######## memory_copier ########
===== src/rtl/memory_copier.sv =====
// memory_copier: byte-at-a-time block copy between two regions of an 8-bit
// address space. Each byte takes a READ, WAIT and WRITE cycle. Requests that
// would write into ROM or past the output ports are rejected without any
// memory write.
module memory_copier (
    input  logic       clk,
    input  logic       reset,
    input  logic       start,
    input  logic [7:0] src_addr,
    input  logic [7:0] dst_addr,
    input  logic [7:0] length,
    output logic       busy,
    output logic       done,
    output logic       error,
    output logic [7:0] mem_address,
    output logic [7:0] mem_data_in,
    output logic       mem_write,
    input  logic [7:0] mem_data_out
);

    typedef enum logic [2:0] {
        IDLE,
        READ,
        WAIT,
        WRITE,
        DONE
    } state_t;

    state_t     state;
    state_t     state_next;

    logic [7:0] sp;
    logic [7:0] dp;
    logic [7:0] remaining;
    logic [7:0] byte_q;
    logic       error_q;

    logic [8:0] dst_end;
    logic [8:0] src_end;
    logic       request_illegal;

    // Last byte touched on each side, computed 9 bits wide so a range that
    // runs off the top of the address space is caught instead of wrapping.
    // A zero-length request is never illegal, so the -1 underflow is harmless.
    assign dst_end = {1'b0, dst_addr} + {1'b0, length} - 9'd1;
    assign src_end = {1'b0, src_addr} + {1'b0, length} - 9'd1;

    assign request_illegal = (length != 8'd0) &&
                             ((dst_addr < 8'h80) ||
                              (dst_end > 9'h0EF) ||
                              (src_end > 9'h0FF));

    // State register; reset returns to IDLE and cancels any transfer in flight.
    always_ff @(posedge clk) begin
        if (reset) begin
            state <= IDLE;
        end else begin
            state <= state_next;
        end
    end

    // Next-state logic: starts are only looked at in IDLE, and a rejected or
    // empty request goes straight to DONE.
    always_comb begin
        state_next = state;
        case (state)
            IDLE: begin
                if (start) begin
                    if (!request_illegal && (length != 8'd0)) begin
                        state_next = READ;
                    end else begin
                        state_next = DONE;
                    end
                end
            end
            READ:  state_next = WAIT;
            WAIT:  state_next = WRITE;
            WRITE: state_next = (remaining > 8'd1) ? READ : DONE;
            DONE:  state_next = IDLE;
            default: state_next = IDLE;
        endcase
    end

    // Datapath: capture the request, latch read data, and step the pointers
    // once per written byte. The error flag is stored so it remains visible
    // after DONE until the next accepted start.
    always_ff @(posedge clk) begin
        if (reset) begin
            sp        <= 8'h00;
            dp        <= 8'h00;
            remaining <= 8'h00;
            byte_q    <= 8'h00;
            error_q   <= 1'b0;
        end else begin
            case (state)
                IDLE: begin
                    if (start) begin
                        sp        <= src_addr;
                        dp        <= dst_addr;
                        remaining <= length;
                        error_q   <= request_illegal;
                    end
                end
                WAIT: begin
                    byte_q <= mem_data_out;
                end
                WRITE: begin
                    sp        <= sp + 8'd1;
                    dp        <= dp + 8'd1;
                    remaining <= remaining - 8'd1;
                end
                default: begin
                end
            endcase
        end
    end

    // Outputs decoded from state alone: the memory bus is parked at zero
    // outside the transfer, and write enable exists only in WRITE.
    always_comb begin
        busy        = 1'b0;
        done        = 1'b0;
        mem_address = 8'h00;
        mem_data_in = 8'h00;
        mem_write   = 1'b0;
        case (state)
            READ: begin
                busy        = 1'b1;
                mem_address = sp;
            end
            WAIT: begin
                busy        = 1'b1;
                mem_address = sp;
            end
            WRITE: begin
                busy        = 1'b1;
                mem_address = dp;
                mem_data_in = byte_q;
                mem_write   = 1'b1;
            end
            DONE: begin
                done = 1'b1;
            end
            default: begin
            end
        endcase
    end

    assign error = error_q;

endmodule


===== config.mk =====
export PLATFORM = sky130hd
export DESIGN_NAME = memory_copier
export DESIGN_NICKNAME = d
export VERILOG_FILES = /design/src/rtl/memory_copier.sv
export SDC_FILE = /design/constraint.sdc
export NUM_CORES = 1
export LEC_CHECK = 0
export ABC_CLOCK_PERIOD_IN_PS = 2850
export CAP_MARGIN = 30
export CORE_UTILIZATION = 30
export DETAILED_ROUTE_END_ITERATION = 6
export MAX_ROUTING_LAYER = met4
export SLEW_MARGIN = 30
export SYNTH_ARGS = -nofsm -noshare
export SYNTH_HDL_FRONTEND = slang
export SYNTH_SLANG_ARGS = --single-unit

===== constraint.sdc =====
create_clock -name clk -period 2.85 [get_ports clk]
set_input_delay 0.4275 -clock clk [delete_from_list [all_inputs] [get_ports clk]]
set_output_delay 0.4275 -clock clk [all_outputs]
set_load 0.005 [all_outputs]

######## dl_origin_scheduler_flat ########
**config.mk**
```make
export PLATFORM = sky130hd
export DESIGN_NAME = dl_origin_scheduler_flat
export DESIGN_NICKNAME = d
export VERILOG_FILES = /design/src/rtl/dl_origin_scheduler_pkg.sv /design/src/rtl/dl_origin_scheduler_if.sv /design/src/rtl/dl_origin_scheduler_rr_pick.sv /design/src/rtl/dl_origin_scheduler.sv /design/src/flat_wrapper.sv
export SDC_FILE = /design/constraint.sdc
export NUM_CORES = 1
export LEC_CHECK = 0
export CORE_MARGIN = 1
export CORE_UTILIZATION = 55
export CTS_CLUSTER_SIZE = 10
export DETAILED_ROUTE_END_ITERATION = 10
export HOLD_SLACK_MARGIN = 0.06
export PLACE_DENSITY = 0.86
export SYNTH_ARGS = -nofsm -noshare
export SYNTH_HDL_FRONTEND = slang
export SYNTH_SLANG_ARGS = --single-unit
```
**constraint.sdc**
```tcl
create_clock -name dl_clock -period 3.55 [get_ports dl_clock]
set_clock_uncertainty 0.05 [all_clocks]
set_input_delay 0.5325 -clock dl_clock [delete_from_list [all_inputs] [get_ports dl_clock]]
set_output_delay 0.5325 -clock dl_clock [all_outputs]
set_load 0.02 [all_outputs]
```
**src/rtl/dl_origin_scheduler_pkg.sv**
```systemverilog
// Shared types and width helpers for the deadlock-detector origin scheduler.
package dl_sched_pkg;

    typedef enum logic [2:0] {
        S_IDLE,
        S_QUALIFY,
        S_PROBE,
        S_CLEAR,
        S_DETECTED
    } dl_sched_state_t;

    localparam int DL_MIN_IDX_W = 1;

    function automatic int CLOG2(input int value);
        int r;
        r = 0;
        for (int i = 0; i < 31; i++) begin
            if ((1 << i) < value) r = i + 1;
        end
        return r;
    endfunction

    // A single process still needs a one-bit index.
    function automatic int IDX_W_OF(input int n);
        return (CLOG2(n) < DL_MIN_IDX_W) ? DL_MIN_IDX_W : CLOG2(n);
    endfunction

endpackage

```
**src/rtl/dl_origin_scheduler_if.sv**
```systemverilog
// Bundle between the scheduler, the per-process detect units and the report unit.
interface dl_origin_scheduler_if
    import dl_sched_pkg::*;
#(
    parameter int N_PROC = 2
);
    localparam int IDX_W = IDX_W_OF(N_PROC);

    logic [N_PROC-1:0] blk_vec;
    logic [N_PROC-1:0] dl_in_vec;
    logic              all_finish;
    logic [N_PROC-1:0] origin;
    logic              token_clear;
    logic              dl_detect_out;
    logic [IDX_W-1:0]  dl_proc_idx;

    modport master (
        output blk_vec, dl_in_vec, all_finish,
        input  origin, token_clear, dl_detect_out, dl_proc_idx
    );

    modport slave (
        input  blk_vec, dl_in_vec, all_finish,
        output origin, token_clear, dl_detect_out, dl_proc_idx
    );

endinterface

```
**src/rtl/dl_origin_scheduler_rr_pick.sv**
```systemverilog
// Combinational round-robin picker: first set request at or after ptr, wrapping.
module dl_rr_pick #(
    parameter int N     = 2,
    parameter int IDX_W = 1
) (
    input  logic [N-1:0]     req,
    input  logic [IDX_W-1:0] ptr,
    output logic [IDX_W-1:0] gnt_idx,
    output logic             gnt_vld
);

    logic [IDX_W-1:0] w_idx;

    // Scan farthest-first so the candidate closest to ptr is assigned last and wins.
    always_comb begin
        gnt_idx = '0;
        gnt_vld = 1'b0;
        w_idx   = '0;
        for (int k = N - 1; k >= 0; k--) begin
            w_idx = IDX_W'((int'(ptr) + k) % N);
            if (req[w_idx]) begin
                gnt_idx = w_idx;
                gnt_vld = 1'b1;
            end
        end
    end

endmodule

```
**src/rtl/dl_origin_scheduler.sv**
```systemverilog
// Picks one blocked process at a time as token origin, waits for token return or
// timeout, and clears the detect ring between probes.
module dl_origin_scheduler
    import dl_sched_pkg::*;
#(
    parameter int N_PROC     = 2,
    parameter int STABLE_CYC = 4,
    parameter int TIMEOUT    = 16
) (
    input  logic                  dl_clock,
    input  logic                  dl_reset,
    dl_origin_scheduler_if.slave  bus
);

    localparam int IDX_W = IDX_W_OF(N_PROC);
    localparam int CW    = CLOG2((STABLE_CYC > TIMEOUT) ? STABLE_CYC : TIMEOUT);

    dl_sched_state_t   r_state;
    logic [IDX_W-1:0]  r_ptr;
    logic [IDX_W-1:0]  r_cand;
    logic [CW-1:0]     r_cnt;
    logic [N_PROC-1:0] r_origin;
    logic              r_token_clear;
    logic              r_detect;
    logic [IDX_W-1:0]  r_proc_idx;

    logic [IDX_W-1:0]  w_gnt_idx;
    logic              w_gnt_vld;
    logic [IDX_W-1:0]  w_ptr_next;

    dl_rr_pick #(
        .N     (N_PROC),
        .IDX_W (IDX_W)
    ) u_pick (
        .req     (bus.blk_vec),
        .ptr     (r_ptr),
        .gnt_idx (w_gnt_idx),
        .gnt_vld (w_gnt_vld)
    );

    assign w_ptr_next = (r_cand == IDX_W'(N_PROC - 1)) ? '0 : r_cand + 1'b1;

    function automatic logic [N_PROC-1:0] onehot(input logic [IDX_W-1:0] idx);
        logic [N_PROC-1:0] v;
        v      = '0;
        v[idx] = 1'b1;
        return v;
    endfunction

    always_ff @(posedge dl_clock or negedge dl_reset) begin
        if (!dl_reset) begin
            r_state       <= S_IDLE;
            r_ptr         <= '0;
            r_cand        <= '0;
            r_cnt         <= '0;
            r_origin      <= '0;
            r_token_clear <= 1'b0;
            r_detect      <= 1'b0;
            r_proc_idx    <= '0;
        end else begin
            r_token_clear <= 1'b0;
            case (r_state)
                S_IDLE: begin
                    r_origin <= '0;
                    if (w_gnt_vld && !bus.all_finish) begin
                        r_cand  <= w_gnt_idx;
                        r_cnt   <= '0;
                        r_state <= S_QUALIFY;
                    end
                end
                S_QUALIFY: begin
                    if (!bus.blk_vec[r_cand] || bus.all_finish) begin
                        r_state <= S_IDLE;
                    end else if (r_cnt == CW'(STABLE_CYC - 1)) begin
                        r_state    <= S_PROBE;
                        r_origin   <= onehot(r_cand);
                        r_proc_idx <= r_cand;
                        r_cnt      <= '0;
                    end else begin
                        r_cnt <= r_cnt + 1'b1;
                    end
                end
                // Exit checks are ordered: finish beats token return beats unblock beats timeout.
                S_PROBE: begin
                    if (bus.all_finish || (!bus.dl_in_vec[r_cand] &&
                        (!bus.blk_vec[r_cand] || r_cnt == CW'(TIMEOUT - 1)))) begin
                        r_state       <= S_CLEAR;
                        r_origin      <= '0;
                        r_token_clear <= 1'b1;
                    end else if (bus.dl_in_vec[r_cand]) begin
                        r_state  <= S_DETECTED;
                        r_detect <= 1'b1;
                    end else begin
                        r_cnt <= r_cnt + 1'b1;
                    end
                end
                S_CLEAR: begin
                    r_ptr   <= w_ptr_next;
                    r_cnt   <= '0;
                    r_state <= S_IDLE;
                end
                S_DETECTED: begin
                    r_state <= S_DETECTED;
                end
                default: begin
                    r_state <= S_IDLE;
                end
            endcase
        end
    end

    assign bus.origin        = r_origin;
    assign bus.token_clear   = r_token_clear;
    assign bus.dl_detect_out = r_detect;
    assign bus.dl_proc_idx   = r_proc_idx;

endmodule

```
**src/flat_wrapper.sv**
```systemverilog
// flat-port wrapper written by rule: the top's interface ports become plain ports
module dl_origin_scheduler_flat import dl_sched_pkg::*;
#(
    parameter int N_PROC     = 2,
    parameter int STABLE_CYC = 4,
    parameter int TIMEOUT    = 16
)
  (dl_clock, dl_reset, bus_blk_vec, bus_dl_in_vec, bus_all_finish, bus_origin, bus_token_clear, bus_dl_detect_out, bus_dl_proc_idx);
  dl_origin_scheduler_if #(.N_PROC(N_PROC)) bus_i ();
  input  logic dl_clock;
  input  logic dl_reset;
  input wire logic [$bits(bus_i.blk_vec)-1:0] bus_blk_vec;
  input wire logic [$bits(bus_i.dl_in_vec)-1:0] bus_dl_in_vec;
  input wire logic [$bits(bus_i.all_finish)-1:0] bus_all_finish;
  output wire logic [$bits(bus_i.origin)-1:0] bus_origin;
  output wire logic [$bits(bus_i.token_clear)-1:0] bus_token_clear;
  output wire logic [$bits(bus_i.dl_detect_out)-1:0] bus_dl_detect_out;
  output wire logic [$bits(bus_i.dl_proc_idx)-1:0] bus_dl_proc_idx;
  assign bus_i.blk_vec = bus_blk_vec;
  assign bus_i.dl_in_vec = bus_dl_in_vec;
  assign bus_i.all_finish = bus_all_finish;
  assign bus_origin = bus_i.origin;
  assign bus_token_clear = bus_i.token_clear;
  assign bus_dl_detect_out = bus_i.dl_detect_out;
  assign bus_dl_proc_idx = bus_i.dl_proc_idx;
  dl_origin_scheduler #(.N_PROC(N_PROC), .STABLE_CYC(STABLE_CYC), .TIMEOUT(TIMEOUT)) u_core (.dl_clock(dl_clock), .dl_reset(dl_reset), .bus(bus_i));
endmodule
```
######## fifo_rd_serializer ########
<file path="src/rtl/fifo_rd_serializer.sv">
// fifo_rd_serializer: drains a wide FIFO through a 2-slot buffer
// and emits each word as LSB-first narrow beats on valid/ready.
module fifo_rd_serializer #(
  parameter int IN_W  = 128,
  parameter int OUT_W = 32,
  parameter int CNT_W = 32
) (
  input  logic             clk,
  input  logic             reset,
  input  logic             fifo_empty,
  output logic             fifo_rd_en,
  input  logic [IN_W-1:0]  fifo_rd_data,
  output logic             out_valid,
  input  logic             out_ready,
  output logic [OUT_W-1:0] out_data,
  output logic             out_last,
  output logic [CNT_W-1:0] word_cnt
);

  localparam int N     = IN_W / OUT_W;
  localparam int IDX_W = (N > 1) ? $clog2(N) : 1;
  localparam logic [IDX_W-1:0] LAST = IDX_W'(N - 1);

  logic [IN_W-1:0]  r_cur;
  logic [IN_W-1:0]  r_nxt;
  logic             r_cur_v;
  logic             r_nxt_v;
  logic             r_inflight;
  logic [IDX_W-1:0] r_beat;
  logic [CNT_W-1:0] r_cnt;

  logic [1:0]       w_occ;
  logic [1:0]       w_own;
  logic             w_pop;
  logic             w_fire;
  logic             w_last;
  logic             w_rel;
  logic             w_cur_free;
  logic             w_cap_cur;
  logic             w_cap_nxt;
  logic [N-1:0][OUT_W-1:0] w_beats;

  assign w_occ = {1'b0, r_cur_v} + {1'b0, r_nxt_v};
  assign w_own = w_occ + {1'b0, r_inflight};
  assign w_pop = reset & ~fifo_empty & (w_own < 2'd2);

  assign w_fire = r_cur_v & out_ready;
  assign w_last = (r_beat == LAST);
  assign w_rel  = w_fire & w_last;

  // head slot is free for the returning word if empty or
  // vacating this cycle with nothing queued behind it
  assign w_cur_free = ~r_cur_v | (w_rel & ~r_nxt_v);
  assign w_cap_cur  = r_inflight & w_cur_free;
  assign w_cap_nxt  = r_inflight & ~w_cur_free;

  assign w_beats    = r_cur;
  assign fifo_rd_en = w_pop;
  assign out_valid  = r_cur_v;
  assign out_data   = w_beats[r_beat];
  assign out_last   = r_cur_v & w_last;
  assign word_cnt   = r_cnt;

  // slot shift on last beat, then capture of the returning read
  always_ff @(posedge clk or negedge reset) begin
    if (!reset) begin
      r_cur      <= '0;
      r_nxt      <= '0;
      r_cur_v    <= 1'b0;
      r_nxt_v    <= 1'b0;
      r_inflight <= 1'b0;
    end else begin
      r_inflight <= w_pop;
      if (w_rel) begin
        r_cur   <= r_nxt;
        r_cur_v <= r_nxt_v;
        r_nxt_v <= 1'b0;
      end
      if (w_cap_cur) begin
        r_cur   <= fifo_rd_data;
        r_cur_v <= 1'b1;
      end
      if (w_cap_nxt) begin
        r_nxt   <= fifo_rd_data;
        r_nxt_v <= 1'b1;
      end
    end
  end

  // beat index within the head word and emitted-word count
  always_ff @(posedge clk or negedge reset) begin
    if (!reset) begin
      r_beat <= '0;
      r_cnt  <= '0;
    end else if (w_fire) begin
      if (w_last) begin
        r_beat <= '0;
        r_cnt  <= r_cnt + 1'b1;
      end else begin
        r_beat <= r_beat + 1'b1;
      end
    end
  end

endmodule

</file>
<file path="config.mk">
export PLATFORM = sky130hd
export DESIGN_NAME = fifo_rd_serializer
export DESIGN_NICKNAME = d
export VERILOG_FILES = /design/src/rtl/fifo_rd_serializer.sv
export SDC_FILE = /design/constraint.sdc
export NUM_CORES = 1
export LEC_CHECK = 0
export CORE_MARGIN = 4
export CORE_UTILIZATION = 51
export CTS_CLUSTER_DIAMETER = 30
export DETAILED_ROUTE_END_ITERATION = 7
export PLACE_DENSITY = 0.77
export SLEW_MARGIN = 0
export SYNTH_ARGS = -nofsm -noshare
export SYNTH_HDL_FRONTEND = slang
export SYNTH_SLANG_ARGS = --single-unit
</file>
<file path="constraint.sdc">
create_clock -name clk -period 3.04 [get_ports clk]
set_clock_uncertainty 0.2 [all_clocks]
set_input_delay 0.304 -clock clk [delete_from_list [all_inputs] [get_ports clk]]
set_output_delay 0.304 -clock clk [all_outputs]
set_load 0.01 [all_outputs]
</file>
######## i2s_tx_serializer ########
==> config.mk <==
export PLATFORM = sky130hd
export DESIGN_NAME = i2s_tx_serializer
export DESIGN_NICKNAME = d
export VERILOG_FILES = /design/src/rtl/i2s_tx_serializer.sv
export SDC_FILE = /design/constraint.sdc
export NUM_CORES = 1
export LEC_CHECK = 0
export CAP_MARGIN = 25
export CORE_MARGIN = 8
export CORE_UTILIZATION = 45
export DETAILED_ROUTE_END_ITERATION = 16
export PLACE_DENSITY_LB_ADDON = 0.08
export SLEW_MARGIN = 20
export SYNTH_ARGS = -nofsm -noshare
export SYNTH_HDL_FRONTEND = slang
export SYNTH_SLANG_ARGS = --single-unit
==> constraint.sdc <==
create_clock -name pclk -period 1.88 [get_ports pclk]
set_input_delay 0.282 -clock pclk [delete_from_list [all_inputs] [get_ports pclk]]
set_output_delay 0.282 -clock pclk [all_outputs]
set_load 0.01 [all_outputs]
==> src/rtl/i2s_tx_serializer.sv <==
// rtl/i2s_tx_serializer.sv - I2S transmit serializer; sclk from clk_div is sampled as data in the pclk domain.
module i2s_tx_serializer #(
    parameter int DW   = 32,
    parameter int SYNC = 2
) (
    input  logic          pclk,
    input  logic          rst_,
    input  logic          sclk_in,
    input  logic          en,
    input  logic          stereo,
    input  logic          frame32,
    input  logic [DW-1:0] data_l,
    input  logic [DW-1:0] data_r,
    input  logic          valid,
    output logic          ready,
    output logic          ws,
    output logic          sd,
    output logic          underrun,
    output logic          busy
);
    typedef enum logic [1:0] {IDLE, START, RUN} state_t;

    state_t          state;
    logic [SYNC-1:0] sclk_sync;
    logic            sclk_hist;
    logic            fall_tick;

    logic [31:0]     data_l32;
    logic [31:0]     data_r32;

    logic [31:0]     buf_l;
    logic [31:0]     buf_r;
    logic            buf_stereo;
    logic            buf_f32;
    logic            buf_full;

    logic [31:0]     cur_l;
    logic [31:0]     cur_r;
    logic            cur_stereo;
    logic            cur_f32;
    logic            slot;
    logic [4:0]      k;

    logic [4:0]      last_k;
    logic            at_last;
    logic            boundary;
    logic            consume;
    logic [31:0]     slot_word;
    logic [4:0]      bit_idx;

    always_ff @(posedge pclk or negedge rst_) begin
        if (!rst_) begin
            sclk_sync <= '0;
            sclk_hist <= 1'b0;
        end else begin
            sclk_sync <= {sclk_sync[SYNC-2:0], sclk_in};
            sclk_hist <= sclk_sync[SYNC-1];
        end
    end

    assign fall_tick = sclk_hist & ~sclk_sync[SYNC-1];

    // Words are held at 32 bits internally; 16-bit slots only ever index [15:0].
    assign data_l32 = 32'(data_l);
    assign data_r32 = 32'(data_r);

    assign last_k    = cur_f32 ? 5'd31 : 5'd15;
    assign at_last   = (k == last_k);
    assign boundary  = (state == RUN) && fall_tick && slot && at_last;
    assign consume   = buf_full && ((state == START && fall_tick) || (boundary && en));
    assign slot_word = (slot && cur_stereo) ? cur_r : cur_l;
    assign bit_idx   = last_k - k;

    assign ready = ~buf_full;
    assign busy  = (state != IDLE);

    // Consume wins over a simultaneous load; ready is already low then since the buffer is full.
    always_ff @(posedge pclk or negedge rst_) begin
        if (!rst_) begin
            buf_l      <= '0;
            buf_r      <= '0;
            buf_stereo <= 1'b0;
            buf_f32    <= 1'b0;
            buf_full   <= 1'b0;
        end else if (consume) begin
            buf_full <= 1'b0;
        end else if (valid && !buf_full) begin
            buf_l      <= data_l32;
            buf_r      <= data_r32;
            buf_stereo <= stereo;
            buf_f32    <= frame32;
            buf_full   <= 1'b1;
        end
    end

    always_ff @(posedge pclk or negedge rst_) begin
        if (!rst_) begin
            state      <= IDLE;
            ws         <= 1'b1;
            sd         <= 1'b0;
            underrun   <= 1'b0;
            cur_l      <= '0;
            cur_r      <= '0;
            cur_stereo <= 1'b0;
            cur_f32    <= 1'b0;
            slot       <= 1'b0;
            k          <= '0;
        end else begin
            underrun <= 1'b0;
            case (state)
                IDLE: begin
                    if (fall_tick) begin
                        ws <= 1'b1;
                        sd <= 1'b0;
                    end
                    if (en && buf_full) begin
                        state <= START;
                    end
                end
                START: begin
                    if (fall_tick) begin
                        cur_l      <= buf_l;
                        cur_r      <= buf_r;
                        cur_stereo <= buf_stereo;
                        cur_f32    <= buf_f32;
                        ws         <= 1'b0;
                        sd         <= 1'b0;
                        slot       <= 1'b0;
                        k          <= '0;
                        state      <= RUN;
                    end
                end
                RUN: begin
                    if (fall_tick) begin
                        sd <= slot_word[bit_idx];
                        // ws flips alongside the LSB so the next MSB lags it by one sclk.
                        ws <= at_last ? ~slot : slot;
                        if (at_last) begin
                            k    <= '0;
                            slot <= ~slot;
                            if (slot) begin
                                if (en && buf_full) begin
                                    cur_l      <= buf_l;
                                    cur_r      <= buf_r;
                                    cur_stereo <= buf_stereo;
                                    cur_f32    <= buf_f32;
                                end else if (en) begin
                                    underrun <= 1'b1;
                                    cur_l    <= '0;
                                    cur_r    <= '0;
                                end else begin
                                    state <= IDLE;
                                end
                            end
                        end else begin
                            k <= k + 5'd1;
                        end
                    end
                end
                default: state <= IDLE;
            endcase
        end
    end
endmodule

dl_origin_scheduler_flat, drive-strength map:
Bar = 10 µm.
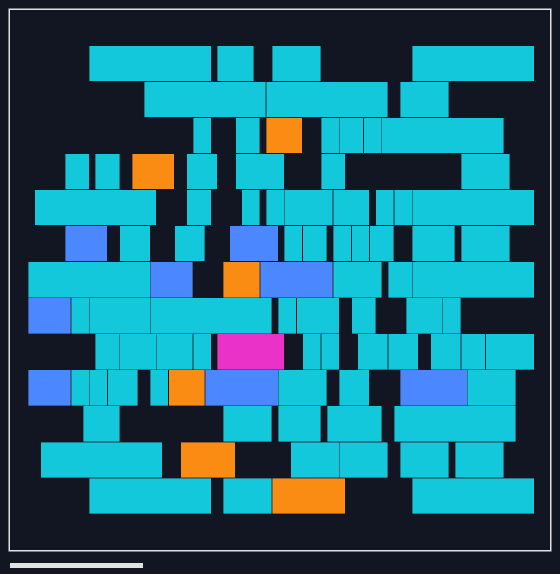
[x1 and smaller] cyan | cells: 80 | share: 84% | most used: dfrtp_1
[x3 and x4] orange | cells: 6 | share: 6.3% | most used: clkbuf_4
[x2] blue | cells: 8 | share: 8.4% | most used: o21ai_2
[x6 and larger] magenta | cells: 1 | share: 1.1% | most used: clkbuf_8

==> flow_summary.rst, dl_origin_scheduler_flat <==
Metrics
=======

.. list-table::
   :header-rows: 1

   * - Metric
     - Value
   * - Count of cells along the worst register-to-register path
     - 6
   * - Detailed Routing Iterations Pass 1
     - 4
   * - Pwr/cell area
     - 513 nW/µm²
   * - Chip area
     - 1660 µm²
   * - Hold_sp
     - u_core.bus.dl_detect_out$_DFFE_PN0P_
   * - Cell resize tally after clock tree synthesis
     - 0
   * - Top register by number of flip-flops
     - u_core.r_cnt
   * - Final Instance Area
     - 966 µm²
   * - Share of total power consumed by net switching
     - 34.8%
   * - Status
     - complete, no violations
   * - Max reg flops
     - 4
   * - Dominant delay contributor by cell family on the critical path
     - AND-OR/OR-AND gates
   * - Peak per-stage delay on the critical path
     - 0.57 ns
   * - Number of max-cap violations
     - 0
   * - Clock buffer count from CTS
     - 3
   * - Cell type of the slowest stage on the worst timing path
     - clkdlybuf4s50_1
   * - Fraction of final layout cells with drive strength greater than 1
     - 15.8%
   * - Post-layout period usage of the worst path
     - 56.1%
   * - Setup slack of the critical path after layout
     - 1.56 ns
   * - Vertical die dimension
     - 40.8 µm
   * - Adder Area Share
     - 1.52%
   * - Met3 routing resource usage after global routing
     - 4.89%
   * - Hold-fix buffers at CTS
     - 0
   * - Multiplexer fraction of the synthesized cell area
     - 8.48%
   * - Power dissipated in the clock network
     - 0.116 mW
   * - Flop+latch power
     - 0.225 mW
   * - Worst R2R Start
     - u_core.r_cnt[0]$_DFFE_PN0P_
   * - Maximum ir drop on the vdd rail
     - 247 µV
-- dl_origin_scheduler_flat: final cells by class --
type,count,area [µm²]
repair buffers,11,110
fillers,106,384
inverters,2,7.51
well taps,15,18.8
flip-flops and latches,14,350
clock buffers,4,36.3
multi-input cells,64,443
-- dl_origin_scheduler_flat: per-layer routing --
layer	part of all wire, %	routed length (µm)
met3	6.1	104
met4	0.71	12
met1	46	776
met2	47	806
met5	0	0
-- dl_origin_scheduler_flat: placed cells by master, fill, tap and decap left out, drive strengths merged --
cell type	netlist	routed
clkdlybuf4s50	0	11
o31a	1	1
o2bb2ai	1	1
o21bai	1	1
or2	2	2
nor4	2	2
a32o	2	2
mux2	2	2
nand3b	1	1
nor3	4	4
o21ai	8	8
nand2	8	8
o32ai	1	1
a21o	1	1
nand3	2	2
ha	1	1
o221ai	1	1
a31oi	1	1
dfrtp	14	14
clkbuf	1	4
a21oi	3	3
a21boi	1	1
mux2i	4	4
inv	2	2
nor2	9	9
or3	1	1
or3b	1	1
o31ai	2	2
nor2b	3	3
a311oi	1	1
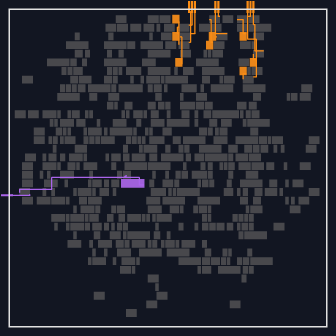
memory_copier: I/O nets highlighted
[`mem_data_in`] orange | direction: output | end cells: 8 | buffers: 8 | wire: 121 µm
[`error`] purple | direction: output | end cells: 1 | buffers: 1 | wire: 53.3 µm

==> flow_summary.rst, memory_copier <==
Metrics
=======

.. list-table::
   :header-rows: 1

   * - Metric
     - Value
   * - Status
     - complete, no violations
   * - Area of the placeable core
     - 9200 µm²
   * - Most frequently used cell type in the post-synthesis netlist
     - inv_1
   * - Clock tree cell share of total cell area
     - 2.64%
   * - Maximum root-to-sink buffer count
     - 2
   * - Comb area leader
     - simple AND/OR/NAND/NOR gates
   * - Total global-route track usage
     - 16.9%
   * - Count of cells along the worst register-to-register path
     - 8
   * - Terminus of the critical flop-to-flop path
     - remaining[7]$_SDFFE_PP0P_
   * - Dominant logic cell types in the final layout
     - inv_1, clkdlybuf4s50_1, nor2_1, dfxtp_1, ha_1
   * - Count of library flops with an enable pin
     - 0
   * - Final-stage net count
     - 498
   * - Hold-critical path endpoint
     - byte_q[7]$_SDFFE_PP0P_
   * - Max-slew headroom
     - 60.7%
   * - Placement Rows
     - 35
   * - CTS H-tree depth
     - 2
   * - Yosys aoi share
     - 20.1%
   * - Ys cells
     - 374
   * - Synth Instances
     - 374
   * - Seq_cells
     - 36
   * - Area share, top type
     - 25.3%
   * - Clock Sinks
     - 36
   * - Boundary pin count
     - 55
## memory_copier: worst max path at each step
stage / to / depth (start not counted) / slack [ns]
floorplan: state[2]$_SDFFE_PP0P_ / 10 / 0.67
global placement: state[0]$_SDFFE_PP0P_ / 10 / -0.006
detailed placement: state[0]$_SDFFE_PP0P_ / 10 / -0.04
CTS: state[0]$_SDFFE_PP0P_ / 10 / 0.26
global route: mem_address[7] / 4 / 0.05
finish: state[0]$_SDFFE_PP0P_ / 10 / 0.21
## memory_copier: routing by layer
metal,part of all wire [%],track usage [%],wire length (µm)
met1,49,23.1,3750
met4,0.90,4.07,69
met5,0,-,0
met2,46,26.8,3570
met3,3.9,1.83,303
## memory_copier: stage by stage
stage	utilization [%]	hold WS [ns]	setup WS [ns]	setup TNS [ns]
final	39.6	0.489	0.208	0
after global routing	39.6	0.519	0.0529	0
after CTS	39.6	0.497	0.263	0
after detailed placement	38.6	0.478	-0.0387	-0.0505
after global placement	38.6	0.470	-0.00613	-0.00613
after floorplan	-	0.442	0.670	0
## memory_copier: power breakdown
group	internal, mW	switching [mW]
clock network	0.216	0.187
logic	0.220	0.229
registers	0.547	0.0559
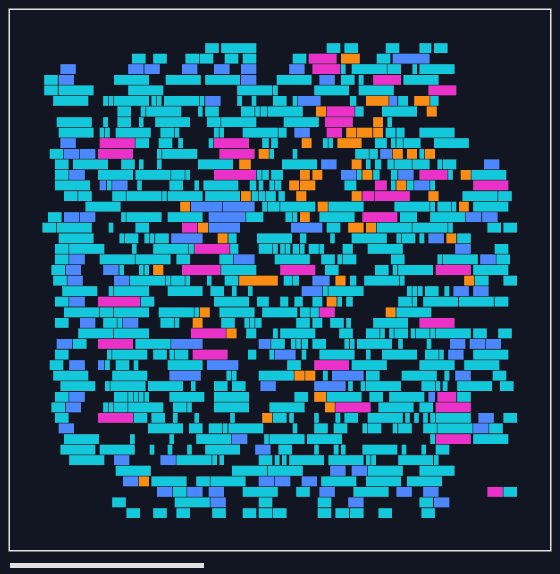
i2s_tx_serializer: drive-strength map
Bar = 50 µm.
[x3 and x4] orange | cells: 52 | share: 7.5% | most used: buf_4
[x6 and larger] magenta | cells: 36 | share: 5.2% | most used: clkbuf_16
[x2] blue | cells: 94 | share: 14% | most used: mux2_2
[x1 and smaller] cyan | cells: 512 | share: 74% | most used: dfrtp_1

==> flow_summary.rst, i2s_tx_serializer <==
Metrics
=======

.. list-table::
   :header-rows: 1

   * - Metric
     - Value
   * - Status
     - complete, no violations
   * - Filler-free cell count of the finished design
     - 882
   * - Total cell area reported by yosys after synthesis
     - 6810 µm²
   * - Maximum ir drop on the vdd rail
     - 1020 µV
   * - Portion of total power attributed to combinational logic
     - 41.3%
   * - Per-instance average area after synthesis
     - 12.0 µm²
   * - Vertical die dimension
     - 139 µm
   * - Seq/Total Area, Yosys
     - 54.0%
   * - Syn nets
     - 642
   * - Total power
     - 15.2 mW
   * - Tally of yosys warning messages
     - 0
   * - Final-stage net count
     - 757
   * - Max-slew headroom
     - 60.4%
   * - Largest net degree at the start of global routing
     - 63
   * - Initial DRC Count
     - 200
   * - Final Instance Area
     - 8760 µm²
   * - Final total negative setup slack
     - 0 ns
   * - Final tally of hold violations
     - 0
   * - Post-DP HPWL
     - 10.2 mm
   * - Count of cells along the worst register-to-register path
     - 9
   * - Post-CTS repair timing setup buffer count
     - 3
   * - Post-detailed-routing wire length
     - 15.0 mm
   * - Async set-or-reset flop fraction in the synthesized netlist
     - 100%
   * - Class of the tightest hold or removal check
     - input port to flip-flop
   * - Top Layer Used
     - met4
   * - WP depth
     - 9
   * - Total global-route track usage
     - 16.1%
   * - Placer Congestion
     - 0.788
   * - Met1 usage in global routing
     - 20.4%
   * - Number of I/O port buffers
     - 75
   * - Cell chain of the critical path
     - xnor2_2 -> and4_4 -> nand3_4 -> nor2_4 -> o21ai_4 -> buf_12 -> buf_6 -> clkbuf_16 -> mux2i_1
   * - Placement Rows
     - 45
==> i2s_tx_serializer: area by class of cell <==
cell class	count	area (µm²)	area share [%]
Sequential cell	147	3680	42.0
Multi-Input combinational cell	320	2710	30.9
Timing Repair Buffer	127	1300	14.8
Clock buffer	20	447	5.10
Inverter	68	255	2.91
Tap cell	188	235	2.69
Clock inverter	12	131	1.50
==> i2s_tx_serializer: Yosys cell counts, types with 3 or more instances <==
master | n | area share [%]
mux4_2 | 10 | 3.3
nand2_1 | 83 | 4.6
buf_1 | 3 | 0.17
buf_2 | 8 | 0.59
mux2_2 | 71 | 12
dfrtp_1 | 146 | 54
a2111oi_0 | 7 | 0.90
nor2_1 | 11 | 0.61
nor3_1 | 5 | 0.37
nand3_1 | 9 | 0.66
mux2i_1 | 68 | 10
buf_12 | 7 | 2.1
o21ai_0 | 8 | 0.59
clkbuf_1 | 10 | 0.55
a22o_1 | 3 | 0.39
nor4_1 | 3 | 0.28
o22ai_1 | 3 | 0.28
a211oi_1 | 3 | 0.33
ha_1 | 5 | 0.92
inv_1 | 68 | 3.7
nor2b_1 | 5 | 0.46
fifo_rd_serializer, metal layers overlaid:
Bar = 50 µm.
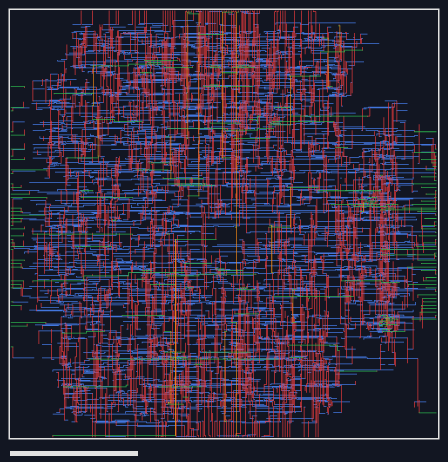
[M4] orange | wire length: 611 µm
[M2] red | wire length: 15000 µm
[M1] blue | wire length: 15200 µm
[M3] green | wire length: 1650 µm

==> flow_summary.rst, fifo_rd_serializer <==
Metrics
=======

.. list-table::
   :header-rows: 1

   * - Metric
     - Value
   * - Inverters, non-clock
     - 1
   * - Routed via count
     - 8989
   * - Total power
     - 19.2 mW
   * - Async set-or-reset flop fraction in the synthesized netlist
     - 100%
   * - Critical Path Start
     - r_inflight$_DFF_PN0_
   * - Clock Sinks
     - 293
   * - Cell at the root of the clock tree
     - clkbuf_16
   * - Setup slack of the critical path after layout
     - 0.0965 ns
   * - Hold-critical path depth
     - 3
   * - Init Core Util
     - 51.8%
   * - Largest net degree at the start of global routing
     - 171
   * - CTS H-tree depth
     - 2
   * - Die W
     - 168 µm
   * - Final-stage net count
     - 1362
   * - Power dissipated in the clock network
     - 6.74 mW
   * - DRC violations left
     - 0
   * - Post-DP HPWL
     - 20.8 mm
   * - Post-layout period usage of the worst path
     - 96.8%
   * - Dominant logic cell types in the final layout
     - dfrtp_1, clkdlybuf4s50_1, nand2_1, mux2_2
   * - Number of tap cells added at floorplan
     - 330
   * - Relative area change from synthesis to final layout
     - 34.5%
   * - Status
     - complete, no violations
fifo_rd_serializer: registers in the layout (all words and copies together), names as in the netlist:
signal / count
r_beat: 2
r_nxt_v: 1
r_nxt: 128
r_inflight: 1
word_cnt: 32
out_valid: 1
r_cur: 128
fifo_rd_serializer: logic make-up (layout without fill, tap and decap cells):
| kind of cell | count (synthesis) | count (layout) | share of synthesized area, % |
|---|---|---|---|
| muxes | 290 | 290 | 26.6 |
| xor gates and xnor gates | 31 | 31 | 2.09 |
| AOI/OAI and AO/OA | 132 | 132 | 5.19 |
| adders and majority gates | 3 | 3 | 0.288 |
| DFF | 293 | 293 | 56.3 |
| buffers and inverters | 67 | 324 | 2.55 |
| and+or+nand+nor | 200 | 200 | 6.90 |
fifo_rd_serializer: timing repair:
action | 4_1_cts | 5_1_grt
resized | 2 | 0
hold buffers | 1 | 0
endpoints found under the hold margin | 240 | 0
endpoints found under the setup margin | 1 | 0
fifo_rd_serializer: per-layer routing:
layer | up-vias | wire, µm | global-route usage (%)
li1 | 4081 | - | -
met1 | 4557 | 15200 | 34.3
met2 | 308 | 15000 | 35.1
met3 | 43 | 1650 | 3.92
met4 | 0 | 611 | 5.82
met5 | - | 0 | 0

######## bus_initiator ########
bus_initiator, clock routing:
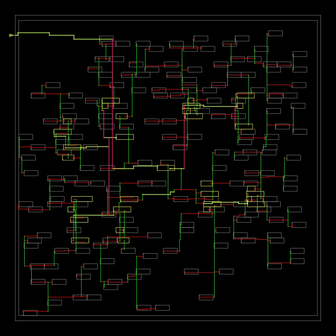

## config.mk

```make
export PLATFORM = sky130hd
export DESIGN_NAME = bus_initiator
export DESIGN_NICKNAME = d
export VERILOG_FILES = /design/src/rtl/bus_initiator.sv
export SDC_FILE = /design/constraint.sdc
export NUM_CORES = 1
export LEC_CHECK = 0
export ABC_AREA = 1
export CAP_MARGIN = 20
export CELL_PAD_IN_SITES_DETAIL_PLACEMENT = 0
export CELL_PAD_IN_SITES_GLOBAL_PLACEMENT = 1
export CORE_MARGIN = 1.5
export CORE_UTILIZATION = 25
export CTS_CLUSTER_DIAMETER = 100
export DETAILED_ROUTE_END_ITERATION = 8
export GPL_ROUTABILITY_DRIVEN = 0
export PLACE_DENSITY = 0.6
export SYNTH_ARGS = -nofsm -noshare
export SYNTH_HDL_FRONTEND = slang
export SYNTH_SLANG_ARGS = --single-unit
```

## constraint.sdc

```tcl
create_clock -name clk -period 3.4 [get_ports clk]
set_clock_uncertainty 0.1 [all_clocks]
set_input_delay 0.51 -clock clk [delete_from_list [all_inputs] [get_ports clk]]
set_output_delay 0.51 -clock clk [all_outputs]
set_load 0.03 [all_outputs]
```

## src/rtl/bus_initiator.sv

```systemverilog
// Master-side port of the shared addr/data/ctrl peripheral bus: turns single-word client
// requests into a strobed bus access with a ready timeout, then reports ack/error.
module bus_initiator #(
    parameter int TIMEOUT = 16,
    parameter int TO_W    = 8
) (
    input  logic        clk,
    input  logic        rst,
    input  logic        req,
    input  logic        req_we,
    input  logic [31:0] req_addr,
    input  logic [31:0] req_wdata,
    output logic        busy,
    output logic        req_ack,
    output logic        rsp_err,
    output logic [31:0] rsp_rdata,
    output logic [31:0] bus_addr,
    output logic        bus_r,
    output logic        bus_w,
    input  logic        bus_ready,
    output logic [31:0] bus_wdata,
    output logic        bus_wdata_oe,
    input  logic [31:0] bus_rdata
);

    typedef enum logic [1:0] {
        ST_IDLE   = 2'd0,
        ST_ACCESS = 2'd1,
        ST_DONE   = 2'd2
    } state_t;

    // Last ACCESS cycle index before abort; unused when TIMEOUT is 0 (wait forever).
    localparam int TO_LAST_I = (TIMEOUT > 0) ? TIMEOUT - 1 : 0;
    localparam logic [TO_W-1:0] TO_LAST = TO_LAST_I[TO_W-1:0];

    state_t            state_r, state_s;
    logic              we_r, we_s;
    logic [31:0]       addr_r, addr_s;
    logic [31:0]       wdata_r, wdata_s;
    logic [TO_W-1:0]   count_r, count_s;
    logic              timeout_hit_s;

    logic              busy_r, busy_s;
    logic              ack_r, ack_s;
    logic              err_r, err_s;
    logic [31:0]       rdata_r, rdata_s;
    logic [31:0]       bus_addr_r, bus_addr_s;
    logic              bus_r_r, bus_r_s;
    logic              bus_w_r, bus_w_s;
    logic [31:0]       bus_wdata_r, bus_wdata_s;
    logic              oe_r, oe_s;

    assign timeout_hit_s = (TIMEOUT != 0) && (count_r == TO_LAST);

    // Next-state and next-output logic; every output is computed here and registered below.
    always_comb begin
        state_s     = state_r;
        we_s        = we_r;
        addr_s      = addr_r;
        wdata_s     = wdata_r;
        count_s     = count_r;
        busy_s      = 1'b0;
        ack_s       = 1'b0;
        err_s       = err_r;
        rdata_s     = rdata_r;
        bus_addr_s  = 32'd0;
        bus_r_s     = 1'b0;
        bus_w_s     = 1'b0;
        bus_wdata_s = 32'd0;
        oe_s        = 1'b0;

        case (state_r)
            ST_IDLE: begin
                if (req) begin
                    we_s        = req_we;
                    addr_s      = req_addr;
                    wdata_s     = req_wdata;
                    count_s     = {TO_W{1'b0}};
                    state_s     = ST_ACCESS;
                    busy_s      = 1'b1;
                    bus_addr_s  = req_addr;
                    bus_r_s     = ~req_we;
                    bus_w_s     = req_we;
                    oe_s        = req_we;
                    bus_wdata_s = req_wdata;
                end else begin
                    state_s = ST_IDLE;
                end
            end
            ST_ACCESS: begin
                busy_s = 1'b1;
                if (bus_ready) begin
                    // Ready wins over a timeout landing on the same cycle.
                    if (!we_r) begin
                        rdata_s = bus_rdata;
                    end else begin
                        rdata_s = rdata_r;
                    end
                    err_s   = 1'b0;
                    ack_s   = 1'b1;
                    state_s = ST_DONE;
                end else if (timeout_hit_s) begin
                    err_s   = 1'b1;
                    ack_s   = 1'b1;
                    state_s = ST_DONE;
                end else begin
                    count_s     = count_r + {{(TO_W-1){1'b0}}, 1'b1};
                    state_s     = ST_ACCESS;
                    bus_addr_s  = addr_r;
                    bus_r_s     = ~we_r;
                    bus_w_s     = we_r;
                    oe_s        = we_r;
                    bus_wdata_s = wdata_r;
                end
            end
            ST_DONE: begin
                state_s = ST_IDLE;
            end
            default: begin
                state_s = ST_IDLE;
            end
        endcase
    end

    // State, latched request and registered outputs; reset aborts any transfer without an ack.
    always_ff @(posedge clk) begin
        if (rst) begin
            state_r     <= ST_IDLE;
            we_r        <= 1'b0;
            addr_r      <= 32'd0;
            wdata_r     <= 32'd0;
            count_r     <= {TO_W{1'b0}};
            busy_r      <= 1'b0;
            ack_r       <= 1'b0;
            err_r       <= 1'b0;
            rdata_r     <= 32'd0;
            bus_addr_r  <= 32'd0;
            bus_r_r     <= 1'b0;
            bus_w_r     <= 1'b0;
            bus_wdata_r <= 32'd0;
            oe_r        <= 1'b0;
        end else begin
            state_r     <= state_s;
            we_r        <= we_s;
            addr_r      <= addr_s;
            wdata_r     <= wdata_s;
            count_r     <= count_s;
            busy_r      <= busy_s;
            ack_r       <= ack_s;
            err_r       <= err_s;
            rdata_r     <= rdata_s;
            bus_addr_r  <= bus_addr_s;
            bus_r_r     <= bus_r_s;
            bus_w_r     <= bus_w_s;
            bus_wdata_r <= bus_wdata_s;
            oe_r        <= oe_s;
        end
    end

    assign busy         = busy_r;
    assign req_ack      = ack_r;
    assign rsp_err      = err_r;
    assign rsp_rdata    = rdata_r;
    assign bus_addr     = bus_addr_r;
    assign bus_r        = bus_r_r;
    assign bus_w        = bus_w_r;
    assign bus_wdata    = bus_wdata_r;
    assign bus_wdata_oe = oe_r;

endmodule

```

######## line_burst_arbiter ########
<file path="config.mk">
export PLATFORM = sky130hd
export DESIGN_NAME = line_burst_arbiter
export DESIGN_NICKNAME = d
export VERILOG_FILES = /design/src/rtl/line_burst_arbiter.sv
export SDC_FILE = /design/constraint.sdc
export NUM_CORES = 2
export LEC_CHECK = 0
export CAP_MARGIN = 5
export CORE_AREA = 3 3 387 389
export CTS_CLUSTER_DIAMETER = 150
export DETAILED_ROUTE_END_ITERATION = 16
export DIE_AREA = 0 0 390 392
export PLACE_DENSITY = 0.54
export SLEW_MARGIN = 40
export SYNTH_ARGS = -nofsm -noshare
export SYNTH_HDL_FRONTEND = slang
export SYNTH_SLANG_ARGS = --single-unit
</file>
<file path="constraint.sdc">
create_clock -name clk -period 47.1 [get_ports clk]
set_input_delay 7.065 -clock clk [delete_from_list [all_inputs] [get_ports clk]]
set_output_delay 7.065 -clock clk [all_outputs]
set_load 0.05 [all_outputs]
</file>
<file path="src/rtl/line_burst_arbiter.sv">
// Arbitrates icache/dcache line requests onto a single burst memory port,
// moving each 256-bit line as four 64-bit beats (beat 0 = bits 63:0).
module line_burst_arbiter #(
  parameter int ADDR_W     = 32,
  parameter int LINE_W     = 256,
  parameter int BEAT_W     = 64,
  parameter int D_PRIORITY = 1
) (
  input  logic              clk,
  input  logic              rst,
  input  logic              i_line_read,
  input  logic [ADDR_W-1:0] i_line_addr,
  output logic [LINE_W-1:0] i_line_rdata,
  output logic              i_line_resp,
  input  logic              d_line_read,
  input  logic              d_line_write,
  input  logic [ADDR_W-1:0] d_line_addr,
  input  logic [LINE_W-1:0] d_line_wdata,
  output logic [LINE_W-1:0] d_line_rdata,
  output logic              d_line_resp,
  output logic [ADDR_W-1:0] mem_addr,
  output logic              mem_read,
  output logic              mem_write,
  output logic [BEAT_W-1:0] mem_wdata,
  input  logic [BEAT_W-1:0] mem_rdata,
  input  logic              mem_resp
);

  localparam int BEATS = LINE_W / BEAT_W;
  localparam int CNT_W = $clog2(BEATS);
  localparam logic [ADDR_W-1:0] LINE_MASK = ~ADDR_W'(LINE_W / 8 - 1);

  typedef enum logic [2:0] {IDLE, I_RD, D_RD, D_WR, DONE} state_t;

  state_t                   state_q, state_d;
  logic [CNT_W-1:0]         cnt_q;
  logic [ADDR_W-1:0]        addr_q;
  logic                     owner_d_q;
  logic [LINE_W-1:0]        wline_q;
  logic [LINE_W-BEAT_W-1:0] asm_q;
  logic [LINE_W-1:0]        i_rdata_q, d_rdata_q;

  logic d_req, grant_d, grant_i, busy, last_beat;

  always_comb begin
    d_req     = d_line_read | d_line_write;
    grant_d   = d_req && ((D_PRIORITY != 0) || !i_line_read);
    grant_i   = i_line_read && !grant_d;
    busy      = (state_q == I_RD) || (state_q == D_RD) || (state_q == D_WR);
    last_beat = busy && mem_resp && (cnt_q == CNT_W'(BEATS - 1));

    state_d = state_q;
    unique case (state_q)
      IDLE: begin
        if (grant_d)      state_d = d_line_write ? D_WR : D_RD;
        else if (grant_i) state_d = I_RD;
      end
      I_RD, D_RD, D_WR: if (last_beat) state_d = DONE;
      DONE:             state_d = IDLE;
      default:          state_d = IDLE;
    endcase
  end

  always_ff @(posedge clk or posedge rst) begin
    if (rst) begin
      state_q   <= IDLE;
      cnt_q     <= '0;
      addr_q    <= '0;
      owner_d_q <= 1'b0;
      wline_q   <= '0;
      asm_q     <= '0;
      i_rdata_q <= '0;
      d_rdata_q <= '0;
    end else begin
      state_q <= state_d;
      if (state_q == IDLE) begin
        if (grant_d) begin
          addr_q    <= d_line_addr & LINE_MASK;
          owner_d_q <= 1'b1;
          if (d_line_write) wline_q <= d_line_wdata;
        end else if (grant_i) begin
          addr_q    <= i_line_addr & LINE_MASK;
          owner_d_q <= 1'b0;
        end
      end
      if (busy && mem_resp) begin
        cnt_q <= cnt_q + 1'b1;
        for (int unsigned b = 0; b < BEATS - 1; b++)
          if (cnt_q == CNT_W'(b)) asm_q[b*BEAT_W +: BEAT_W] <= mem_rdata;
      end
      // Final beat goes straight into the owner's line so rdata only changes on completion.
      if (last_beat && state_q == I_RD) i_rdata_q <= {mem_rdata, asm_q};
      if (last_beat && state_q == D_RD) d_rdata_q <= {mem_rdata, asm_q};
    end
  end

  always_comb begin
    mem_addr     = addr_q;
    mem_read     = (state_q == I_RD) || (state_q == D_RD);
    mem_write    = (state_q == D_WR);
    mem_wdata    = (state_q == D_WR) ? wline_q[cnt_q*BEAT_W +: BEAT_W] : '0;
    i_line_resp  = (state_q == DONE) && !owner_d_q;
    d_line_resp  = (state_q == DONE) && owner_d_q;
    i_line_rdata = i_rdata_q;
    d_line_rdata = d_rdata_q;
  end

  a_no_rd_wr_both: assert property (@(posedge clk) disable iff (rst)
    !(state_q == IDLE && d_line_read && d_line_write))
    else $error("line_burst_arbiter: d_line_read and d_line_write both high");

  a_no_stray_resp: assert property (@(posedge clk) disable iff (rst)
    !((state_q == IDLE || state_q == DONE) && mem_resp))
    else $error("line_burst_arbiter: mem_resp while no burst is active");

endmodule

</file>
######## seq_decoder_flat ########
**src/rtl/seq_decoder_if.sv**
```systemverilog
// Control-path bundle between the instruction sequencer and its datapath/memory.
// The decoder drives the strobes and status through 'master'; the environment
// (datapath, memory, run control) uses 'slave'.
interface seq_decoder_if #(
    parameter int CNT_W = 16
);
    logic             run;
    logic [15:0]      instr;
    logic             mem_rdy;

    logic             mar_load;
    logic             ir_load;
    logic             mdr_load;
    logic             reg_load;
    logic             ram_load;
    logic             incr_pc;
    logic             mem_req;
    logic [1:0]       byte_en;
    logic [2:0]       regr0s;
    logic [2:0]       regr1s;
    logic [2:0]       regws;
    logic [1:0]       mdrs;
    logic [1:0]       op0s;
    logic [1:0]       op1s;
    logic [12:0]      irimm;

    logic [3:0]       state;
    logic             busy;
    logic             illegal;
    logic             timeout;
    logic [CNT_W-1:0] retired;

    modport master (
        input  run, instr, mem_rdy,
        output mar_load, ir_load, mdr_load, reg_load, ram_load, incr_pc, mem_req,
        output byte_en, regr0s, regr1s, regws, mdrs, op0s, op1s, irimm,
        output state, busy, illegal, timeout, retired
    );

    modport slave (
        output run, instr, mem_rdy,
        input  mar_load, ir_load, mdr_load, reg_load, ram_load, incr_pc, mem_req,
        input  byte_en, regr0s, regr1s, regws, mdrs, op0s, op1s, irimm,
        input  state, busy, illegal, timeout, retired
    );
endinterface

```
**src/rtl/seq_decoder.sv**
```systemverilog
// Multi-cycle instruction sequencer: walks fetch / decode / operand read /
// execute / memory wait / write-back and emits the datapath control strobes.
// Memory waits are bounded; an unknown opcode or an over-long wait parks the
// sequencer in a sticky TRAP state until reset.
//
// state  | meaning
// IDLE   | halted, waiting for run
// FETCH  | PC -> MAR, PC incremented
// FETCHW | instruction read in flight, IR loads on mem_rdy
// DECODE | opcode check, immediate -> MDR
// READ   | address operand (R[arg1] + MDR) -> MAR
// EXEC   | store data prepared, or immediate move written back
// EXECW  | data access in flight (store or load)
// WB     | loaded data -> R[tgt]
// TRAP   | illegal opcode or memory timeout, sticky
module seq_decoder #(
    parameter int WAIT_MAX = 15,
    parameter int CNT_W    = 16
) (
    input  logic          clk,
    input  logic          reset,
    seq_decoder_if.master bus
);

    localparam int            WW        = (WAIT_MAX < 1) ? 1 : $clog2(WAIT_MAX + 1);
    localparam logic [WW-1:0] WAIT_LAST = WW'(WAIT_MAX);

    localparam logic [2:0] OPC_LOAD  = 3'b000;
    localparam logic [2:0] OPC_STW   = 3'b010;
    localparam logic [2:0] OPC_STB   = 3'b011;
    localparam logic [2:0] OPC_MOVI  = 3'b101;
    localparam logic [2:0] SEL_PC    = 3'b111;

    localparam logic [1:0] MDR_IMM   = 2'd0;
    localparam logic [1:0] MDR_RAM   = 2'd1;
    localparam logic [1:0] MDR_ALU   = 2'd2;
    localparam logic [1:0] OP_R0     = 2'd0;
    localparam logic [1:0] OP_R1     = 2'd1;
    localparam logic [1:0] OP_MDR    = 2'd2;

    typedef enum logic [3:0] {
        S_IDLE   = 4'd0,
        S_FETCH  = 4'd1,
        S_FETCHW = 4'd2,
        S_DECODE = 4'd3,
        S_READ   = 4'd4,
        S_EXEC   = 4'd5,
        S_EXECW  = 4'd6,
        S_WB     = 4'd7,
        S_TRAP   = 4'd8
    } state_t;

    state_t           r_state;
    logic [WW-1:0]    r_wait;
    logic             r_illegal;
    logic             r_timeout;
    logic [CNT_W-1:0] r_retired;

    logic [2:0]       w_opc;
    logic [2:0]       w_arg1;
    logic [2:0]       w_tgt;
    logic             w_legal;
    logic             w_store;
    logic             w_wait_last;
    logic             w_instr_end;
    state_t           w_end_next;

    assign w_opc       = bus.instr[15:13];
    assign w_arg1      = bus.instr[5:3];
    assign w_tgt       = bus.instr[2:0];
    assign w_legal     = (w_opc == OPC_LOAD) || (w_opc == OPC_STW) ||
                         (w_opc == OPC_STB)  || (w_opc == OPC_MOVI);
    assign w_store     = (w_opc == OPC_STW) || (w_opc == OPC_STB);
    assign w_wait_last = (r_wait == WAIT_LAST);
    // run only matters here and in IDLE; mid-instruction changes are ignored
    assign w_end_next  = bus.run ? S_FETCH : S_IDLE;

    // Flag the cycle in which the current instruction completes
    always_comb begin
        w_instr_end = 1'b0;
        case (r_state)
            S_EXEC:  w_instr_end = (w_opc == OPC_MOVI);
            S_EXECW: w_instr_end = w_store && bus.mem_rdy;
            S_WB:    w_instr_end = 1'b1;
            default: w_instr_end = 1'b0;
        endcase
    end

    // Sequencer state, bounded memory-wait counter, sticky trap causes, retire count
    always_ff @(posedge clk or posedge reset) begin
        if (reset) begin
            r_state   <= S_IDLE;
            r_wait    <= '0;
            r_illegal <= 1'b0;
            r_timeout <= 1'b0;
            r_retired <= '0;
        end else begin
            if (w_instr_end) begin
                r_retired <= r_retired + CNT_W'(1);
            end
            case (r_state)
                S_IDLE: begin
                    if (bus.run) begin
                        r_state <= S_FETCH;
                    end
                end
                S_FETCH: begin
                    r_wait  <= '0;
                    r_state <= S_FETCHW;
                end
                S_FETCHW: begin
                    if (bus.mem_rdy) begin
                        r_state <= S_DECODE;
                    end else if (w_wait_last) begin
                        r_timeout <= 1'b1;
                        r_state   <= S_TRAP;
                    end else begin
                        r_wait <= r_wait + WW'(1);
                    end
                end
                S_DECODE: begin
                    if (!w_legal) begin
                        r_illegal <= 1'b1;
                        r_state   <= S_TRAP;
                    end else if (w_opc == OPC_MOVI) begin
                        r_state <= S_EXEC;
                    end else begin
                        r_state <= S_READ;
                    end
                end
                S_READ: begin
                    r_state <= S_EXEC;
                end
                S_EXEC: begin
                    if (w_opc == OPC_MOVI) begin
                        r_state <= w_end_next;
                    end else begin
                        r_wait  <= '0;
                        r_state <= S_EXECW;
                    end
                end
                S_EXECW: begin
                    if (bus.mem_rdy) begin
                        r_state <= w_store ? w_end_next : S_WB;
                    end else if (w_wait_last) begin
                        r_timeout <= 1'b1;
                        r_state   <= S_TRAP;
                    end else begin
                        r_wait <= r_wait + WW'(1);
                    end
                end
                S_WB: begin
                    r_state <= w_end_next;
                end
                S_TRAP: begin
                    r_state <= S_TRAP;
                end
                default: begin
                    r_state <= S_IDLE;
                end
            endcase
        end
    end

    // Zero-extended immediate field, decoded from the IR in every state
    always_comb begin
        bus.irimm = '0;
        case (w_opc)
            OPC_LOAD, OPC_STW, OPC_STB: bus.irimm = {6'd0, bus.instr[12:6]};
            OPC_MOVI:                   bus.irimm = {3'd0, bus.instr[12:3]};
            default:                    bus.irimm = '0;
        endcase
    end

    // Datapath strobes and selects, decoded from state and IR
    always_comb begin
        bus.mar_load = 1'b0;
        bus.ir_load  = 1'b0;
        bus.mdr_load = 1'b0;
        bus.reg_load = 1'b0;
        bus.ram_load = 1'b0;
        bus.incr_pc  = 1'b0;
        bus.mem_req  = 1'b0;
        bus.byte_en  = 2'b11;
        bus.regr0s   = 3'd0;
        bus.regr1s   = 3'd0;
        bus.regws    = 3'd0;
        bus.mdrs     = MDR_IMM;
        bus.op0s     = OP_R0;
        bus.op1s     = OP_R0;
        case (r_state)
            S_FETCH: begin
                bus.regr1s   = SEL_PC;
                bus.op1s     = OP_R1;
                bus.mar_load = 1'b1;
                bus.incr_pc  = 1'b1;
            end
            S_FETCHW: begin
                bus.mem_req = 1'b1;
                bus.ir_load = bus.mem_rdy;
            end
            S_DECODE: begin
                if (w_legal) begin
                    bus.mdrs     = MDR_IMM;
                    bus.mdr_load = 1'b1;
                end
            end
            S_READ: begin
                bus.regr0s   = w_arg1;
                bus.op0s     = OP_MDR;
                bus.op1s     = OP_R0;
                bus.mar_load = 1'b1;
            end
            S_EXEC: begin
                if (w_store) begin
                    bus.mdrs     = MDR_ALU;
                    bus.regr0s   = w_tgt;
                    bus.regr1s   = 3'd0;
                    bus.op0s     = OP_R0;
                    bus.op1s     = OP_R1;
                    bus.mdr_load = 1'b1;
                end else if (w_opc == OPC_MOVI) begin
                    bus.regr1s   = 3'd0;
                    bus.op0s     = OP_MDR;
                    bus.op1s     = OP_R1;
                    bus.regws    = w_tgt;
                    bus.reg_load = 1'b1;
                end
            end
            S_EXECW: begin
                bus.mem_req = 1'b1;
                if (w_store) begin
                    bus.ram_load = 1'b1;
                    bus.byte_en  = (w_opc == OPC_STB) ? 2'b01 : 2'b11;
                end else if (w_opc == OPC_LOAD) begin
                    bus.mdrs     = MDR_RAM;
                    bus.mdr_load = bus.mem_rdy;
                end
            end
            S_WB: begin
                bus.regr1s   = 3'd0;
                bus.op0s     = OP_MDR;
                bus.op1s     = OP_R1;
                bus.regws    = w_tgt;
                bus.reg_load = 1'b1;
            end
            default: begin
            end
        endcase
    end

    // Status
    assign bus.state   = r_state;
    assign bus.busy    = (r_state != S_IDLE) && (r_state != S_TRAP);
    assign bus.illegal = r_illegal;
    assign bus.timeout = r_timeout;
    assign bus.retired = r_retired;

endmodule

```
**src/flat_wrapper.sv**
```systemverilog
// flat-port wrapper written by rule: the top's interface ports become plain ports
module seq_decoder_flat 
#(
    parameter int WAIT_MAX = 15,
    parameter int CNT_W    = 16
)
  (clk, reset, bus_run, bus_instr, bus_mem_rdy, bus_mar_load, bus_ir_load, bus_mdr_load, bus_reg_load, bus_ram_load, bus_incr_pc, bus_mem_req, bus_byte_en, bus_regr0s, bus_regr1s, bus_regws, bus_mdrs, bus_op0s, bus_op1s, bus_irimm, bus_state, bus_busy, bus_illegal, bus_timeout, bus_retired);
  seq_decoder_if #(.CNT_W(CNT_W)) bus_i ();
  input  logic clk;
  input  logic reset;
  input wire logic [$bits(bus_i.run)-1:0] bus_run;
  input wire logic [$bits(bus_i.instr)-1:0] bus_instr;
  input wire logic [$bits(bus_i.mem_rdy)-1:0] bus_mem_rdy;
  output wire logic [$bits(bus_i.mar_load)-1:0] bus_mar_load;
  output wire logic [$bits(bus_i.ir_load)-1:0] bus_ir_load;
  output wire logic [$bits(bus_i.mdr_load)-1:0] bus_mdr_load;
  output wire logic [$bits(bus_i.reg_load)-1:0] bus_reg_load;
  output wire logic [$bits(bus_i.ram_load)-1:0] bus_ram_load;
  output wire logic [$bits(bus_i.incr_pc)-1:0] bus_incr_pc;
  output wire logic [$bits(bus_i.mem_req)-1:0] bus_mem_req;
  output wire logic [$bits(bus_i.byte_en)-1:0] bus_byte_en;
  output wire logic [$bits(bus_i.regr0s)-1:0] bus_regr0s;
  output wire logic [$bits(bus_i.regr1s)-1:0] bus_regr1s;
  output wire logic [$bits(bus_i.regws)-1:0] bus_regws;
  output wire logic [$bits(bus_i.mdrs)-1:0] bus_mdrs;
  output wire logic [$bits(bus_i.op0s)-1:0] bus_op0s;
  output wire logic [$bits(bus_i.op1s)-1:0] bus_op1s;
  output wire logic [$bits(bus_i.irimm)-1:0] bus_irimm;
  output wire logic [$bits(bus_i.state)-1:0] bus_state;
  output wire logic [$bits(bus_i.busy)-1:0] bus_busy;
  output wire logic [$bits(bus_i.illegal)-1:0] bus_illegal;
  output wire logic [$bits(bus_i.timeout)-1:0] bus_timeout;
  output wire logic [$bits(bus_i.retired)-1:0] bus_retired;
  assign bus_i.run = bus_run;
  assign bus_i.instr = bus_instr;
  assign bus_i.mem_rdy = bus_mem_rdy;
  assign bus_mar_load = bus_i.mar_load;
  assign bus_ir_load = bus_i.ir_load;
  assign bus_mdr_load = bus_i.mdr_load;
  assign bus_reg_load = bus_i.reg_load;
  assign bus_ram_load = bus_i.ram_load;
  assign bus_incr_pc = bus_i.incr_pc;
  assign bus_mem_req = bus_i.mem_req;
  assign bus_byte_en = bus_i.byte_en;
  assign bus_regr0s = bus_i.regr0s;
  assign bus_regr1s = bus_i.regr1s;
  assign bus_regws = bus_i.regws;
  assign bus_mdrs = bus_i.mdrs;
  assign bus_op0s = bus_i.op0s;
  assign bus_op1s = bus_i.op1s;
  assign bus_irimm = bus_i.irimm;
  assign bus_state = bus_i.state;
  assign bus_busy = bus_i.busy;
  assign bus_illegal = bus_i.illegal;
  assign bus_timeout = bus_i.timeout;
  assign bus_retired = bus_i.retired;
  seq_decoder #(.WAIT_MAX(WAIT_MAX), .CNT_W(CNT_W)) u_core (.clk(clk), .reset(reset), .bus(bus_i));
endmodule
```
**config.mk**
```make
export PLATFORM = sky130hd
export DESIGN_NAME = seq_decoder_flat
export DESIGN_NICKNAME = d
export VERILOG_FILES = /design/src/rtl/seq_decoder_if.sv /design/src/rtl/seq_decoder.sv /design/src/flat_wrapper.sv
export SDC_FILE = /design/constraint.sdc
export NUM_CORES = 1
export LEC_CHECK = 0
export CAP_MARGIN = 30
export CORE_MARGIN = 4
export CORE_UTILIZATION = 45
export DETAILED_ROUTE_END_ITERATION = 6
export GPL_ROUTABILITY_DRIVEN = 0
export PLACE_DENSITY = 0.86
export SETUP_SLACK_MARGIN = 0.05
export SYNTH_ARGS = -nofsm -noshare
export SYNTH_HDL_FRONTEND = slang
export SYNTH_SLANG_ARGS = --single-unit
```
**constraint.sdc**
```tcl
create_clock -name clk -period 5.3 [get_ports clk]
set_clock_uncertainty 0.05 [all_clocks]
set_input_delay 1.06 -clock clk [delete_from_list [all_inputs] [get_ports clk]]
set_output_delay 1.06 -clock clk [all_outputs]
set_load 0.005 [all_outputs]
```
######## can_bit_destuff ########
$ cat src/rtl/can_bit_destuff_pkg.sv
// can_bit_destuff_pkg: shared CAN destuff state type, stuff run length and CRC-15 constants
package can_bit_destuff_pkg;
    typedef enum logic [1:0] {DS_IDLE, DS_RUN, DS_ERR} type_destuff_state_e;
    localparam int CAN_STUFF_RUN_LEN = 5;
    localparam int CAN_CRC15_W = 15;
    localparam logic [CAN_CRC15_W-1:0] CAN_CRC15_POLY = 15'h4599;
endpackage

$ cat src/rtl/can_crc15.sv
// can_crc15: serial CAN CRC-15 (poly 0x4599, init 0) with enable and clear
module can_crc15 import can_bit_destuff_pkg::*; (
    input  logic                   clk,
    input  logic                   rst,
    input  logic                   en_i,
    input  logic                   clr_i,
    input  logic                   bit_i,
    output logic [CAN_CRC15_W-1:0] crc_o
);
    logic [CAN_CRC15_W-1:0] crc_d, crc_q;
    always_comb begin
        crc_d = clr_i ? '0
              : en_i  ? ({crc_q[CAN_CRC15_W-2:0], 1'b0} ^ ((bit_i ^ crc_q[CAN_CRC15_W-1]) ? CAN_CRC15_POLY : '0))
              : crc_q;
    end
    always_ff @(posedge clk) begin
        if (rst) crc_q <= '0;
        else     crc_q <= crc_d;
    end
    assign crc_o = crc_q;
endmodule

$ cat src/rtl/can_bit_destuff.sv
// can_bit_destuff: CAN receive bit destuffer; define CAN_DESTUFF_CRC_EN to add a running CRC-15 of destuffed bits
module can_bit_destuff import can_bit_destuff_pkg::*; #(
    parameter int RUN_LEN = CAN_STUFF_RUN_LEN
) (
    input  logic                   clk,
    input  logic                   rst,
    input  logic                   sample_point_i,
    input  logic                   sampled_bit_i,
    input  logic                   destuff_en_i,
    input  logic                   clear_i,
    output logic                   bit_valid_o,
    output logic                   bit_o,
    output logic                   stuff_bit_o,
    output logic                   stuff_err_o,
    output logic                   stuff_err_flag_o,
    output logic [CAN_CRC15_W-1:0] crc_o,
    output logic                   crc_zero_o
);
    localparam logic [2:0] RL = 3'(RUN_LEN);
    type_destuff_state_e state_d, state_q;
    logic [2:0] run_cnt_d, run_cnt_q;
    logic last_bit_d, last_bit_q;
    logic bit_valid_d, bit_valid_q;
    logic bit_d, bit_q;
    logic stuff_bit_d, stuff_bit_q;
    logic stuff_err_d, stuff_err_q;
    logic err_flag_d, err_flag_q;
    always_comb begin
        state_d     = state_q;
        run_cnt_d   = run_cnt_q;
        last_bit_d  = last_bit_q;
        bit_valid_d = 1'b0;
        bit_d       = bit_q;
        stuff_bit_d = 1'b0;
        stuff_err_d = 1'b0;
        err_flag_d  = err_flag_q;
        if (clear_i) begin
            state_d    = DS_IDLE;
            run_cnt_d  = '0;
            last_bit_d = 1'b1;
            err_flag_d = 1'b0;
        end else if (state_q != DS_ERR) begin
            if (!destuff_en_i) begin
                state_d     = DS_IDLE;
                run_cnt_d   = '0;
                last_bit_d  = 1'b1;
                bit_valid_d = sample_point_i;
                bit_d       = sample_point_i ? sampled_bit_i : bit_q;
            end else begin
                // idle keeps run_cnt=0/last_bit=1, so a rising enable evaluates from the reset run state
                state_d = DS_RUN;
                if (sample_point_i && run_cnt_q == RL) begin
                    if (sampled_bit_i != last_bit_q) begin
                        stuff_bit_d = 1'b1;
                        run_cnt_d   = 3'd1;
                        last_bit_d  = sampled_bit_i;
                    end else begin
                        stuff_err_d = 1'b1;
                        err_flag_d  = 1'b1;
                        state_d     = DS_ERR;
                    end
                end else if (sample_point_i) begin
                    bit_valid_d = 1'b1;
                    bit_d       = sampled_bit_i;
                    last_bit_d  = sampled_bit_i;
                    run_cnt_d   = (sampled_bit_i != last_bit_q) ? 3'd1 : run_cnt_q + 3'd1;
                end
            end
        end
    end
    always_ff @(posedge clk) begin
        if (rst) begin
            state_q     <= DS_IDLE;
            run_cnt_q   <= '0;
            last_bit_q  <= 1'b1;
            bit_valid_q <= 1'b0;
            bit_q       <= 1'b1;
            stuff_bit_q <= 1'b0;
            stuff_err_q <= 1'b0;
            err_flag_q  <= 1'b0;
        end else begin
            state_q     <= state_d;
            run_cnt_q   <= run_cnt_d;
            last_bit_q  <= last_bit_d;
            bit_valid_q <= bit_valid_d;
            bit_q       <= bit_d;
            stuff_bit_q <= stuff_bit_d;
            stuff_err_q <= stuff_err_d;
            err_flag_q  <= err_flag_d;
        end
    end
    assign bit_valid_o      = bit_valid_q;
    assign bit_o            = bit_q;
    assign stuff_bit_o      = stuff_bit_q;
    assign stuff_err_o      = stuff_err_q;
    assign stuff_err_flag_o = err_flag_q;
`ifdef CAN_DESTUFF_CRC_EN
    can_crc15 u_crc (
        .clk   (clk),
        .rst   (rst),
        .en_i  (bit_valid_d & destuff_en_i),
        .clr_i (clear_i),
        .bit_i (sampled_bit_i),
        .crc_o (crc_o)
    );
`else
    assign crc_o = '0;
`endif
    assign crc_zero_o = (crc_o == '0);
endmodule
$ cat config.mk
export PLATFORM = sky130hd
export DESIGN_NAME = can_bit_destuff
export DESIGN_NICKNAME = d
export VERILOG_FILES = /design/src/rtl/can_bit_destuff_pkg.sv /design/src/rtl/can_crc15.sv /design/src/rtl/can_bit_destuff.sv
export SDC_FILE = /design/constraint.sdc
export NUM_CORES = 1
export LEC_CHECK = 0
export CAP_MARGIN = 20
export CORE_MARGIN = 4
export CORE_UTILIZATION = 43
export CTS_BUF_LIST = sky130_fd_sc_hd__clkbuf_16
export DETAILED_ROUTE_END_ITERATION = 10
export GPL_TIMING_DRIVEN = 0
export PLACE_DENSITY = 0.82
export SYNTH_ARGS = -nofsm -noshare
export SYNTH_HDL_FRONTEND = slang
export SYNTH_HIERARCHICAL = 1
export SYNTH_SLANG_ARGS = --single-unit
$ cat constraint.sdc
create_clock -name clk -period 3.85 [get_ports clk]
set_clock_uncertainty 0.15 [all_clocks]
set_input_delay 0.77 -clock clk [delete_from_list [all_inputs] [get_ports clk]]
set_output_delay 0.77 -clock clk [all_outputs]
set_load 0.02 [all_outputs]
can_bit_destuff, drive-strength map:
Bar = 10 µm.
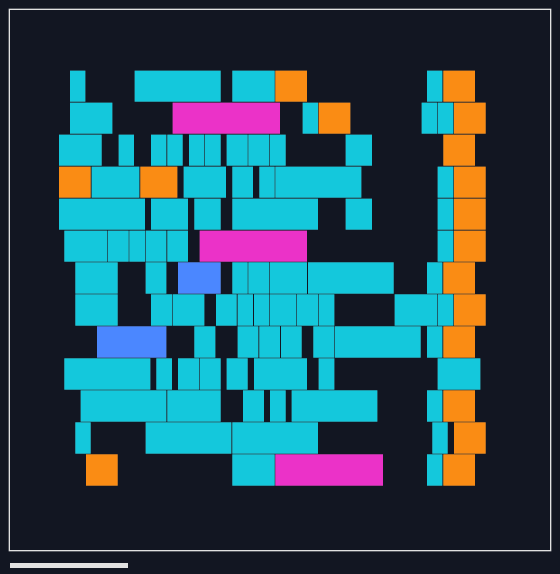
[x6 and larger] magenta | cells: 3 | share: 2.9% | most used: clkbuf_16
[x2] blue | cells: 2 | share: 1.9%
[x3 and x4] orange | cells: 17 | share: 17% | most used: buf_4
[x1 and smaller] cyan | cells: 81 | share: 79% | most used: conb_1

==> flow_summary.rst, can_bit_destuff <==
Metrics
=======

.. list-table::
   :header-rows: 1

   * - Metric
     - Value
   * - Status
     - complete, no violations
   * - Boundary pin count
     - 27
   * - Multiplexer fraction of the synthesized cell area
     - 0%
   * - Capturing element of the worst setup path
     - bit_o
   * - Setup slack of the critical path after layout
     - 1.74 ns
   * - Cell resize tally after clock tree synthesis
     - 0
   * - Total power
     - 0.355 mW
   * - Wire length of the first global-routing pass
     - 1.84 mm
   * - Fraction of final layout cells with drive strength greater than 1
     - 21.4%
   * - Hold-fix buffers at CTS
     - 0
   * - Final tally of hold violations
     - 0
   * - Maximum ir drop on the vdd rail
     - 227 µV
   * - Synth Instances
     - 75
   * - Regs by FF count
     - run_cnt_q (3), state_q (2)
   * - Adder Area Share
     - 4.05%
   * - Initial DRC Count
     - 17
   * - Leak pwr
     - 0.392 nW
   * - Largest net degree at the start of global routing
     - 7
   * - Max reg flops
     - 3
   * - Number of tap cells added at floorplan
     - 15
   * - Filler-free cell count of the finished design
     - 118
   * - Worst path bufs/invs
     - 1
   * - N_diodes
     - 0
   * - Top register by number of flip-flops
     - run_cnt_q
   * - Number of max-slew violations in the final report
     - 0
   * - Vertical die dimension
     - 45.9 µm
   * - CTS H-tree depth
     - 1
   * - Cell at the root of the clock tree
     - clkbuf_16
   * - Relative area change from synthesis to final layout
     - 40.5%
[can_bit_destuff: layer usage]
| metal | vias to the layer above | GRT usage [%] | share of wire, % |
|---|---|---|---|
| li1 | 276 | - | - |
| met1 | 240 | 12.5 | 35 |
| met2 | 42 | 21.4 | 47 |
| met3 | 5 | 3.95 | 15 |
| met4 | 0 | 10.2 | 2.6 |
| met5 | - | 0 | 0 |
[can_bit_destuff: power by group]
group,internal [mW],switching (mW)
Clock,0.136,0.0514
Sequential,0.116,0.00131
Combinational,0.0217,0.0279
Total,0.274,0.0806
[can_bit_destuff: Yosys cell counts (all sizes together)]
master / count
o22ai: 1
conb: 2
o211ai: 1
nand2: 3
xor2: 1
buf: 16
nor2b: 1
nor2: 8
o21ai: 4
or2: 1
o311ai: 1
a21oi: 4
nand2b: 2
xnor2: 1
nor3: 5
nand3: 8
o41a: 1
inv: 2
dfxtp: 11
ha: 2
[can_bit_destuff: cells by family after synthesis]
logic type,Yosys count
XOR/XNOR,2
adder cells (fa/ha/maj),2
AND/OR/NAND/NOR,28
flip-flops,11
other,2
AND-OR/OR-AND,12
buffers and inverters,18
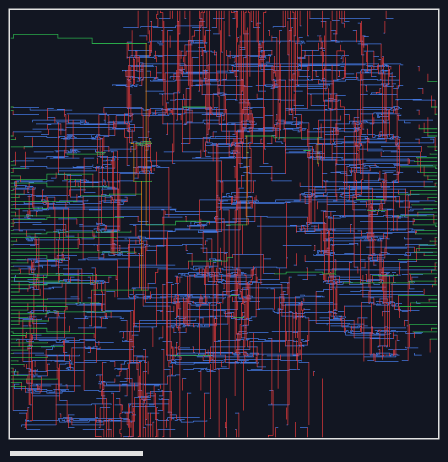
bus_initiator: metal layers overlaid
Bar = 50 µm.
[M3] green | wire length: 1490 µm
[M1] blue | wire length: 8820 µm
[M2] red | wire length: 8450 µm
[M4] orange | wire length: 167 µm

Notes on 'clock routing' of bus_initiator above:
clock buffer count from CTS: 17
Clock Sinks: 176
power dissipated in the clock network: 2.02 mW
clock latency of the later-clocked register in the worst-skew pair: 0.43 ns
seq_cells: 176

==> flow_summary.rst, bus_initiator <==
Metrics
=======

.. list-table::
   :header-rows: 1

   * - Metric
     - Value
   * - Status
     - complete, no violations
   * - Post-layout period usage of the worst path
     - 61.9%
   * - Class of the tightest hold or removal check
     - flip-flop to flip-flop
   * - Setup slack of the critical path after layout
     - 1.29 ns
   * - Class of the most critical setup path
     - flip-flop to flip-flop
   * - DRC violations left
     - 0
   * - Relative area change from synthesis to final layout
     - 46.4%
   * - TritonCTS clock tree
     - done
   * - Clock tree cell share of total cell area
     - 6.80%
   * - Final critical-path required period
     - 2.11 ns
   * - Cell type of the slowest stage on the worst timing path
     - nand3_2
   * - Worst path bufs/invs
     - 1
   * - Detailed Routing Iterations Pass 1
     - 5
   * - Number of tap cells added at floorplan
     - 324
   * - Number of I/O port buffers
     - 202
   * - Most frequently used cell type in the post-synthesis netlist
     - dfxtp_1
   * - Hold-fix buffers at CTS
     - 0
   * - Total global-route track usage
     - 14.9%
   * - GRT Residual Overflow
     - 0
   * - Dominant logic cell types in the final layout
     - clkdlybuf4s50_1, dfxtp_1, nand2_1, a21oi_1, nor2_1
   * - Maximum ir drop on the vdd rail
     - 272 µV
## bus_initiator: metal layers
metal	part of all wire, %	routed length, µm	up-vias	track usage, %
met2	45	8450	170	23.6
met3	7.9	1490	12	5.35
met1	47	8820	2558	19.2
met5	0	0	-	0
met4	0.88	166	0	4.21
li1	-	-	2862	-
## bus_initiator: final timing paths
path                           startpoint  cells after the start                       to  slack [ns]
setup reg to reg  count_r[0]$_SDFFE_PP0P_                      7  bus_addr[12]$_SDFF_PP0_        1.29
hold / removal       rsp_err$_SDFFE_PP0P_                      2     rsp_err$_SDFFE_PP0P_        0.35
setup / recovery  count_r[0]$_SDFFE_PP0P_                      7  bus_addr[12]$_SDFF_PP0_        1.29
hold reg to reg      rsp_err$_SDFFE_PP0P_                      2     rsp_err$_SDFFE_PP0P_        0.35
## bus_initiator: stage by stage
step	total power, mW	util (%)	hold WS (ns)	instance area, µm²	std cells
after floorplan	2.62	-	0.345	6200	744
after global placement	2.94	34.8	0.341	8460	1223
after detailed placement	2.94	34.8	0.347	8460	1223
after CTS	4.99	37.3	0.360	9070	1255
after global routing	5.14	37.3	0.370	9070	1255
final	4.91	37.3	0.353	9070	1255
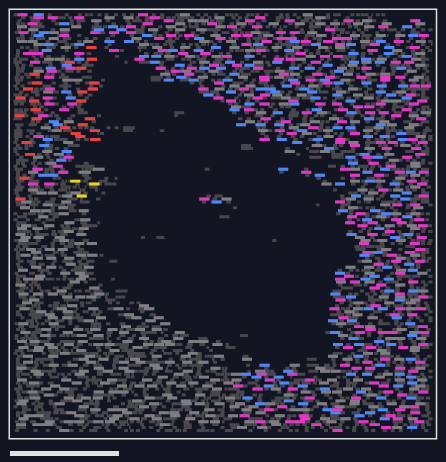
line_burst_arbiter: sequential cells grouped by signal name
Bar = 100 µm. Other sequential cells in the stronger gray, the rest of the logic in the fainter gray.
[`asm_q`] blue | placed flops: 192 | where: widely spread
[`state_q`] yellow | placed flops: 3
[`mem_addr`] red | placed flops: 27 | where: upper left
[`i_line_rdata`] magenta | placed flops: 256 | where: widely spread
not colored: 515

==> flow_summary.rst, line_burst_arbiter <==
Metrics
=======

.. list-table::
   :header-rows: 1

   * - Metric
     - Value
   * - Cell at the root of the clock tree
     - clkbuf_16
   * - Vertical die dimension
     - 392 µm
   * - Total global-route track usage
     - 16.2%
   * - Post-CTS repair timing setup buffer count
     - 0
   * - Hold-critical path depth
     - 1
   * - Area of the placeable core
     - 147000 µm²
   * - Post-detailed-route via-to-cell ratio
     - 4.38
   * - Internal Dissipation
     - 2.75 mW
   * - Setup repair after global routing missed its margin
     - false
   * - Share of total power consumed by net switching
     - 41.6%
   * - Number of tap cells added at floorplan
     - 1930
   * - Maximum ir drop on the vdd rail
     - 39.3 µV
   * - Status
     - complete, no violations
   * - Count of library flops with an enable pin
     - 0
   * - Highest Clock Rate
     - 91.1 MHz
   * - Final-stage net count
     - 3715
   * - Global Route met2 Usage
     - 26.6%
   * - Leak pwr
     - 23.7 nW
   * - OpenROAD warning count
     - 44
   * - Data arrival time at the worst-slack endpoint
     - 3.91 ns
   * - Class of the tightest hold or removal check
     - flip-flop to flip-flop
   * - Multi-input gate share of total cell area
     - 25.6%
   * - Fill cell count
     - 14000
   * - CTS H-tree depth
     - 3
   * - Multi-input gate area in the final layout
     - 14300 µm²
   * - Yosys aoi share
     - 0.108%
   * - Final critical-path required period
     - 10.98 ns
   * - Measured slew at the worst slew-check pin
     - 0.818 ns
   * - Post-layout period usage of the worst path
     - 23.3%
   * - Post-detailed-routing wire length
     - 126 mm
[line_burst_arbiter: Yosys cell counts, drive strengths merged, types with 4 or more instances]
cell type     n
nand2         4
mux2       1012
clkbuf       13
mux4         64
nor2          5
buf         125
ha            4
inv           5
nand3         4
nor2b        66
dfrtp       993
[line_burst_arbiter: power groups by stage]
| stage | Combinational [mW] | Clock, mW | Sequential (mW) |
|---|---|---|---|
| final | 2.30 | 0.898 | 1.51 |
| after global routing | 2.40 | 0.969 | 1.57 |
| after CTS | 2.34 | 0.933 | 1.52 |
| after detailed placement | 2.33 | 0 | 1.53 |
| after global placement | 2.31 | 0 | 1.52 |
| after floorplan | 0.861 | 0 | 2.20 |
[line_burst_arbiter: through the flow]
step	area [µm²]	instances	utilization, %	power [mW]
2_1_floorplan	40400	2321	-	3.06
3_3_place_gp	51800	5128	35.2	3.83
3_5_place_dp	52000	5133	35.3	3.86
4_1_cts	55800	5343	37.9	4.79
5_1_grt	55900	5347	38.0	4.94
6_report	55900	5358	38.0	4.71
[line_burst_arbiter: sequential cells by signal, indices dropped and copies added (netlist names)]
signal        flops
d_line_rdata    256
mem_addr         27
owner_d_q         1
wline_q         256
cnt_q             2
state_q           3
asm_q           192
i_line_rdata    256
seq_decoder_flat, metal layers overlaid:
Bar = 20 µm.
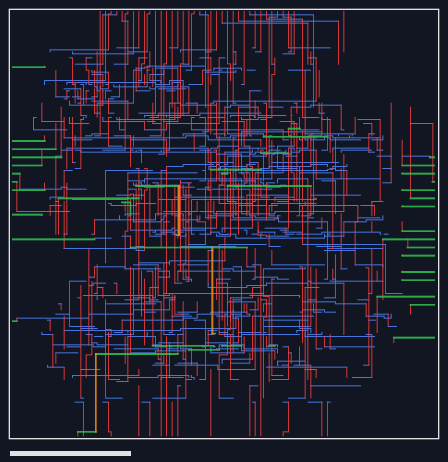
[M1] blue | wire length: 2060 µm
[M4] orange | wire length: 35.4 µm
[M2] red | wire length: 2360 µm
[M3] green | wire length: 256 µm

seq_decoder_flat, drive-strength map:
Bar = 20 µm.
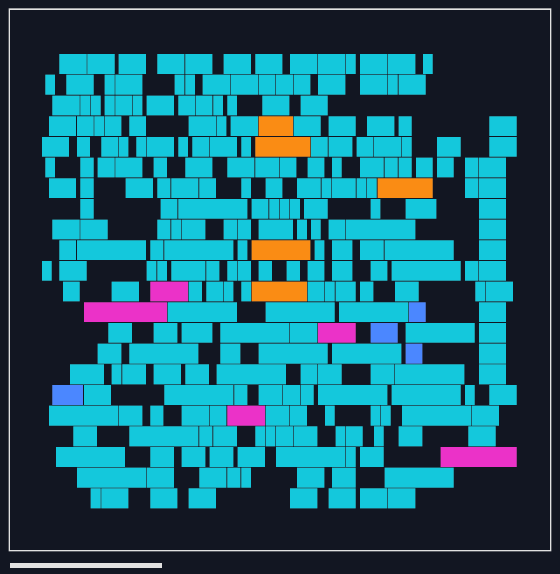
[x1 and smaller] cyan | cells: 254 | share: 95% | most used: clkdlybuf4s50_1
[x2] blue | cells: 4 | share: 1.5% | most used: or2_2
[x6 and larger] magenta | cells: 5 | share: 1.9% | most used: clkbuf_8
[x3 and x4] orange | cells: 5 | share: 1.9% | most used: a211oi_4

==> flow_summary.rst, seq_decoder_flat <==
Metrics
=======

.. list-table::
   :header-rows: 1

   * - Metric
     - Value
   * - Hold-critical path depth
     - 1
   * - Worst path bufs/invs
     - 2
   * - Die W
     - 71.0 µm
   * - Final critical-path required period
     - 4.41 ns
   * - Cell type of the slowest stage on the worst timing path
     - clkdlybuf4s50_1
   * - Yosys aoi share
     - 15.1%
   * - Multiplexer fraction of the synthesized cell area
     - 0.630%
   * - Count of cells along the worst register-to-register path
     - 5
   * - Tally of yosys warning messages
     - 0
   * - Number of max-slew violations in the final report
     - 0
   * - Async set-or-reset flop fraction in the synthesized netlist
     - 100%
   * - Portion of total power attributed to combinational logic
     - 47.3%
   * - Post-CTS repair timing setup buffer count
     - 0
   * - Measured slew at the worst slew-check pin
     - 0.699 ns
   * - Met3 routing resource usage after global routing
     - 3.55%
   * - Total global-route track usage
     - 19.0%
   * - Yosys simple share
     - 29.3%
   * - Adder Area Share
     - 1.40%
   * - Final-stage net count
     - 291
   * - Post-DP HPWL
     - 3.78 mm
   * - N_diodes
     - 0
   * - Post-layout period usage of the worst path
     - 83.1%
   * - Area of the placeable core
     - 3740 µm²
   * - Synth Instances
     - 205
   * - Most Frequent Cell on Critical Path
     - clkdlybuf4s50_1
   * - Status
     - complete, no violations
[seq_decoder_flat: path summary, 6_finish.rpt]
| kind | endpoint | slack [ns] |
|---|---|---|
| setup / recovery | bus_regws[1] | 0.89 |
| hold / removal | u_core.bus.timeout$_DFFE_PP0P_ | 0.42 |
| setup reg to reg | u_core.bus.retired[12]$_DFFE_PP0P_ | 3.06 |
| hold reg to reg | u_core.bus.timeout$_DFFE_PP0P_ | 0.42 |
| max in group asynchronous | u_core.bus.retired[2]$_DFFE_PP0P_ | 3.79 |
| min in group asynchronous | u_core.bus.illegal$_DFFE_PP0P_ | 1.00 |
[seq_decoder_flat: cells in the final DEF, fill, tap and decap left out, types with 3 or more instances in the layout]
cell type,count
xnor2_1,12
clkdlybuf4s50_1,73
and3_1,3
o21ai_0,3
conb_1,6
nor3_1,8
clkbuf_8,3
o22ai_1,8
and4_1,3
nor2_1,11
a21oi_1,6
nand3_1,9
xor2_1,6
nand2_1,32
and2_1,7
dfrtp_1,26
nand2b_1,9
inv_1,6
[seq_decoder_flat: state kept, by name, indices dropped and copies added, names as in the netlist]
signal	count
u_core.bus.retired	16
u_core.bus.state	4
u_core.r_wait	4
u_core.bus.illegal	1
u_core.bus.timeout	1

==> notes/layouts.md <==
Pictures saved along the way, in no particular order.

I/O nets highlighted.
Plate I
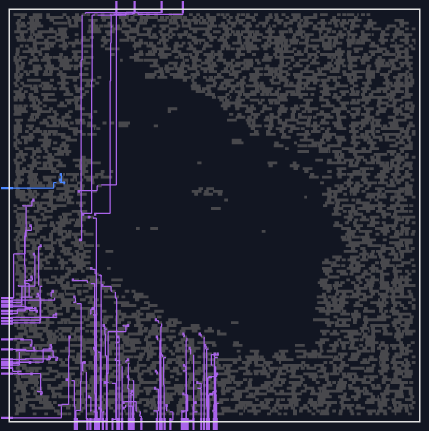
Plate II
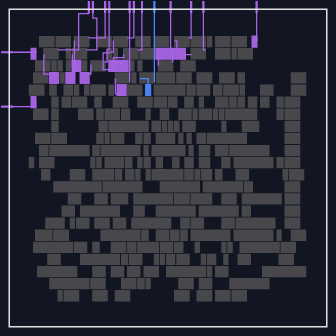
Plate III
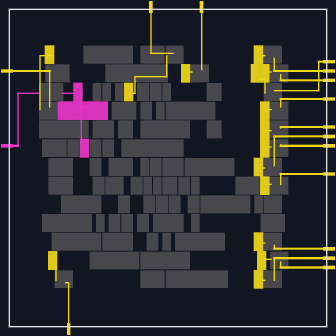
Plate IV
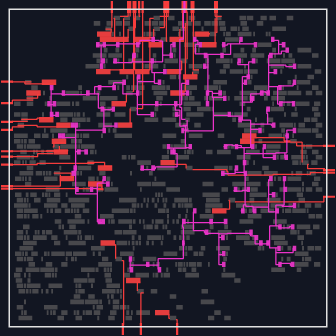
Of these, most cells: Plate I
Of these, fewest cells: Plate III
Plate II is seq_decoder_flat.
Plate IV is bus_initiator.
Plate I is line_burst_arbiter.
Plate III is can_bit_destuff.


######## snake_input_ctrl ########
File: config.mk
export PLATFORM = sky130hd
export DESIGN_NAME = snake_input_ctrl
export DESIGN_NICKNAME = d
export VERILOG_FILES = /design/src/rtl/snake_input_ctrl.sv
export SDC_FILE = /design/constraint.sdc
export NUM_CORES = 1
export LEC_CHECK = 0
export ABC_AREA = 1
export CAP_MARGIN = 15
export CORE_MARGIN = 1
export CORE_UTILIZATION = 45
export DETAILED_ROUTE_END_ITERATION = 6
export SETUP_SLACK_MARGIN = 0.2
export SLEW_MARGIN = 30
export SYNTH_ARGS = -nofsm -noshare
export SYNTH_HDL_FRONTEND = slang
export SYNTH_SLANG_ARGS = --single-unit
File: constraint.sdc
create_clock -name clk -period 2.2 [get_ports clk]
set_input_delay 0.22 -clock clk [delete_from_list [all_inputs] [get_ports clk]]
set_output_delay 0.22 -clock clk [all_outputs]
set_load 0.01 [all_outputs]
File: src/rtl/snake_input_ctrl.sv
// snake_input_ctrl: synchronises and debounces the three game buttons, keeps the
// committed heading and pause state, and paces the game with a speed-selectable tick.
module snake_input_ctrl #(
  parameter int DEBOUNCE_CYCLES = 1000000,
  parameter int BASE_PERIOD     = 67108864
) (
  input  logic       clk,
  input  logic       rst,
  input  logic [2:0] button,
  input  logic [1:0] speed,
  output logic       tick,
  output logic [1:0] dir,
  output logic       turned,
  output logic       paused
);

  localparam int DW = $clog2(DEBOUNCE_CYCLES);
  localparam int CW = $clog2(BASE_PERIOD);
  localparam logic [DW-1:0] DB_LAST = DW'(DEBOUNCE_CYCLES - 1);

  logic [2:0]    sync1_r;
  logic [2:0]    sync2_r;
  logic [2:0]    deb_r;
  logic [2:0]    deb_d_r;
  logic [DW-1:0] db_cnt_r [3];

  logic [CW-1:0] tick_cnt_r;
  logic [CW-1:0] period_m1_s;
  logic          tick_r;
  logic          turned_r;
  logic          paused_r;
  logic [1:0]    dir_r;
  logic          pend_vld_r;
  logic [1:0]    pend_dir_r;

  logic [2:0]    press_s;
  logic          wrap_s;
  logic          turn_req_s;
  logic          slot_free_s;
  logic [1:0]    base_dir_s;
  logic [1:0]    prop_dir_s;

  // Two-flop synchroniser followed by a per-button stability counter
  always_ff @(posedge clk) begin
    if (rst) begin
      sync1_r <= 3'b111;
      sync2_r <= 3'b111;
      deb_r   <= 3'b111;
      deb_d_r <= 3'b111;
      for (int i = 0; i < 3; i++) begin
        db_cnt_r[i] <= {DW{1'b0}};
      end
    end else begin
      sync1_r <= button;
      sync2_r <= sync1_r;
      deb_d_r <= deb_r;
      for (int i = 0; i < 3; i++) begin
        if (sync2_r[i] == deb_r[i]) begin
          db_cnt_r[i] <= {DW{1'b0}};
        end else if (db_cnt_r[i] == DB_LAST) begin
          deb_r[i]    <= sync2_r[i];
          db_cnt_r[i] <= {DW{1'b0}};
        end else begin
          db_cnt_r[i] <= db_cnt_r[i] + DW'(1);
        end
      end
    end
  end

  // Tick period minus one for the selected speed
  always_comb begin
    case (speed)
      2'd0:    period_m1_s = CW'(BASE_PERIOD - 1);
      2'd1:    period_m1_s = CW'((BASE_PERIOD >> 1) - 1);
      2'd2:    period_m1_s = CW'((BASE_PERIOD >> 2) - 1);
      2'd3:    period_m1_s = CW'((BASE_PERIOD >> 3) - 1);
      default: period_m1_s = CW'(BASE_PERIOD - 1);
    endcase
  end

  // Press events, wrap detection and the proposed heading for a turn event
  always_comb begin
    press_s     = deb_d_r & ~deb_r;
    wrap_s      = ~paused_r & (tick_cnt_r >= period_m1_s);
    turn_req_s  = press_s[0] ^ press_s[1];
    slot_free_s = wrap_s | ~pend_vld_r;
    // On a wrap the slot refills relative to the heading being committed now.
    if (wrap_s && pend_vld_r) begin
      base_dir_s = pend_dir_r;
    end else begin
      base_dir_s = dir_r;
    end
    if (press_s[0]) begin
      prop_dir_s = base_dir_s - 2'd1;
    end else begin
      prop_dir_s = base_dir_s + 2'd1;
    end
  end

  // Tick counter, tick strobe and heading commit
  always_ff @(posedge clk) begin
    if (rst) begin
      tick_cnt_r <= {CW{1'b0}};
      tick_r     <= 1'b0;
      turned_r   <= 1'b0;
      dir_r      <= 2'b11;
    end else begin
      tick_r <= wrap_s;
      if (wrap_s) begin
        tick_cnt_r <= {CW{1'b0}};
        turned_r   <= pend_vld_r;
        if (pend_vld_r) begin
          dir_r <= pend_dir_r;
        end else begin
          dir_r <= dir_r;
        end
      end else begin
        turned_r <= 1'b0;
        if (!paused_r) begin
          tick_cnt_r <= tick_cnt_r + CW'(1);
        end else begin
          tick_cnt_r <= tick_cnt_r;
        end
      end
    end
  end

  // Pending-turn slot and pause toggle
  always_ff @(posedge clk) begin
    if (rst) begin
      pend_vld_r <= 1'b0;
      pend_dir_r <= 2'b00;
      paused_r   <= 1'b0;
    end else begin
      paused_r <= paused_r ^ press_s[2];
      if (turn_req_s && slot_free_s) begin
        pend_vld_r <= 1'b1;
        pend_dir_r <= prop_dir_s;
      end else if (wrap_s) begin
        pend_vld_r <= 1'b0;
      end else begin
        pend_vld_r <= pend_vld_r;
      end
    end
  end

  assign tick   = tick_r;
  assign dir    = dir_r;
  assign turned = turned_r;
  assign paused = paused_r;

endmodule
######## flash_spi_reader_flat ########
## src/rtl/flash_spi_reader_if.sv

```systemverilog
// Host-side read port of the configuration-flash reader, as driven by the STM32 bus bridge.
// enable_in is a level: a rising edge opens a session and low aborts it. continue_read_in is a
// one-cycle pulse that is only honoured while busy_out=0. data_out is valid whenever busy_out=0.
interface flash_spi_reader_if;
   logic       enable_in;
   logic [7:0] cmd_in;
   logic       continue_read_in;
   logic [7:0] data_out;
   logic       busy_out;

   modport master (output enable_in, cmd_in, continue_read_in, input data_out, busy_out);
   modport slave  (input enable_in, cmd_in, continue_read_in, output data_out, busy_out);
endinterface

```

## src/rtl/flash_spi_reader.sv

```systemverilog
// SPI mode-0 master for the configuration flash: sends command plus start address once,
// then returns one sequential byte per continue request until enable drops.
module flash_spi_reader #(
   parameter int          CLK_DIV    = 2,
   parameter int          ADDR_BYTES = 3,
   parameter logic [31:0] START_ADDR = 32'h0
) (
   input  logic              clk_in,
   input  logic              reset_in,
   flash_spi_reader_if.slave host,
   output logic              flash_ncs,
   output logic              flash_sck,
   output logic              flash_mosi,
   input  logic              flash_miso,
   output logic [2:0]        state_dbg
);

   typedef enum logic [2:0] {
      IDLE      = 3'd0,
      SETUP     = 3'd1,
      SHIFT_HDR = 3'd2,
      SHIFT_RD  = 3'd3,
      HOLD      = 3'd4
   } state_t;

   localparam int          DW           = (CLK_DIV > 1) ? $clog2(CLK_DIV) : 1;
   localparam logic [DW-1:0] DIV_LAST   = DW'(CLK_DIV - 1);
   localparam int          HDR_BITS     = 8 * (1 + ADDR_BYTES);
   localparam logic [5:0]  HDR_LAST     = 6'(HDR_BITS);
   // Address bytes left-aligned so the header always shifts out of bit 39.
   localparam logic [31:0] ADDR_ALIGNED = (ADDR_BYTES == 0) ? 32'h0 :
                                          (START_ADDR << (32 - 8 * ADDR_BYTES));

   state_t          state, state_nxt;
   logic [DW-1:0]   div_cnt;
   logic            sck_q;
   logic [5:0]      bit_cnt;
   logic [39:0]     hdr_sr;
   logic [7:0]      rx_sr;
   logic [7:0]      data_q;
   logic            hdr_sent;
   logic            enable_prev;
   logic            armed;
   logic            busy;
   logic            start;
   logic            half_end;
   logic            abort;

   // armed blocks a start when enable is already high as reset releases.
   assign start    = host.enable_in & ~enable_prev & armed;
   assign half_end = (div_cnt == DIV_LAST);
   assign abort    = (state != IDLE) && !host.enable_in;

   always_ff @(posedge clk_in) begin
      if (reset_in) state <= IDLE;
      else          state <= state_nxt;
   end

   always_comb begin
      state_nxt = state;
      case (state)
         IDLE:      if (start) state_nxt = SETUP;
         SETUP:     if (!host.enable_in) state_nxt = IDLE;
                    else if (half_end) state_nxt = hdr_sent ? SHIFT_RD : SHIFT_HDR;
         SHIFT_HDR: if (!host.enable_in) state_nxt = IDLE;
                    else if (half_end && sck_q && bit_cnt == HDR_LAST) state_nxt = SHIFT_RD;
         SHIFT_RD:  if (!host.enable_in) state_nxt = IDLE;
                    else if (half_end && sck_q && bit_cnt == 6'd8) state_nxt = HOLD;
         HOLD:      if (!host.enable_in) state_nxt = IDLE;
                    else if (host.continue_read_in) state_nxt = SETUP;
         default:   state_nxt = IDLE;
      endcase
   end

   always_ff @(posedge clk_in) begin
      if (reset_in) begin
         div_cnt     <= '0;
         sck_q       <= 1'b0;
         bit_cnt     <= '0;
         hdr_sr      <= '0;
         rx_sr       <= '0;
         data_q      <= '0;
         hdr_sent    <= 1'b0;
         enable_prev <= 1'b0;
         armed       <= 1'b0;
      end else begin
         enable_prev <= host.enable_in;
         if (!host.enable_in) armed <= 1'b1;
         if (abort) begin
            sck_q   <= 1'b0;
            div_cnt <= '0;
            bit_cnt <= '0;
         end else begin
            case (state)
               IDLE: begin
                  sck_q   <= 1'b0;
                  div_cnt <= '0;
                  bit_cnt <= '0;
                  if (start) begin
                     hdr_sr   <= {host.cmd_in, ADDR_ALIGNED};
                     hdr_sent <= 1'b0;
                  end
               end
               SETUP: begin
                  if (half_end) begin
                     div_cnt <= '0;
                     sck_q   <= 1'b1;
                     bit_cnt <= 6'd1;
                     if (hdr_sent) rx_sr <= {rx_sr[6:0], flash_miso};
                  end else begin
                     div_cnt <= div_cnt + 1'b1;
                  end
               end
               SHIFT_HDR, SHIFT_RD: begin
                  if (half_end) begin
                     div_cnt <= '0;
                     sck_q   <= ~sck_q;
                     if (!sck_q) begin
                        // Rising SCK: the flash samples mosi, we sample miso.
                        bit_cnt <= bit_cnt + 6'd1;
                        if (state == SHIFT_RD) rx_sr <= {rx_sr[6:0], flash_miso};
                     end else if (state == SHIFT_HDR) begin
                        if (bit_cnt == HDR_LAST) begin
                           hdr_sent <= 1'b1;
                           bit_cnt  <= '0;
                        end else begin
                           hdr_sr <= {hdr_sr[38:0], 1'b0};
                        end
                     end else if (bit_cnt == 6'd8) begin
                        data_q  <= rx_sr;
                        bit_cnt <= '0;
                     end
                  end else begin
                     div_cnt <= div_cnt + 1'b1;
                  end
               end
               HOLD: begin
                  sck_q   <= 1'b0;
                  div_cnt <= '0;
               end
               default: begin
                  sck_q   <= 1'b0;
                  div_cnt <= '0;
               end
            endcase
         end
      end
   end

   always_comb begin
      flash_ncs  = (state == IDLE);
      busy       = (state != HOLD);
      flash_mosi = 1'b0;
      if (state == SHIFT_HDR || (state == SETUP && !hdr_sent)) flash_mosi = hdr_sr[39];
   end

   assign flash_sck     = sck_q;
   assign host.busy_out = busy;
   assign host.data_out = data_q;
   assign state_dbg     = state;

endmodule

```

## src/flat_wrapper.sv

```systemverilog
// flat-port wrapper written by rule: the top's interface ports become plain ports
module flash_spi_reader_flat 
#(
   parameter int          CLK_DIV    = 2,
   parameter int          ADDR_BYTES = 3,
   parameter logic [31:0] START_ADDR = 32'h0
)
  (clk_in, reset_in, flash_ncs, flash_sck, flash_mosi, flash_miso, state_dbg, host_enable_in, host_cmd_in, host_continue_read_in, host_data_out, host_busy_out);
  flash_spi_reader_if host_i ();
  input  logic clk_in;
  input  logic reset_in;
  output logic flash_ncs;
  output logic flash_sck;
  output logic flash_mosi;
  input  logic flash_miso;
  output logic [2:0] state_dbg;
  input wire logic [$bits(host_i.enable_in)-1:0] host_enable_in;
  input wire logic [$bits(host_i.cmd_in)-1:0] host_cmd_in;
  input wire logic [$bits(host_i.continue_read_in)-1:0] host_continue_read_in;
  output wire logic [$bits(host_i.data_out)-1:0] host_data_out;
  output wire logic [$bits(host_i.busy_out)-1:0] host_busy_out;
  assign host_i.enable_in = host_enable_in;
  assign host_i.cmd_in = host_cmd_in;
  assign host_i.continue_read_in = host_continue_read_in;
  assign host_data_out = host_i.data_out;
  assign host_busy_out = host_i.busy_out;
  flash_spi_reader #(.CLK_DIV(CLK_DIV), .ADDR_BYTES(ADDR_BYTES), .START_ADDR(START_ADDR)) u_core (.clk_in(clk_in), .reset_in(reset_in), .host(host_i), .flash_ncs(flash_ncs), .flash_sck(flash_sck), .flash_mosi(flash_mosi), .flash_miso(flash_miso), .state_dbg(state_dbg));
endmodule
```

## config.mk

```make
export PLATFORM = sky130hd
export DESIGN_NAME = flash_spi_reader_flat
export DESIGN_NICKNAME = d
export VERILOG_FILES = /design/src/rtl/flash_spi_reader_if.sv /design/src/rtl/flash_spi_reader.sv /design/src/flat_wrapper.sv
export SDC_FILE = /design/constraint.sdc
export NUM_CORES = 1
export LEC_CHECK = 0
export CAP_MARGIN = 20
export CORE_ASPECT_RATIO = 0.8
export CORE_MARGIN = 2
export CORE_UTILIZATION = 45
export DETAILED_ROUTE_END_ITERATION = 7
export PLACE_DENSITY = 0.74
export SLEW_MARGIN = 20
export SYNTH_ARGS = -nofsm -noshare
export SYNTH_HDL_FRONTEND = slang
export SYNTH_SLANG_ARGS = --single-unit
```

## constraint.sdc

```tcl
create_clock -name clk_in -period 2.6 [get_ports clk_in]
set_clock_uncertainty 0.1 [all_clocks]
set_input_delay 0.52 -clock clk_in [delete_from_list [all_inputs] [get_ports clk_in]]
set_output_delay 0.52 -clock clk_in [all_outputs]
set_load 0.01 [all_outputs]
```

######## ps2_key_decoder ########
### src/rtl/ps2_key_decoder.sv
// PS/2 scan-code decoder: strips E0/F0 prefixes, swallows Pause, filters typematic repeats,
// tracks shift/caps and queues {ext,brk,scan} key events in a small valid/ready FIFO.
module ps2_key_decoder #(
  parameter int FIFO_DEPTH    = 4,
  parameter bit REPEAT_FILTER = 1'b1
) (
  input  logic       clk_i,
  input  logic       rst_i,
  input  logic       byte_valid_i,
  input  logic [7:0] byte_data_i,
  input  logic       byte_err_i,
  output logic       evt_valid_o,
  input  logic       evt_ready_i,
  output logic [9:0] evt_code_o,
  output logic       shift_o,
  output logic       caps_o,
  output logic       overflow_o
);

  localparam int AW = $clog2(FIFO_DEPTH);
  localparam int PW = AW + 1;
  localparam logic [PW-1:0] PTR_ONE = {{AW{1'b0}}, 1'b1};

  typedef enum logic [2:0] {IDLE, EXT, BRK, EXT_BRK, SKIP} state_e;

  state_e        state_q, state_d;
  logic [2:0]    cnt_q, cnt_d;
  logic [8:0]    held_q, held_d;
  logic          held_v_q, held_v_d;
  logic          shl_q, shl_d, shr_q, shr_d;
  logic          caps_q, caps_d;
  logic          overflow_q, overflow_d;
  logic [9:0]    mem_q [FIFO_DEPTH];
  logic [PW-1:0] wptr_q, rptr_q;

  logic       emit, evt_ext, evt_brk, is_pause, is_prefix;
  logic [7:0] evt_scan;
  logic [8:0] key;
  logic       make, suppress, push, pop, full, push_ok;

  always_comb begin
    state_d   = state_q;
    cnt_d     = cnt_q;
    emit      = 1'b0;
    evt_ext   = 1'b0;
    evt_brk   = 1'b0;
    evt_scan  = byte_data_i;
    is_pause  = 1'b0;
    is_prefix = (byte_data_i == 8'hE0) || (byte_data_i == 8'hF0) || (byte_data_i == 8'hE1);
    if (byte_valid_i) begin
      if (byte_err_i) begin
        state_d = IDLE;
        cnt_d   = 3'd0;
      end else if (state_q == SKIP) begin
        cnt_d = cnt_q - 3'd1;
        if (cnt_q <= 3'd1) begin
          state_d  = IDLE;
          cnt_d    = 3'd0;
          emit     = (cnt_q == 3'd1);
          evt_ext  = 1'b1;
          evt_scan = 8'hE1;
          is_pause = 1'b1;
        end
      end else if (state_q == EXT && byte_data_i == 8'hF0) begin
        state_d = EXT_BRK;
      end else if (state_q == IDLE || is_prefix) begin
        // A prefix arriving mid-sequence restarts decoding from IDLE
        case (byte_data_i)
          8'hE0: state_d = EXT;
          8'hF0: state_d = BRK;
          8'hE1: begin
            state_d = SKIP;
            cnt_d   = 3'd7;
          end
          8'h00, 8'hAA, 8'hEE, 8'hFA, 8'hFE, 8'hFF: state_d = IDLE;
          default: begin
            emit    = 1'b1;
            state_d = IDLE;
          end
        endcase
      end else begin
        emit    = 1'b1;
        evt_ext = (state_q == EXT) || (state_q == EXT_BRK);
        evt_brk = (state_q == BRK) || (state_q == EXT_BRK);
        state_d = IDLE;
      end
    end
  end

  assign key      = {evt_ext, evt_scan};
  assign make     = !evt_brk;
  assign suppress = REPEAT_FILTER && !is_pause && make && held_v_q && (held_q == key);

  always_comb begin
    held_d   = held_q;
    held_v_d = held_v_q;
    shl_d    = shl_q;
    shr_d    = shr_q;
    caps_d   = caps_q;
    if (emit && !is_pause) begin
      if (REPEAT_FILTER) begin
        if (make && !suppress) begin
          held_d   = key;
          held_v_d = 1'b1;
        end else if (!make && key == held_q) begin
          held_v_d = 1'b0;
        end
      end
      if (key == 9'h012) shl_d = make;
      if (key == 9'h059) shr_d = make;
      if (make && !suppress && key == 9'h058) caps_d = !caps_q;
    end
  end

  assign evt_valid_o = (wptr_q != rptr_q);
  assign full        = (wptr_q[AW] != rptr_q[AW]) && (wptr_q[AW-1:0] == rptr_q[AW-1:0]);
  assign pop         = evt_valid_o && evt_ready_i;
  assign push        = emit && !suppress;
  assign push_ok     = push && (!full || pop);
  assign overflow_d  = overflow_q || (push && !push_ok);

  always_ff @(posedge clk_i) begin
    if (rst_i) begin
      state_q    <= IDLE;
      cnt_q      <= 3'd0;
      held_q     <= 9'd0;
      held_v_q   <= 1'b0;
      shl_q      <= 1'b0;
      shr_q      <= 1'b0;
      caps_q     <= 1'b0;
      overflow_q <= 1'b0;
      wptr_q     <= '0;
      rptr_q     <= '0;
      for (int i = 0; i < FIFO_DEPTH; i++) mem_q[i] <= 10'd0;
    end else begin
      state_q    <= state_d;
      cnt_q      <= cnt_d;
      held_q     <= held_d;
      held_v_q   <= held_v_d;
      shl_q      <= shl_d;
      shr_q      <= shr_d;
      caps_q     <= caps_d;
      overflow_q <= overflow_d;
      if (push_ok) begin
        mem_q[wptr_q[AW-1:0]] <= {evt_ext, evt_brk, evt_scan};
        wptr_q                <= wptr_q + PTR_ONE;
      end
      if (pop) rptr_q <= rptr_q + PTR_ONE;
    end
  end

  assign evt_code_o = evt_valid_o ? mem_q[rptr_q[AW-1:0]] : 10'd0;
  assign shift_o    = shl_q || shr_q;
  assign caps_o     = caps_q;
  assign overflow_o = overflow_q;

endmodule

### config.mk
export PLATFORM = sky130hd
export DESIGN_NAME = ps2_key_decoder
export DESIGN_NICKNAME = d
export VERILOG_FILES = /design/src/rtl/ps2_key_decoder.sv
export SDC_FILE = /design/constraint.sdc
export NUM_CORES = 1
export LEC_CHECK = 0
export ABC_AREA = 0
export CORE_MARGIN = 5
export CORE_UTILIZATION = 40
export DETAILED_ROUTE_END_ITERATION = 16
export GPL_TIMING_DRIVEN = 1
export SYNTH_ARGS = -nofsm -noshare
export SYNTH_HDL_FRONTEND = slang
export SYNTH_SLANG_ARGS = --single-unit
### constraint.sdc
create_clock -name clk_i -period 7.9 [get_ports clk_i]
set_input_delay 1.58 -clock clk_i [delete_from_list [all_inputs] [get_ports clk_i]]
set_output_delay 1.58 -clock clk_i [all_outputs]
set_load 0.01 [all_outputs]

## Gallery

Clock routing.
image #1
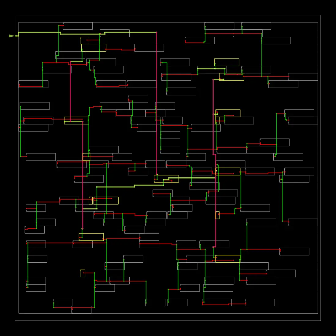
image #2
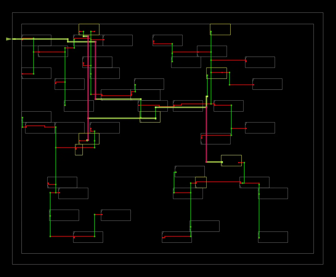
image #3
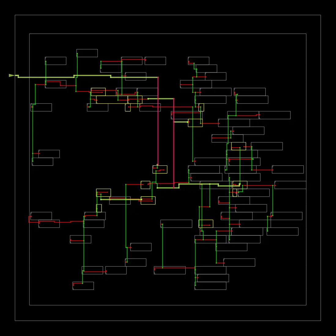
| picture | from |
|---|---|
| image #3 | ps2_key_decoder |
| image #1 | snake_input_ctrl |
| image #2 | flash_spi_reader_flat |

ps2_key_decoder, metal layers overlaid:
Bar = 20 µm.
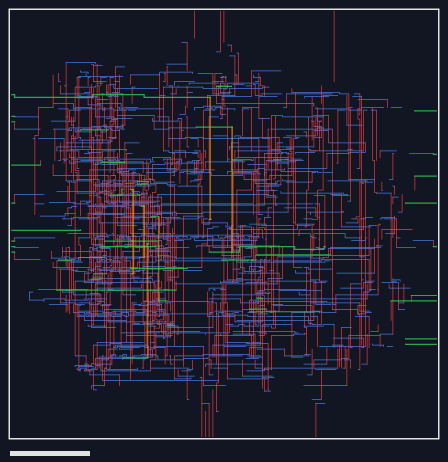
[M1] blue | wire length: 3950 µm
[M2] red | wire length: 4130 µm
[M4] orange | wire length: 146 µm
[M3] green | wire length: 362 µm

==> flow_summary.rst, ps2_key_decoder <==
Metrics
=======

.. list-table::
   :header-rows: 1

   * - Metric
     - Value
   * - Status
     - complete, no violations
   * - Area share, top type
     - 31.8%
   * - Power in combinational cells
     - 0.117 mW
   * - Largest net degree at the start of global routing
     - 57
   * - Hold_sp
     - overflow_o$_SDFF_PP0_
   * - Worst R2R Start
     - cnt_q[1]$_SDFFE_PP0P_
   * - Met3 routing resource usage after global routing
     - 3.91%
   * - Remaining antenna violation count
     - 0
   * - Most frequently placed logic cell in the final layout
     - edfxtp_1
   * - N_diodes
     - 0
   * - Synth unique cells
     - 61
   * - Total cell area reported by yosys after synthesis
     - 3780 µm²
   * - Post-CTS repair timing setup buffer count
     - 0
   * - FF+latch area
     - 1760 µm²
   * - Per-instance average area after synthesis
     - 10.7 µm²
   * - Leak pwr
     - 1.47 nW
-- ps2_key_decoder: cells in the mapped netlist (5+ instances only) --
cell type / instances
xnor2_1: 5
a21oi_1: 11
nand3_1: 6
nor2_1: 25
mux4_2: 10
dfxtp_1: 28
nand2_1: 10
nor2b_1: 8
buf_2: 5
nor4_2: 11
o21ai_0: 14
o311ai_0: 7
nor3_1: 11
edfxtp_1: 40
inv_1: 16
nor4_1: 8
o41ai_1: 7
and2_1: 17
and3_1: 14
nand2b_1: 10
clkbuf_1: 19
-- ps2_key_decoder: cell type report --
type	instances	share of cell area (%)
clock inverter	5	1.26
tap	129	3.79
sequential	68	41.4
clock buffer	10	3.00
multi-input combinational	239	42.3
timing repair buffer	31	6.87
inverter	16	1.41
-- ps2_key_decoder: worst max-delay path, delay by kind of cell --
family          cells  cell delay, ns
simple gates        2            0.53
buf+inv             2            0.89
xor+xnor            1            0.18
compound gates      4            1.76
-- ps2_key_decoder: flip-flops by register name, summed over array words and instances (netlist names), named ones only --
name        cells
held_v_q        1
rptr_q          3
state_q         3
caps_o          1
shl_q           1
shr_q           1
overflow_o      1
mem_q          40
wptr_q          3
cnt_q           3
held_q          9
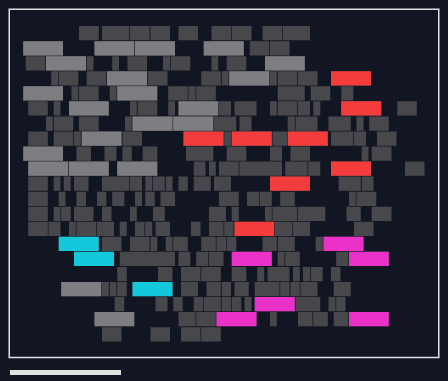
flash_spi_reader_flat: sequential cells grouped by signal name
Bar = 20 µm. Other sequential cells in the stronger gray, the rest of the logic in the fainter gray.
[`u_core.bit_cnt`] magenta | placed flops: 6
[`u_core.hdr_sr`] red | placed flops: 8
[`u_core.state_dbg`] cyan | placed flops: 3
not colored: 21

==> flow_summary.rst, flash_spi_reader_flat <==
Metrics
=======

.. list-table::
   :header-rows: 1

   * - Metric
     - Value
   * - Status
     - complete, no violations
   * - Class of the most critical setup path
     - flip-flop to output pin
   * - Clock buffer count from CTS
     - 5
   * - Worst-case register-to-register setup slack
     - 0.43 ns
   * - Peak per-stage delay on the critical path
     - 0.54 ns
   * - Number of I/O port buffers
     - 27
   * - Fraction of final layout cells with drive strength greater than 1
     - 12.8%
   * - Kind of launch point of the worst setup path
     - flip-flop
   * - Sequential portion of the cell area
     - 32.0%
   * - Crit. End Element
     - output pin
   * - Inverters, non-clock
     - 10
   * - Leak pwr
     - 0.861 nW
   * - Final core utilization
     - 57.2%
   * - Tally of yosys warning messages
     - 0
   * - WP depth
     - 5
-- flash_spi_reader_flat: flip-flops by register name, indices dropped and copies added, names as in the netlist --
register	cells
u_core.div_cnt	1
u_core.armed	1
u_core.bit_cnt	6
u_core.flash_sck	1
u_core.enable_prev	1
u_core.hdr_sr	8
u_core.hdr_sent	1
u_core.state_dbg	3
u_core.rx_sr	8
u_core.host.data_out	8
-- flash_spi_reader_flat: kinds of logic after synthesis --
| family | Yosys count | synth area share [%] |
|---|---|---|
| simple gates | 81 | 23.1 |
| mux | 31 | 16.5 |
| fa+ha+maj | 2 | 1.29 |
| buf+inv | 23 | 4.91 |
| flops | 38 | 39.3 |
| compound gates | 38 | 15.0 |
-- flash_spi_reader_flat: power by group through the flow --
stage,registers [mW],clock network [mW],logic [mW]
6_report,0.632,0.421,0.218
5_1_grt,0.635,0.460,0.241
2_1_floorplan,0.632,0,0.147
4_1_cts,0.631,0.435,0.219
3_5_place_dp,0.645,0,0.217
3_3_place_gp,0.645,0,0.215
-- flash_spi_reader_flat: tightest hold or removal path: stages, from the launching register on --
cell and delay, ns:
dfxtp_1 0.33, mux2i_1 0.06, nor2_1 0.07
snake_input_ctrl, sequential cells grouped by signal name:
Bar = 20 µm. Other sequential cells in the stronger gray, the rest of the logic in the fainter gray.
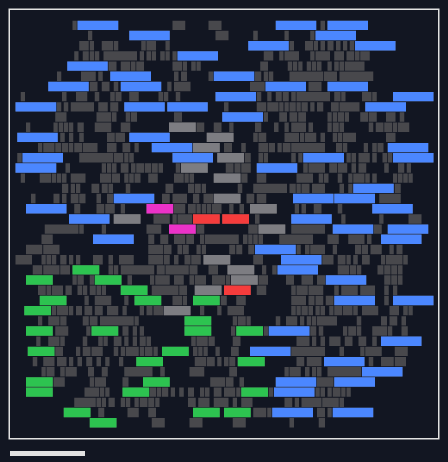
[`pend_dir_r`] magenta | placed flops: 2
[`tick_cnt_r`] green | placed flops: 26
[`deb_d_r`] red | placed flops: 3
[`db_cnt_r`] blue | placed flops: 60 | where: widely spread
not colored: 15

==> flow_summary.rst, snake_input_ctrl <==
Metrics
=======

.. list-table::
   :header-rows: 1

   * - Metric
     - Value
   * - Status
     - complete, no violations
   * - Worst-path fanout max
     - 4
   * - Clock tree cell share of total cell area
     - 4.04%
   * - Vertical die dimension
     - 114 µm
   * - Sequential fraction of design power
     - 55.6%
   * - Vias in the first global route
     - 4129
   * - Die W
     - 114 µm
   * - Met3 routing resource usage after global routing
     - 2.70%
   * - Synth Instances
     - 658
   * - Class of the most critical setup path
     - flip-flop to flip-flop
   * - CTS H-tree depth
     - 3
   * - Final core utilization
     - 57.6%
   * - DRC violations left
     - 0
   * - Boundary pin count
     - 12
   * - Worst R2R Start
     - db_cnt_r[2][0]$_SDFFCE_PN0P_
   * - Placer Congestion
     - 0.812
   * - Multi-Input Combinational
     - 511
   * - Global Route met2 Usage
     - 29.2%
   * - Hold-critical path depth
     - 1
   * - Initial DRC Count
     - 202
   * - Total cell area reported by yosys after synthesis
     - 5670 µm²
   * - Tightest hold margin
     - 0.407 ns
   * - Flops after synth
     - 106
   * - Final Instance Area
     - 7000 µm²
   * - Busiest grt layer
     - met2
   * - Clk network pwr share
     - 39.4%
   * - Final tally of hold violations
     - 0
   * - Highest Clock Rate
     - 498 MHz
   * - Number of max-cap violations
     - 0
   * - Fill cell count
     - 1124
   * - Most frequently used cell type in the post-synthesis netlist
     - nand2_1
   * - Maximum root-to-sink buffer count
     - 2
snake_input_ctrl: power groups by stage:
stage / Clock [mW] / Combinational, mW / Sequential [mW]
global placement: 0 / 0.165 / 2.24
global route: 1.69 / 0.226 / 2.21
CTS: 1.61 / 0.170 / 2.20
finish: 1.56 / 0.196 / 2.20
detailed placement: 0 / 0.167 / 2.24
floorplan: 0 / 0.124 / 2.23
snake_input_ctrl: kinds of logic (layout without fill, tap and decap cells):
logic type                 Yosys count  count (layout)  share of synthesized area (%)
other                                1              60                         0.0661
adders and majority gates            7               7                           1.54
xor gates and xnor gates            32              32                           4.94
DFF                                106             106                           48.0
buffers and inverters              100             149                           7.13
AOI/OAI and AO/OA                   49              49                           4.88
and+or+nand+nor                    363             363                           33.4
snake_input_ctrl: flip-flops by register name, indices dropped and copies added, names as in the netlist:
name	cells
deb_d_r	3
pend_vld_r	1
tick_cnt_r	26
sync2_r	3
pend_dir_r	2
sync1_r	3
paused	1
tick	1
turned	1
deb_r	3
dir	2
db_cnt_r	60
snake_input_ctrl: metal layers:
metal	vias to the layer above	wire length (µm)	share of wire [%]
li1	2314	-	-
met1	2026	5020	47
met2	51	5230	49
met3	14	218	2.0
met4	0	201	1.9
met5	-	0	0


==> layout pictures side by side <==
Metal layers overlaid.
shot_01.png
Bar = 20 µm.
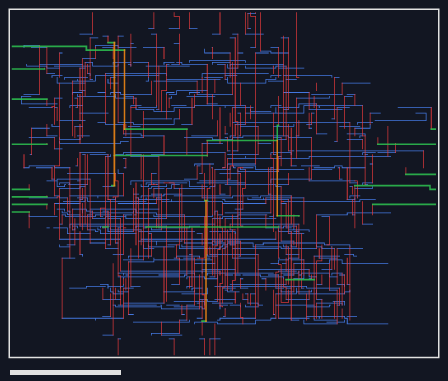
shot_02.png
Bar = 10 µm.
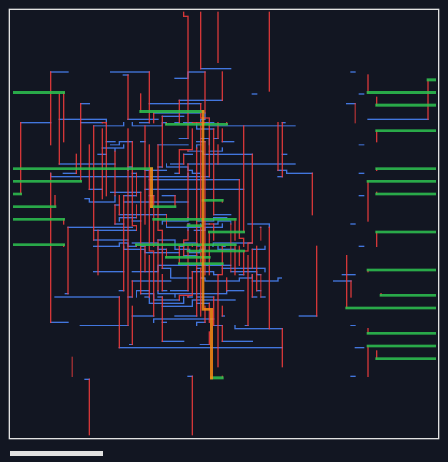
shot_03.png
Bar = 20 µm.
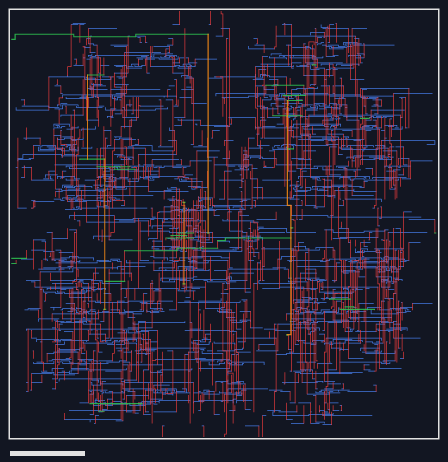
shot_04.png
Bar = 100 µm.
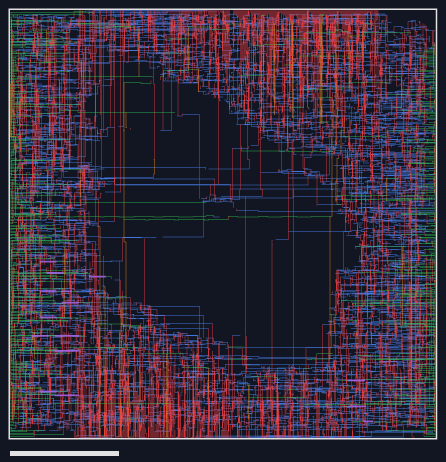
shot_05.png
Bar = 20 µm.
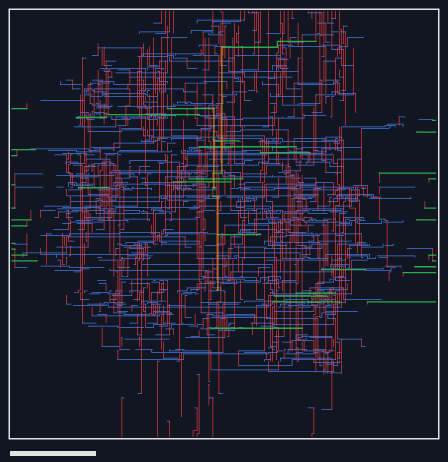
shot_06.png
Bar = 50 µm.
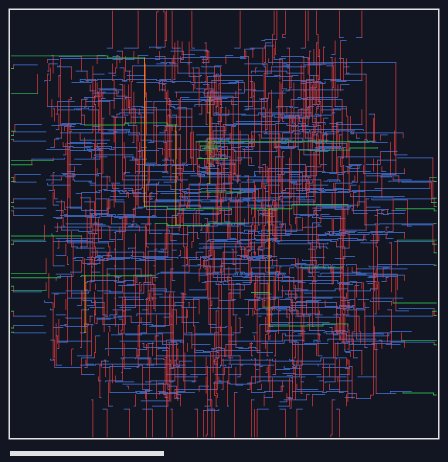
Of these, largest die: shot_04.png
line_burst_arbiter: shot_04.png
i2s_tx_serializer: shot_06.png
snake_input_ctrl: shot_03.png
flash_spi_reader_flat: shot_01.png
can_bit_destuff: shot_02.png
memory_copier: shot_05.png


==> screenshots <==
Sequential cells grouped by signal name.
picture 1
Bar = 50 µm. Other sequential cells in the stronger gray, the rest of the logic in the fainter gray.
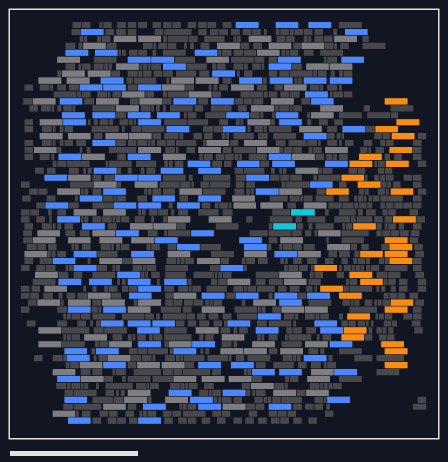
picture 2
Bar = 20 µm. Other sequential cells in the stronger gray, the rest of the logic in the fainter gray.
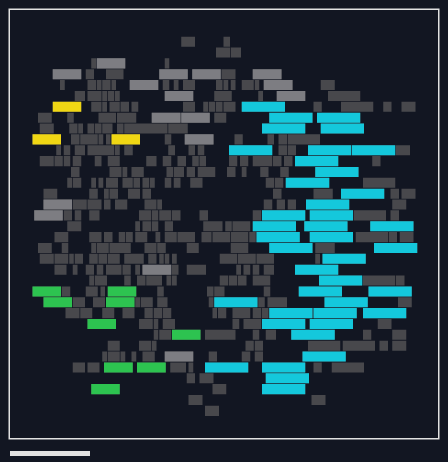
picture 3
Bar = 20 µm. Other sequential cells in the stronger gray, the rest of the logic in the fainter gray.
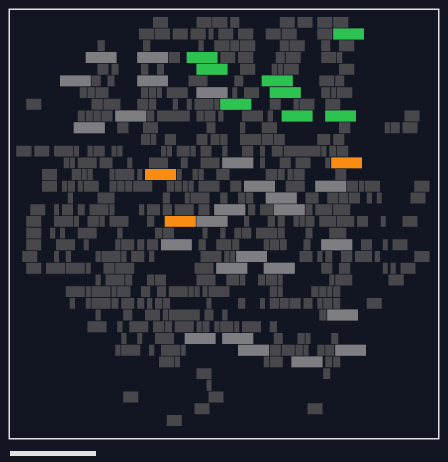
picture 4
Bar = 10 µm. Other sequential cells in the stronger gray, the rest of the logic in the fainter gray.
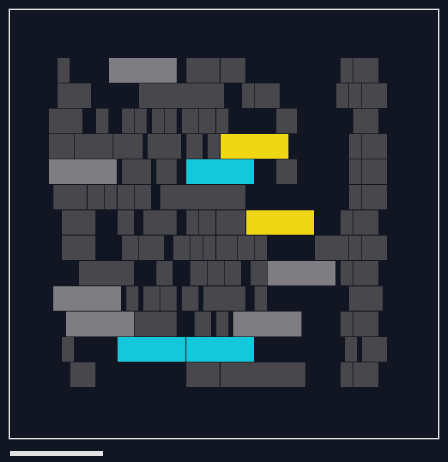
picture 5
Bar = 10 µm. Other sequential cells in the stronger gray, the rest of the logic in the fainter gray.
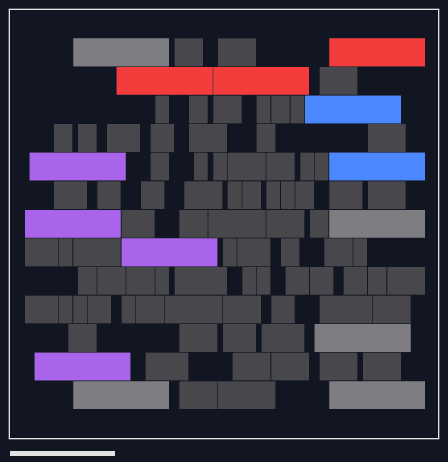
picture 6
Bar = 20 µm. Other sequential cells in the stronger gray, the rest of the logic in the fainter gray.
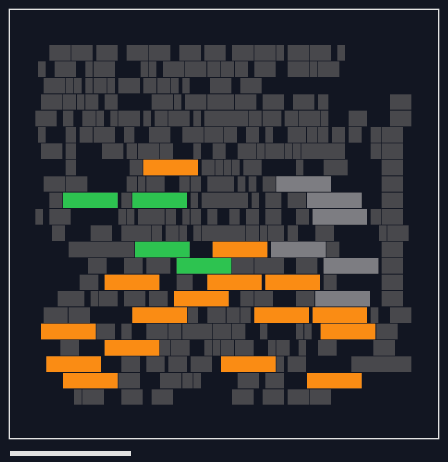
- picture 6 = seq_decoder_flat
- picture 4 = can_bit_destuff
- picture 5 = dl_origin_scheduler_flat
- picture 2 = ps2_key_decoder
- picture 1 = fifo_rd_serializer
- picture 3 = memory_copier
The one with the most sequential cells is picture 1.
The one with the most cells is picture 1.

Key to picture 4:
[`run_cnt_q`] cyan | placed flops: 3
[`state_q`] yellow | placed flops: 2

Power is estimated from default activity; no workload was simulated.
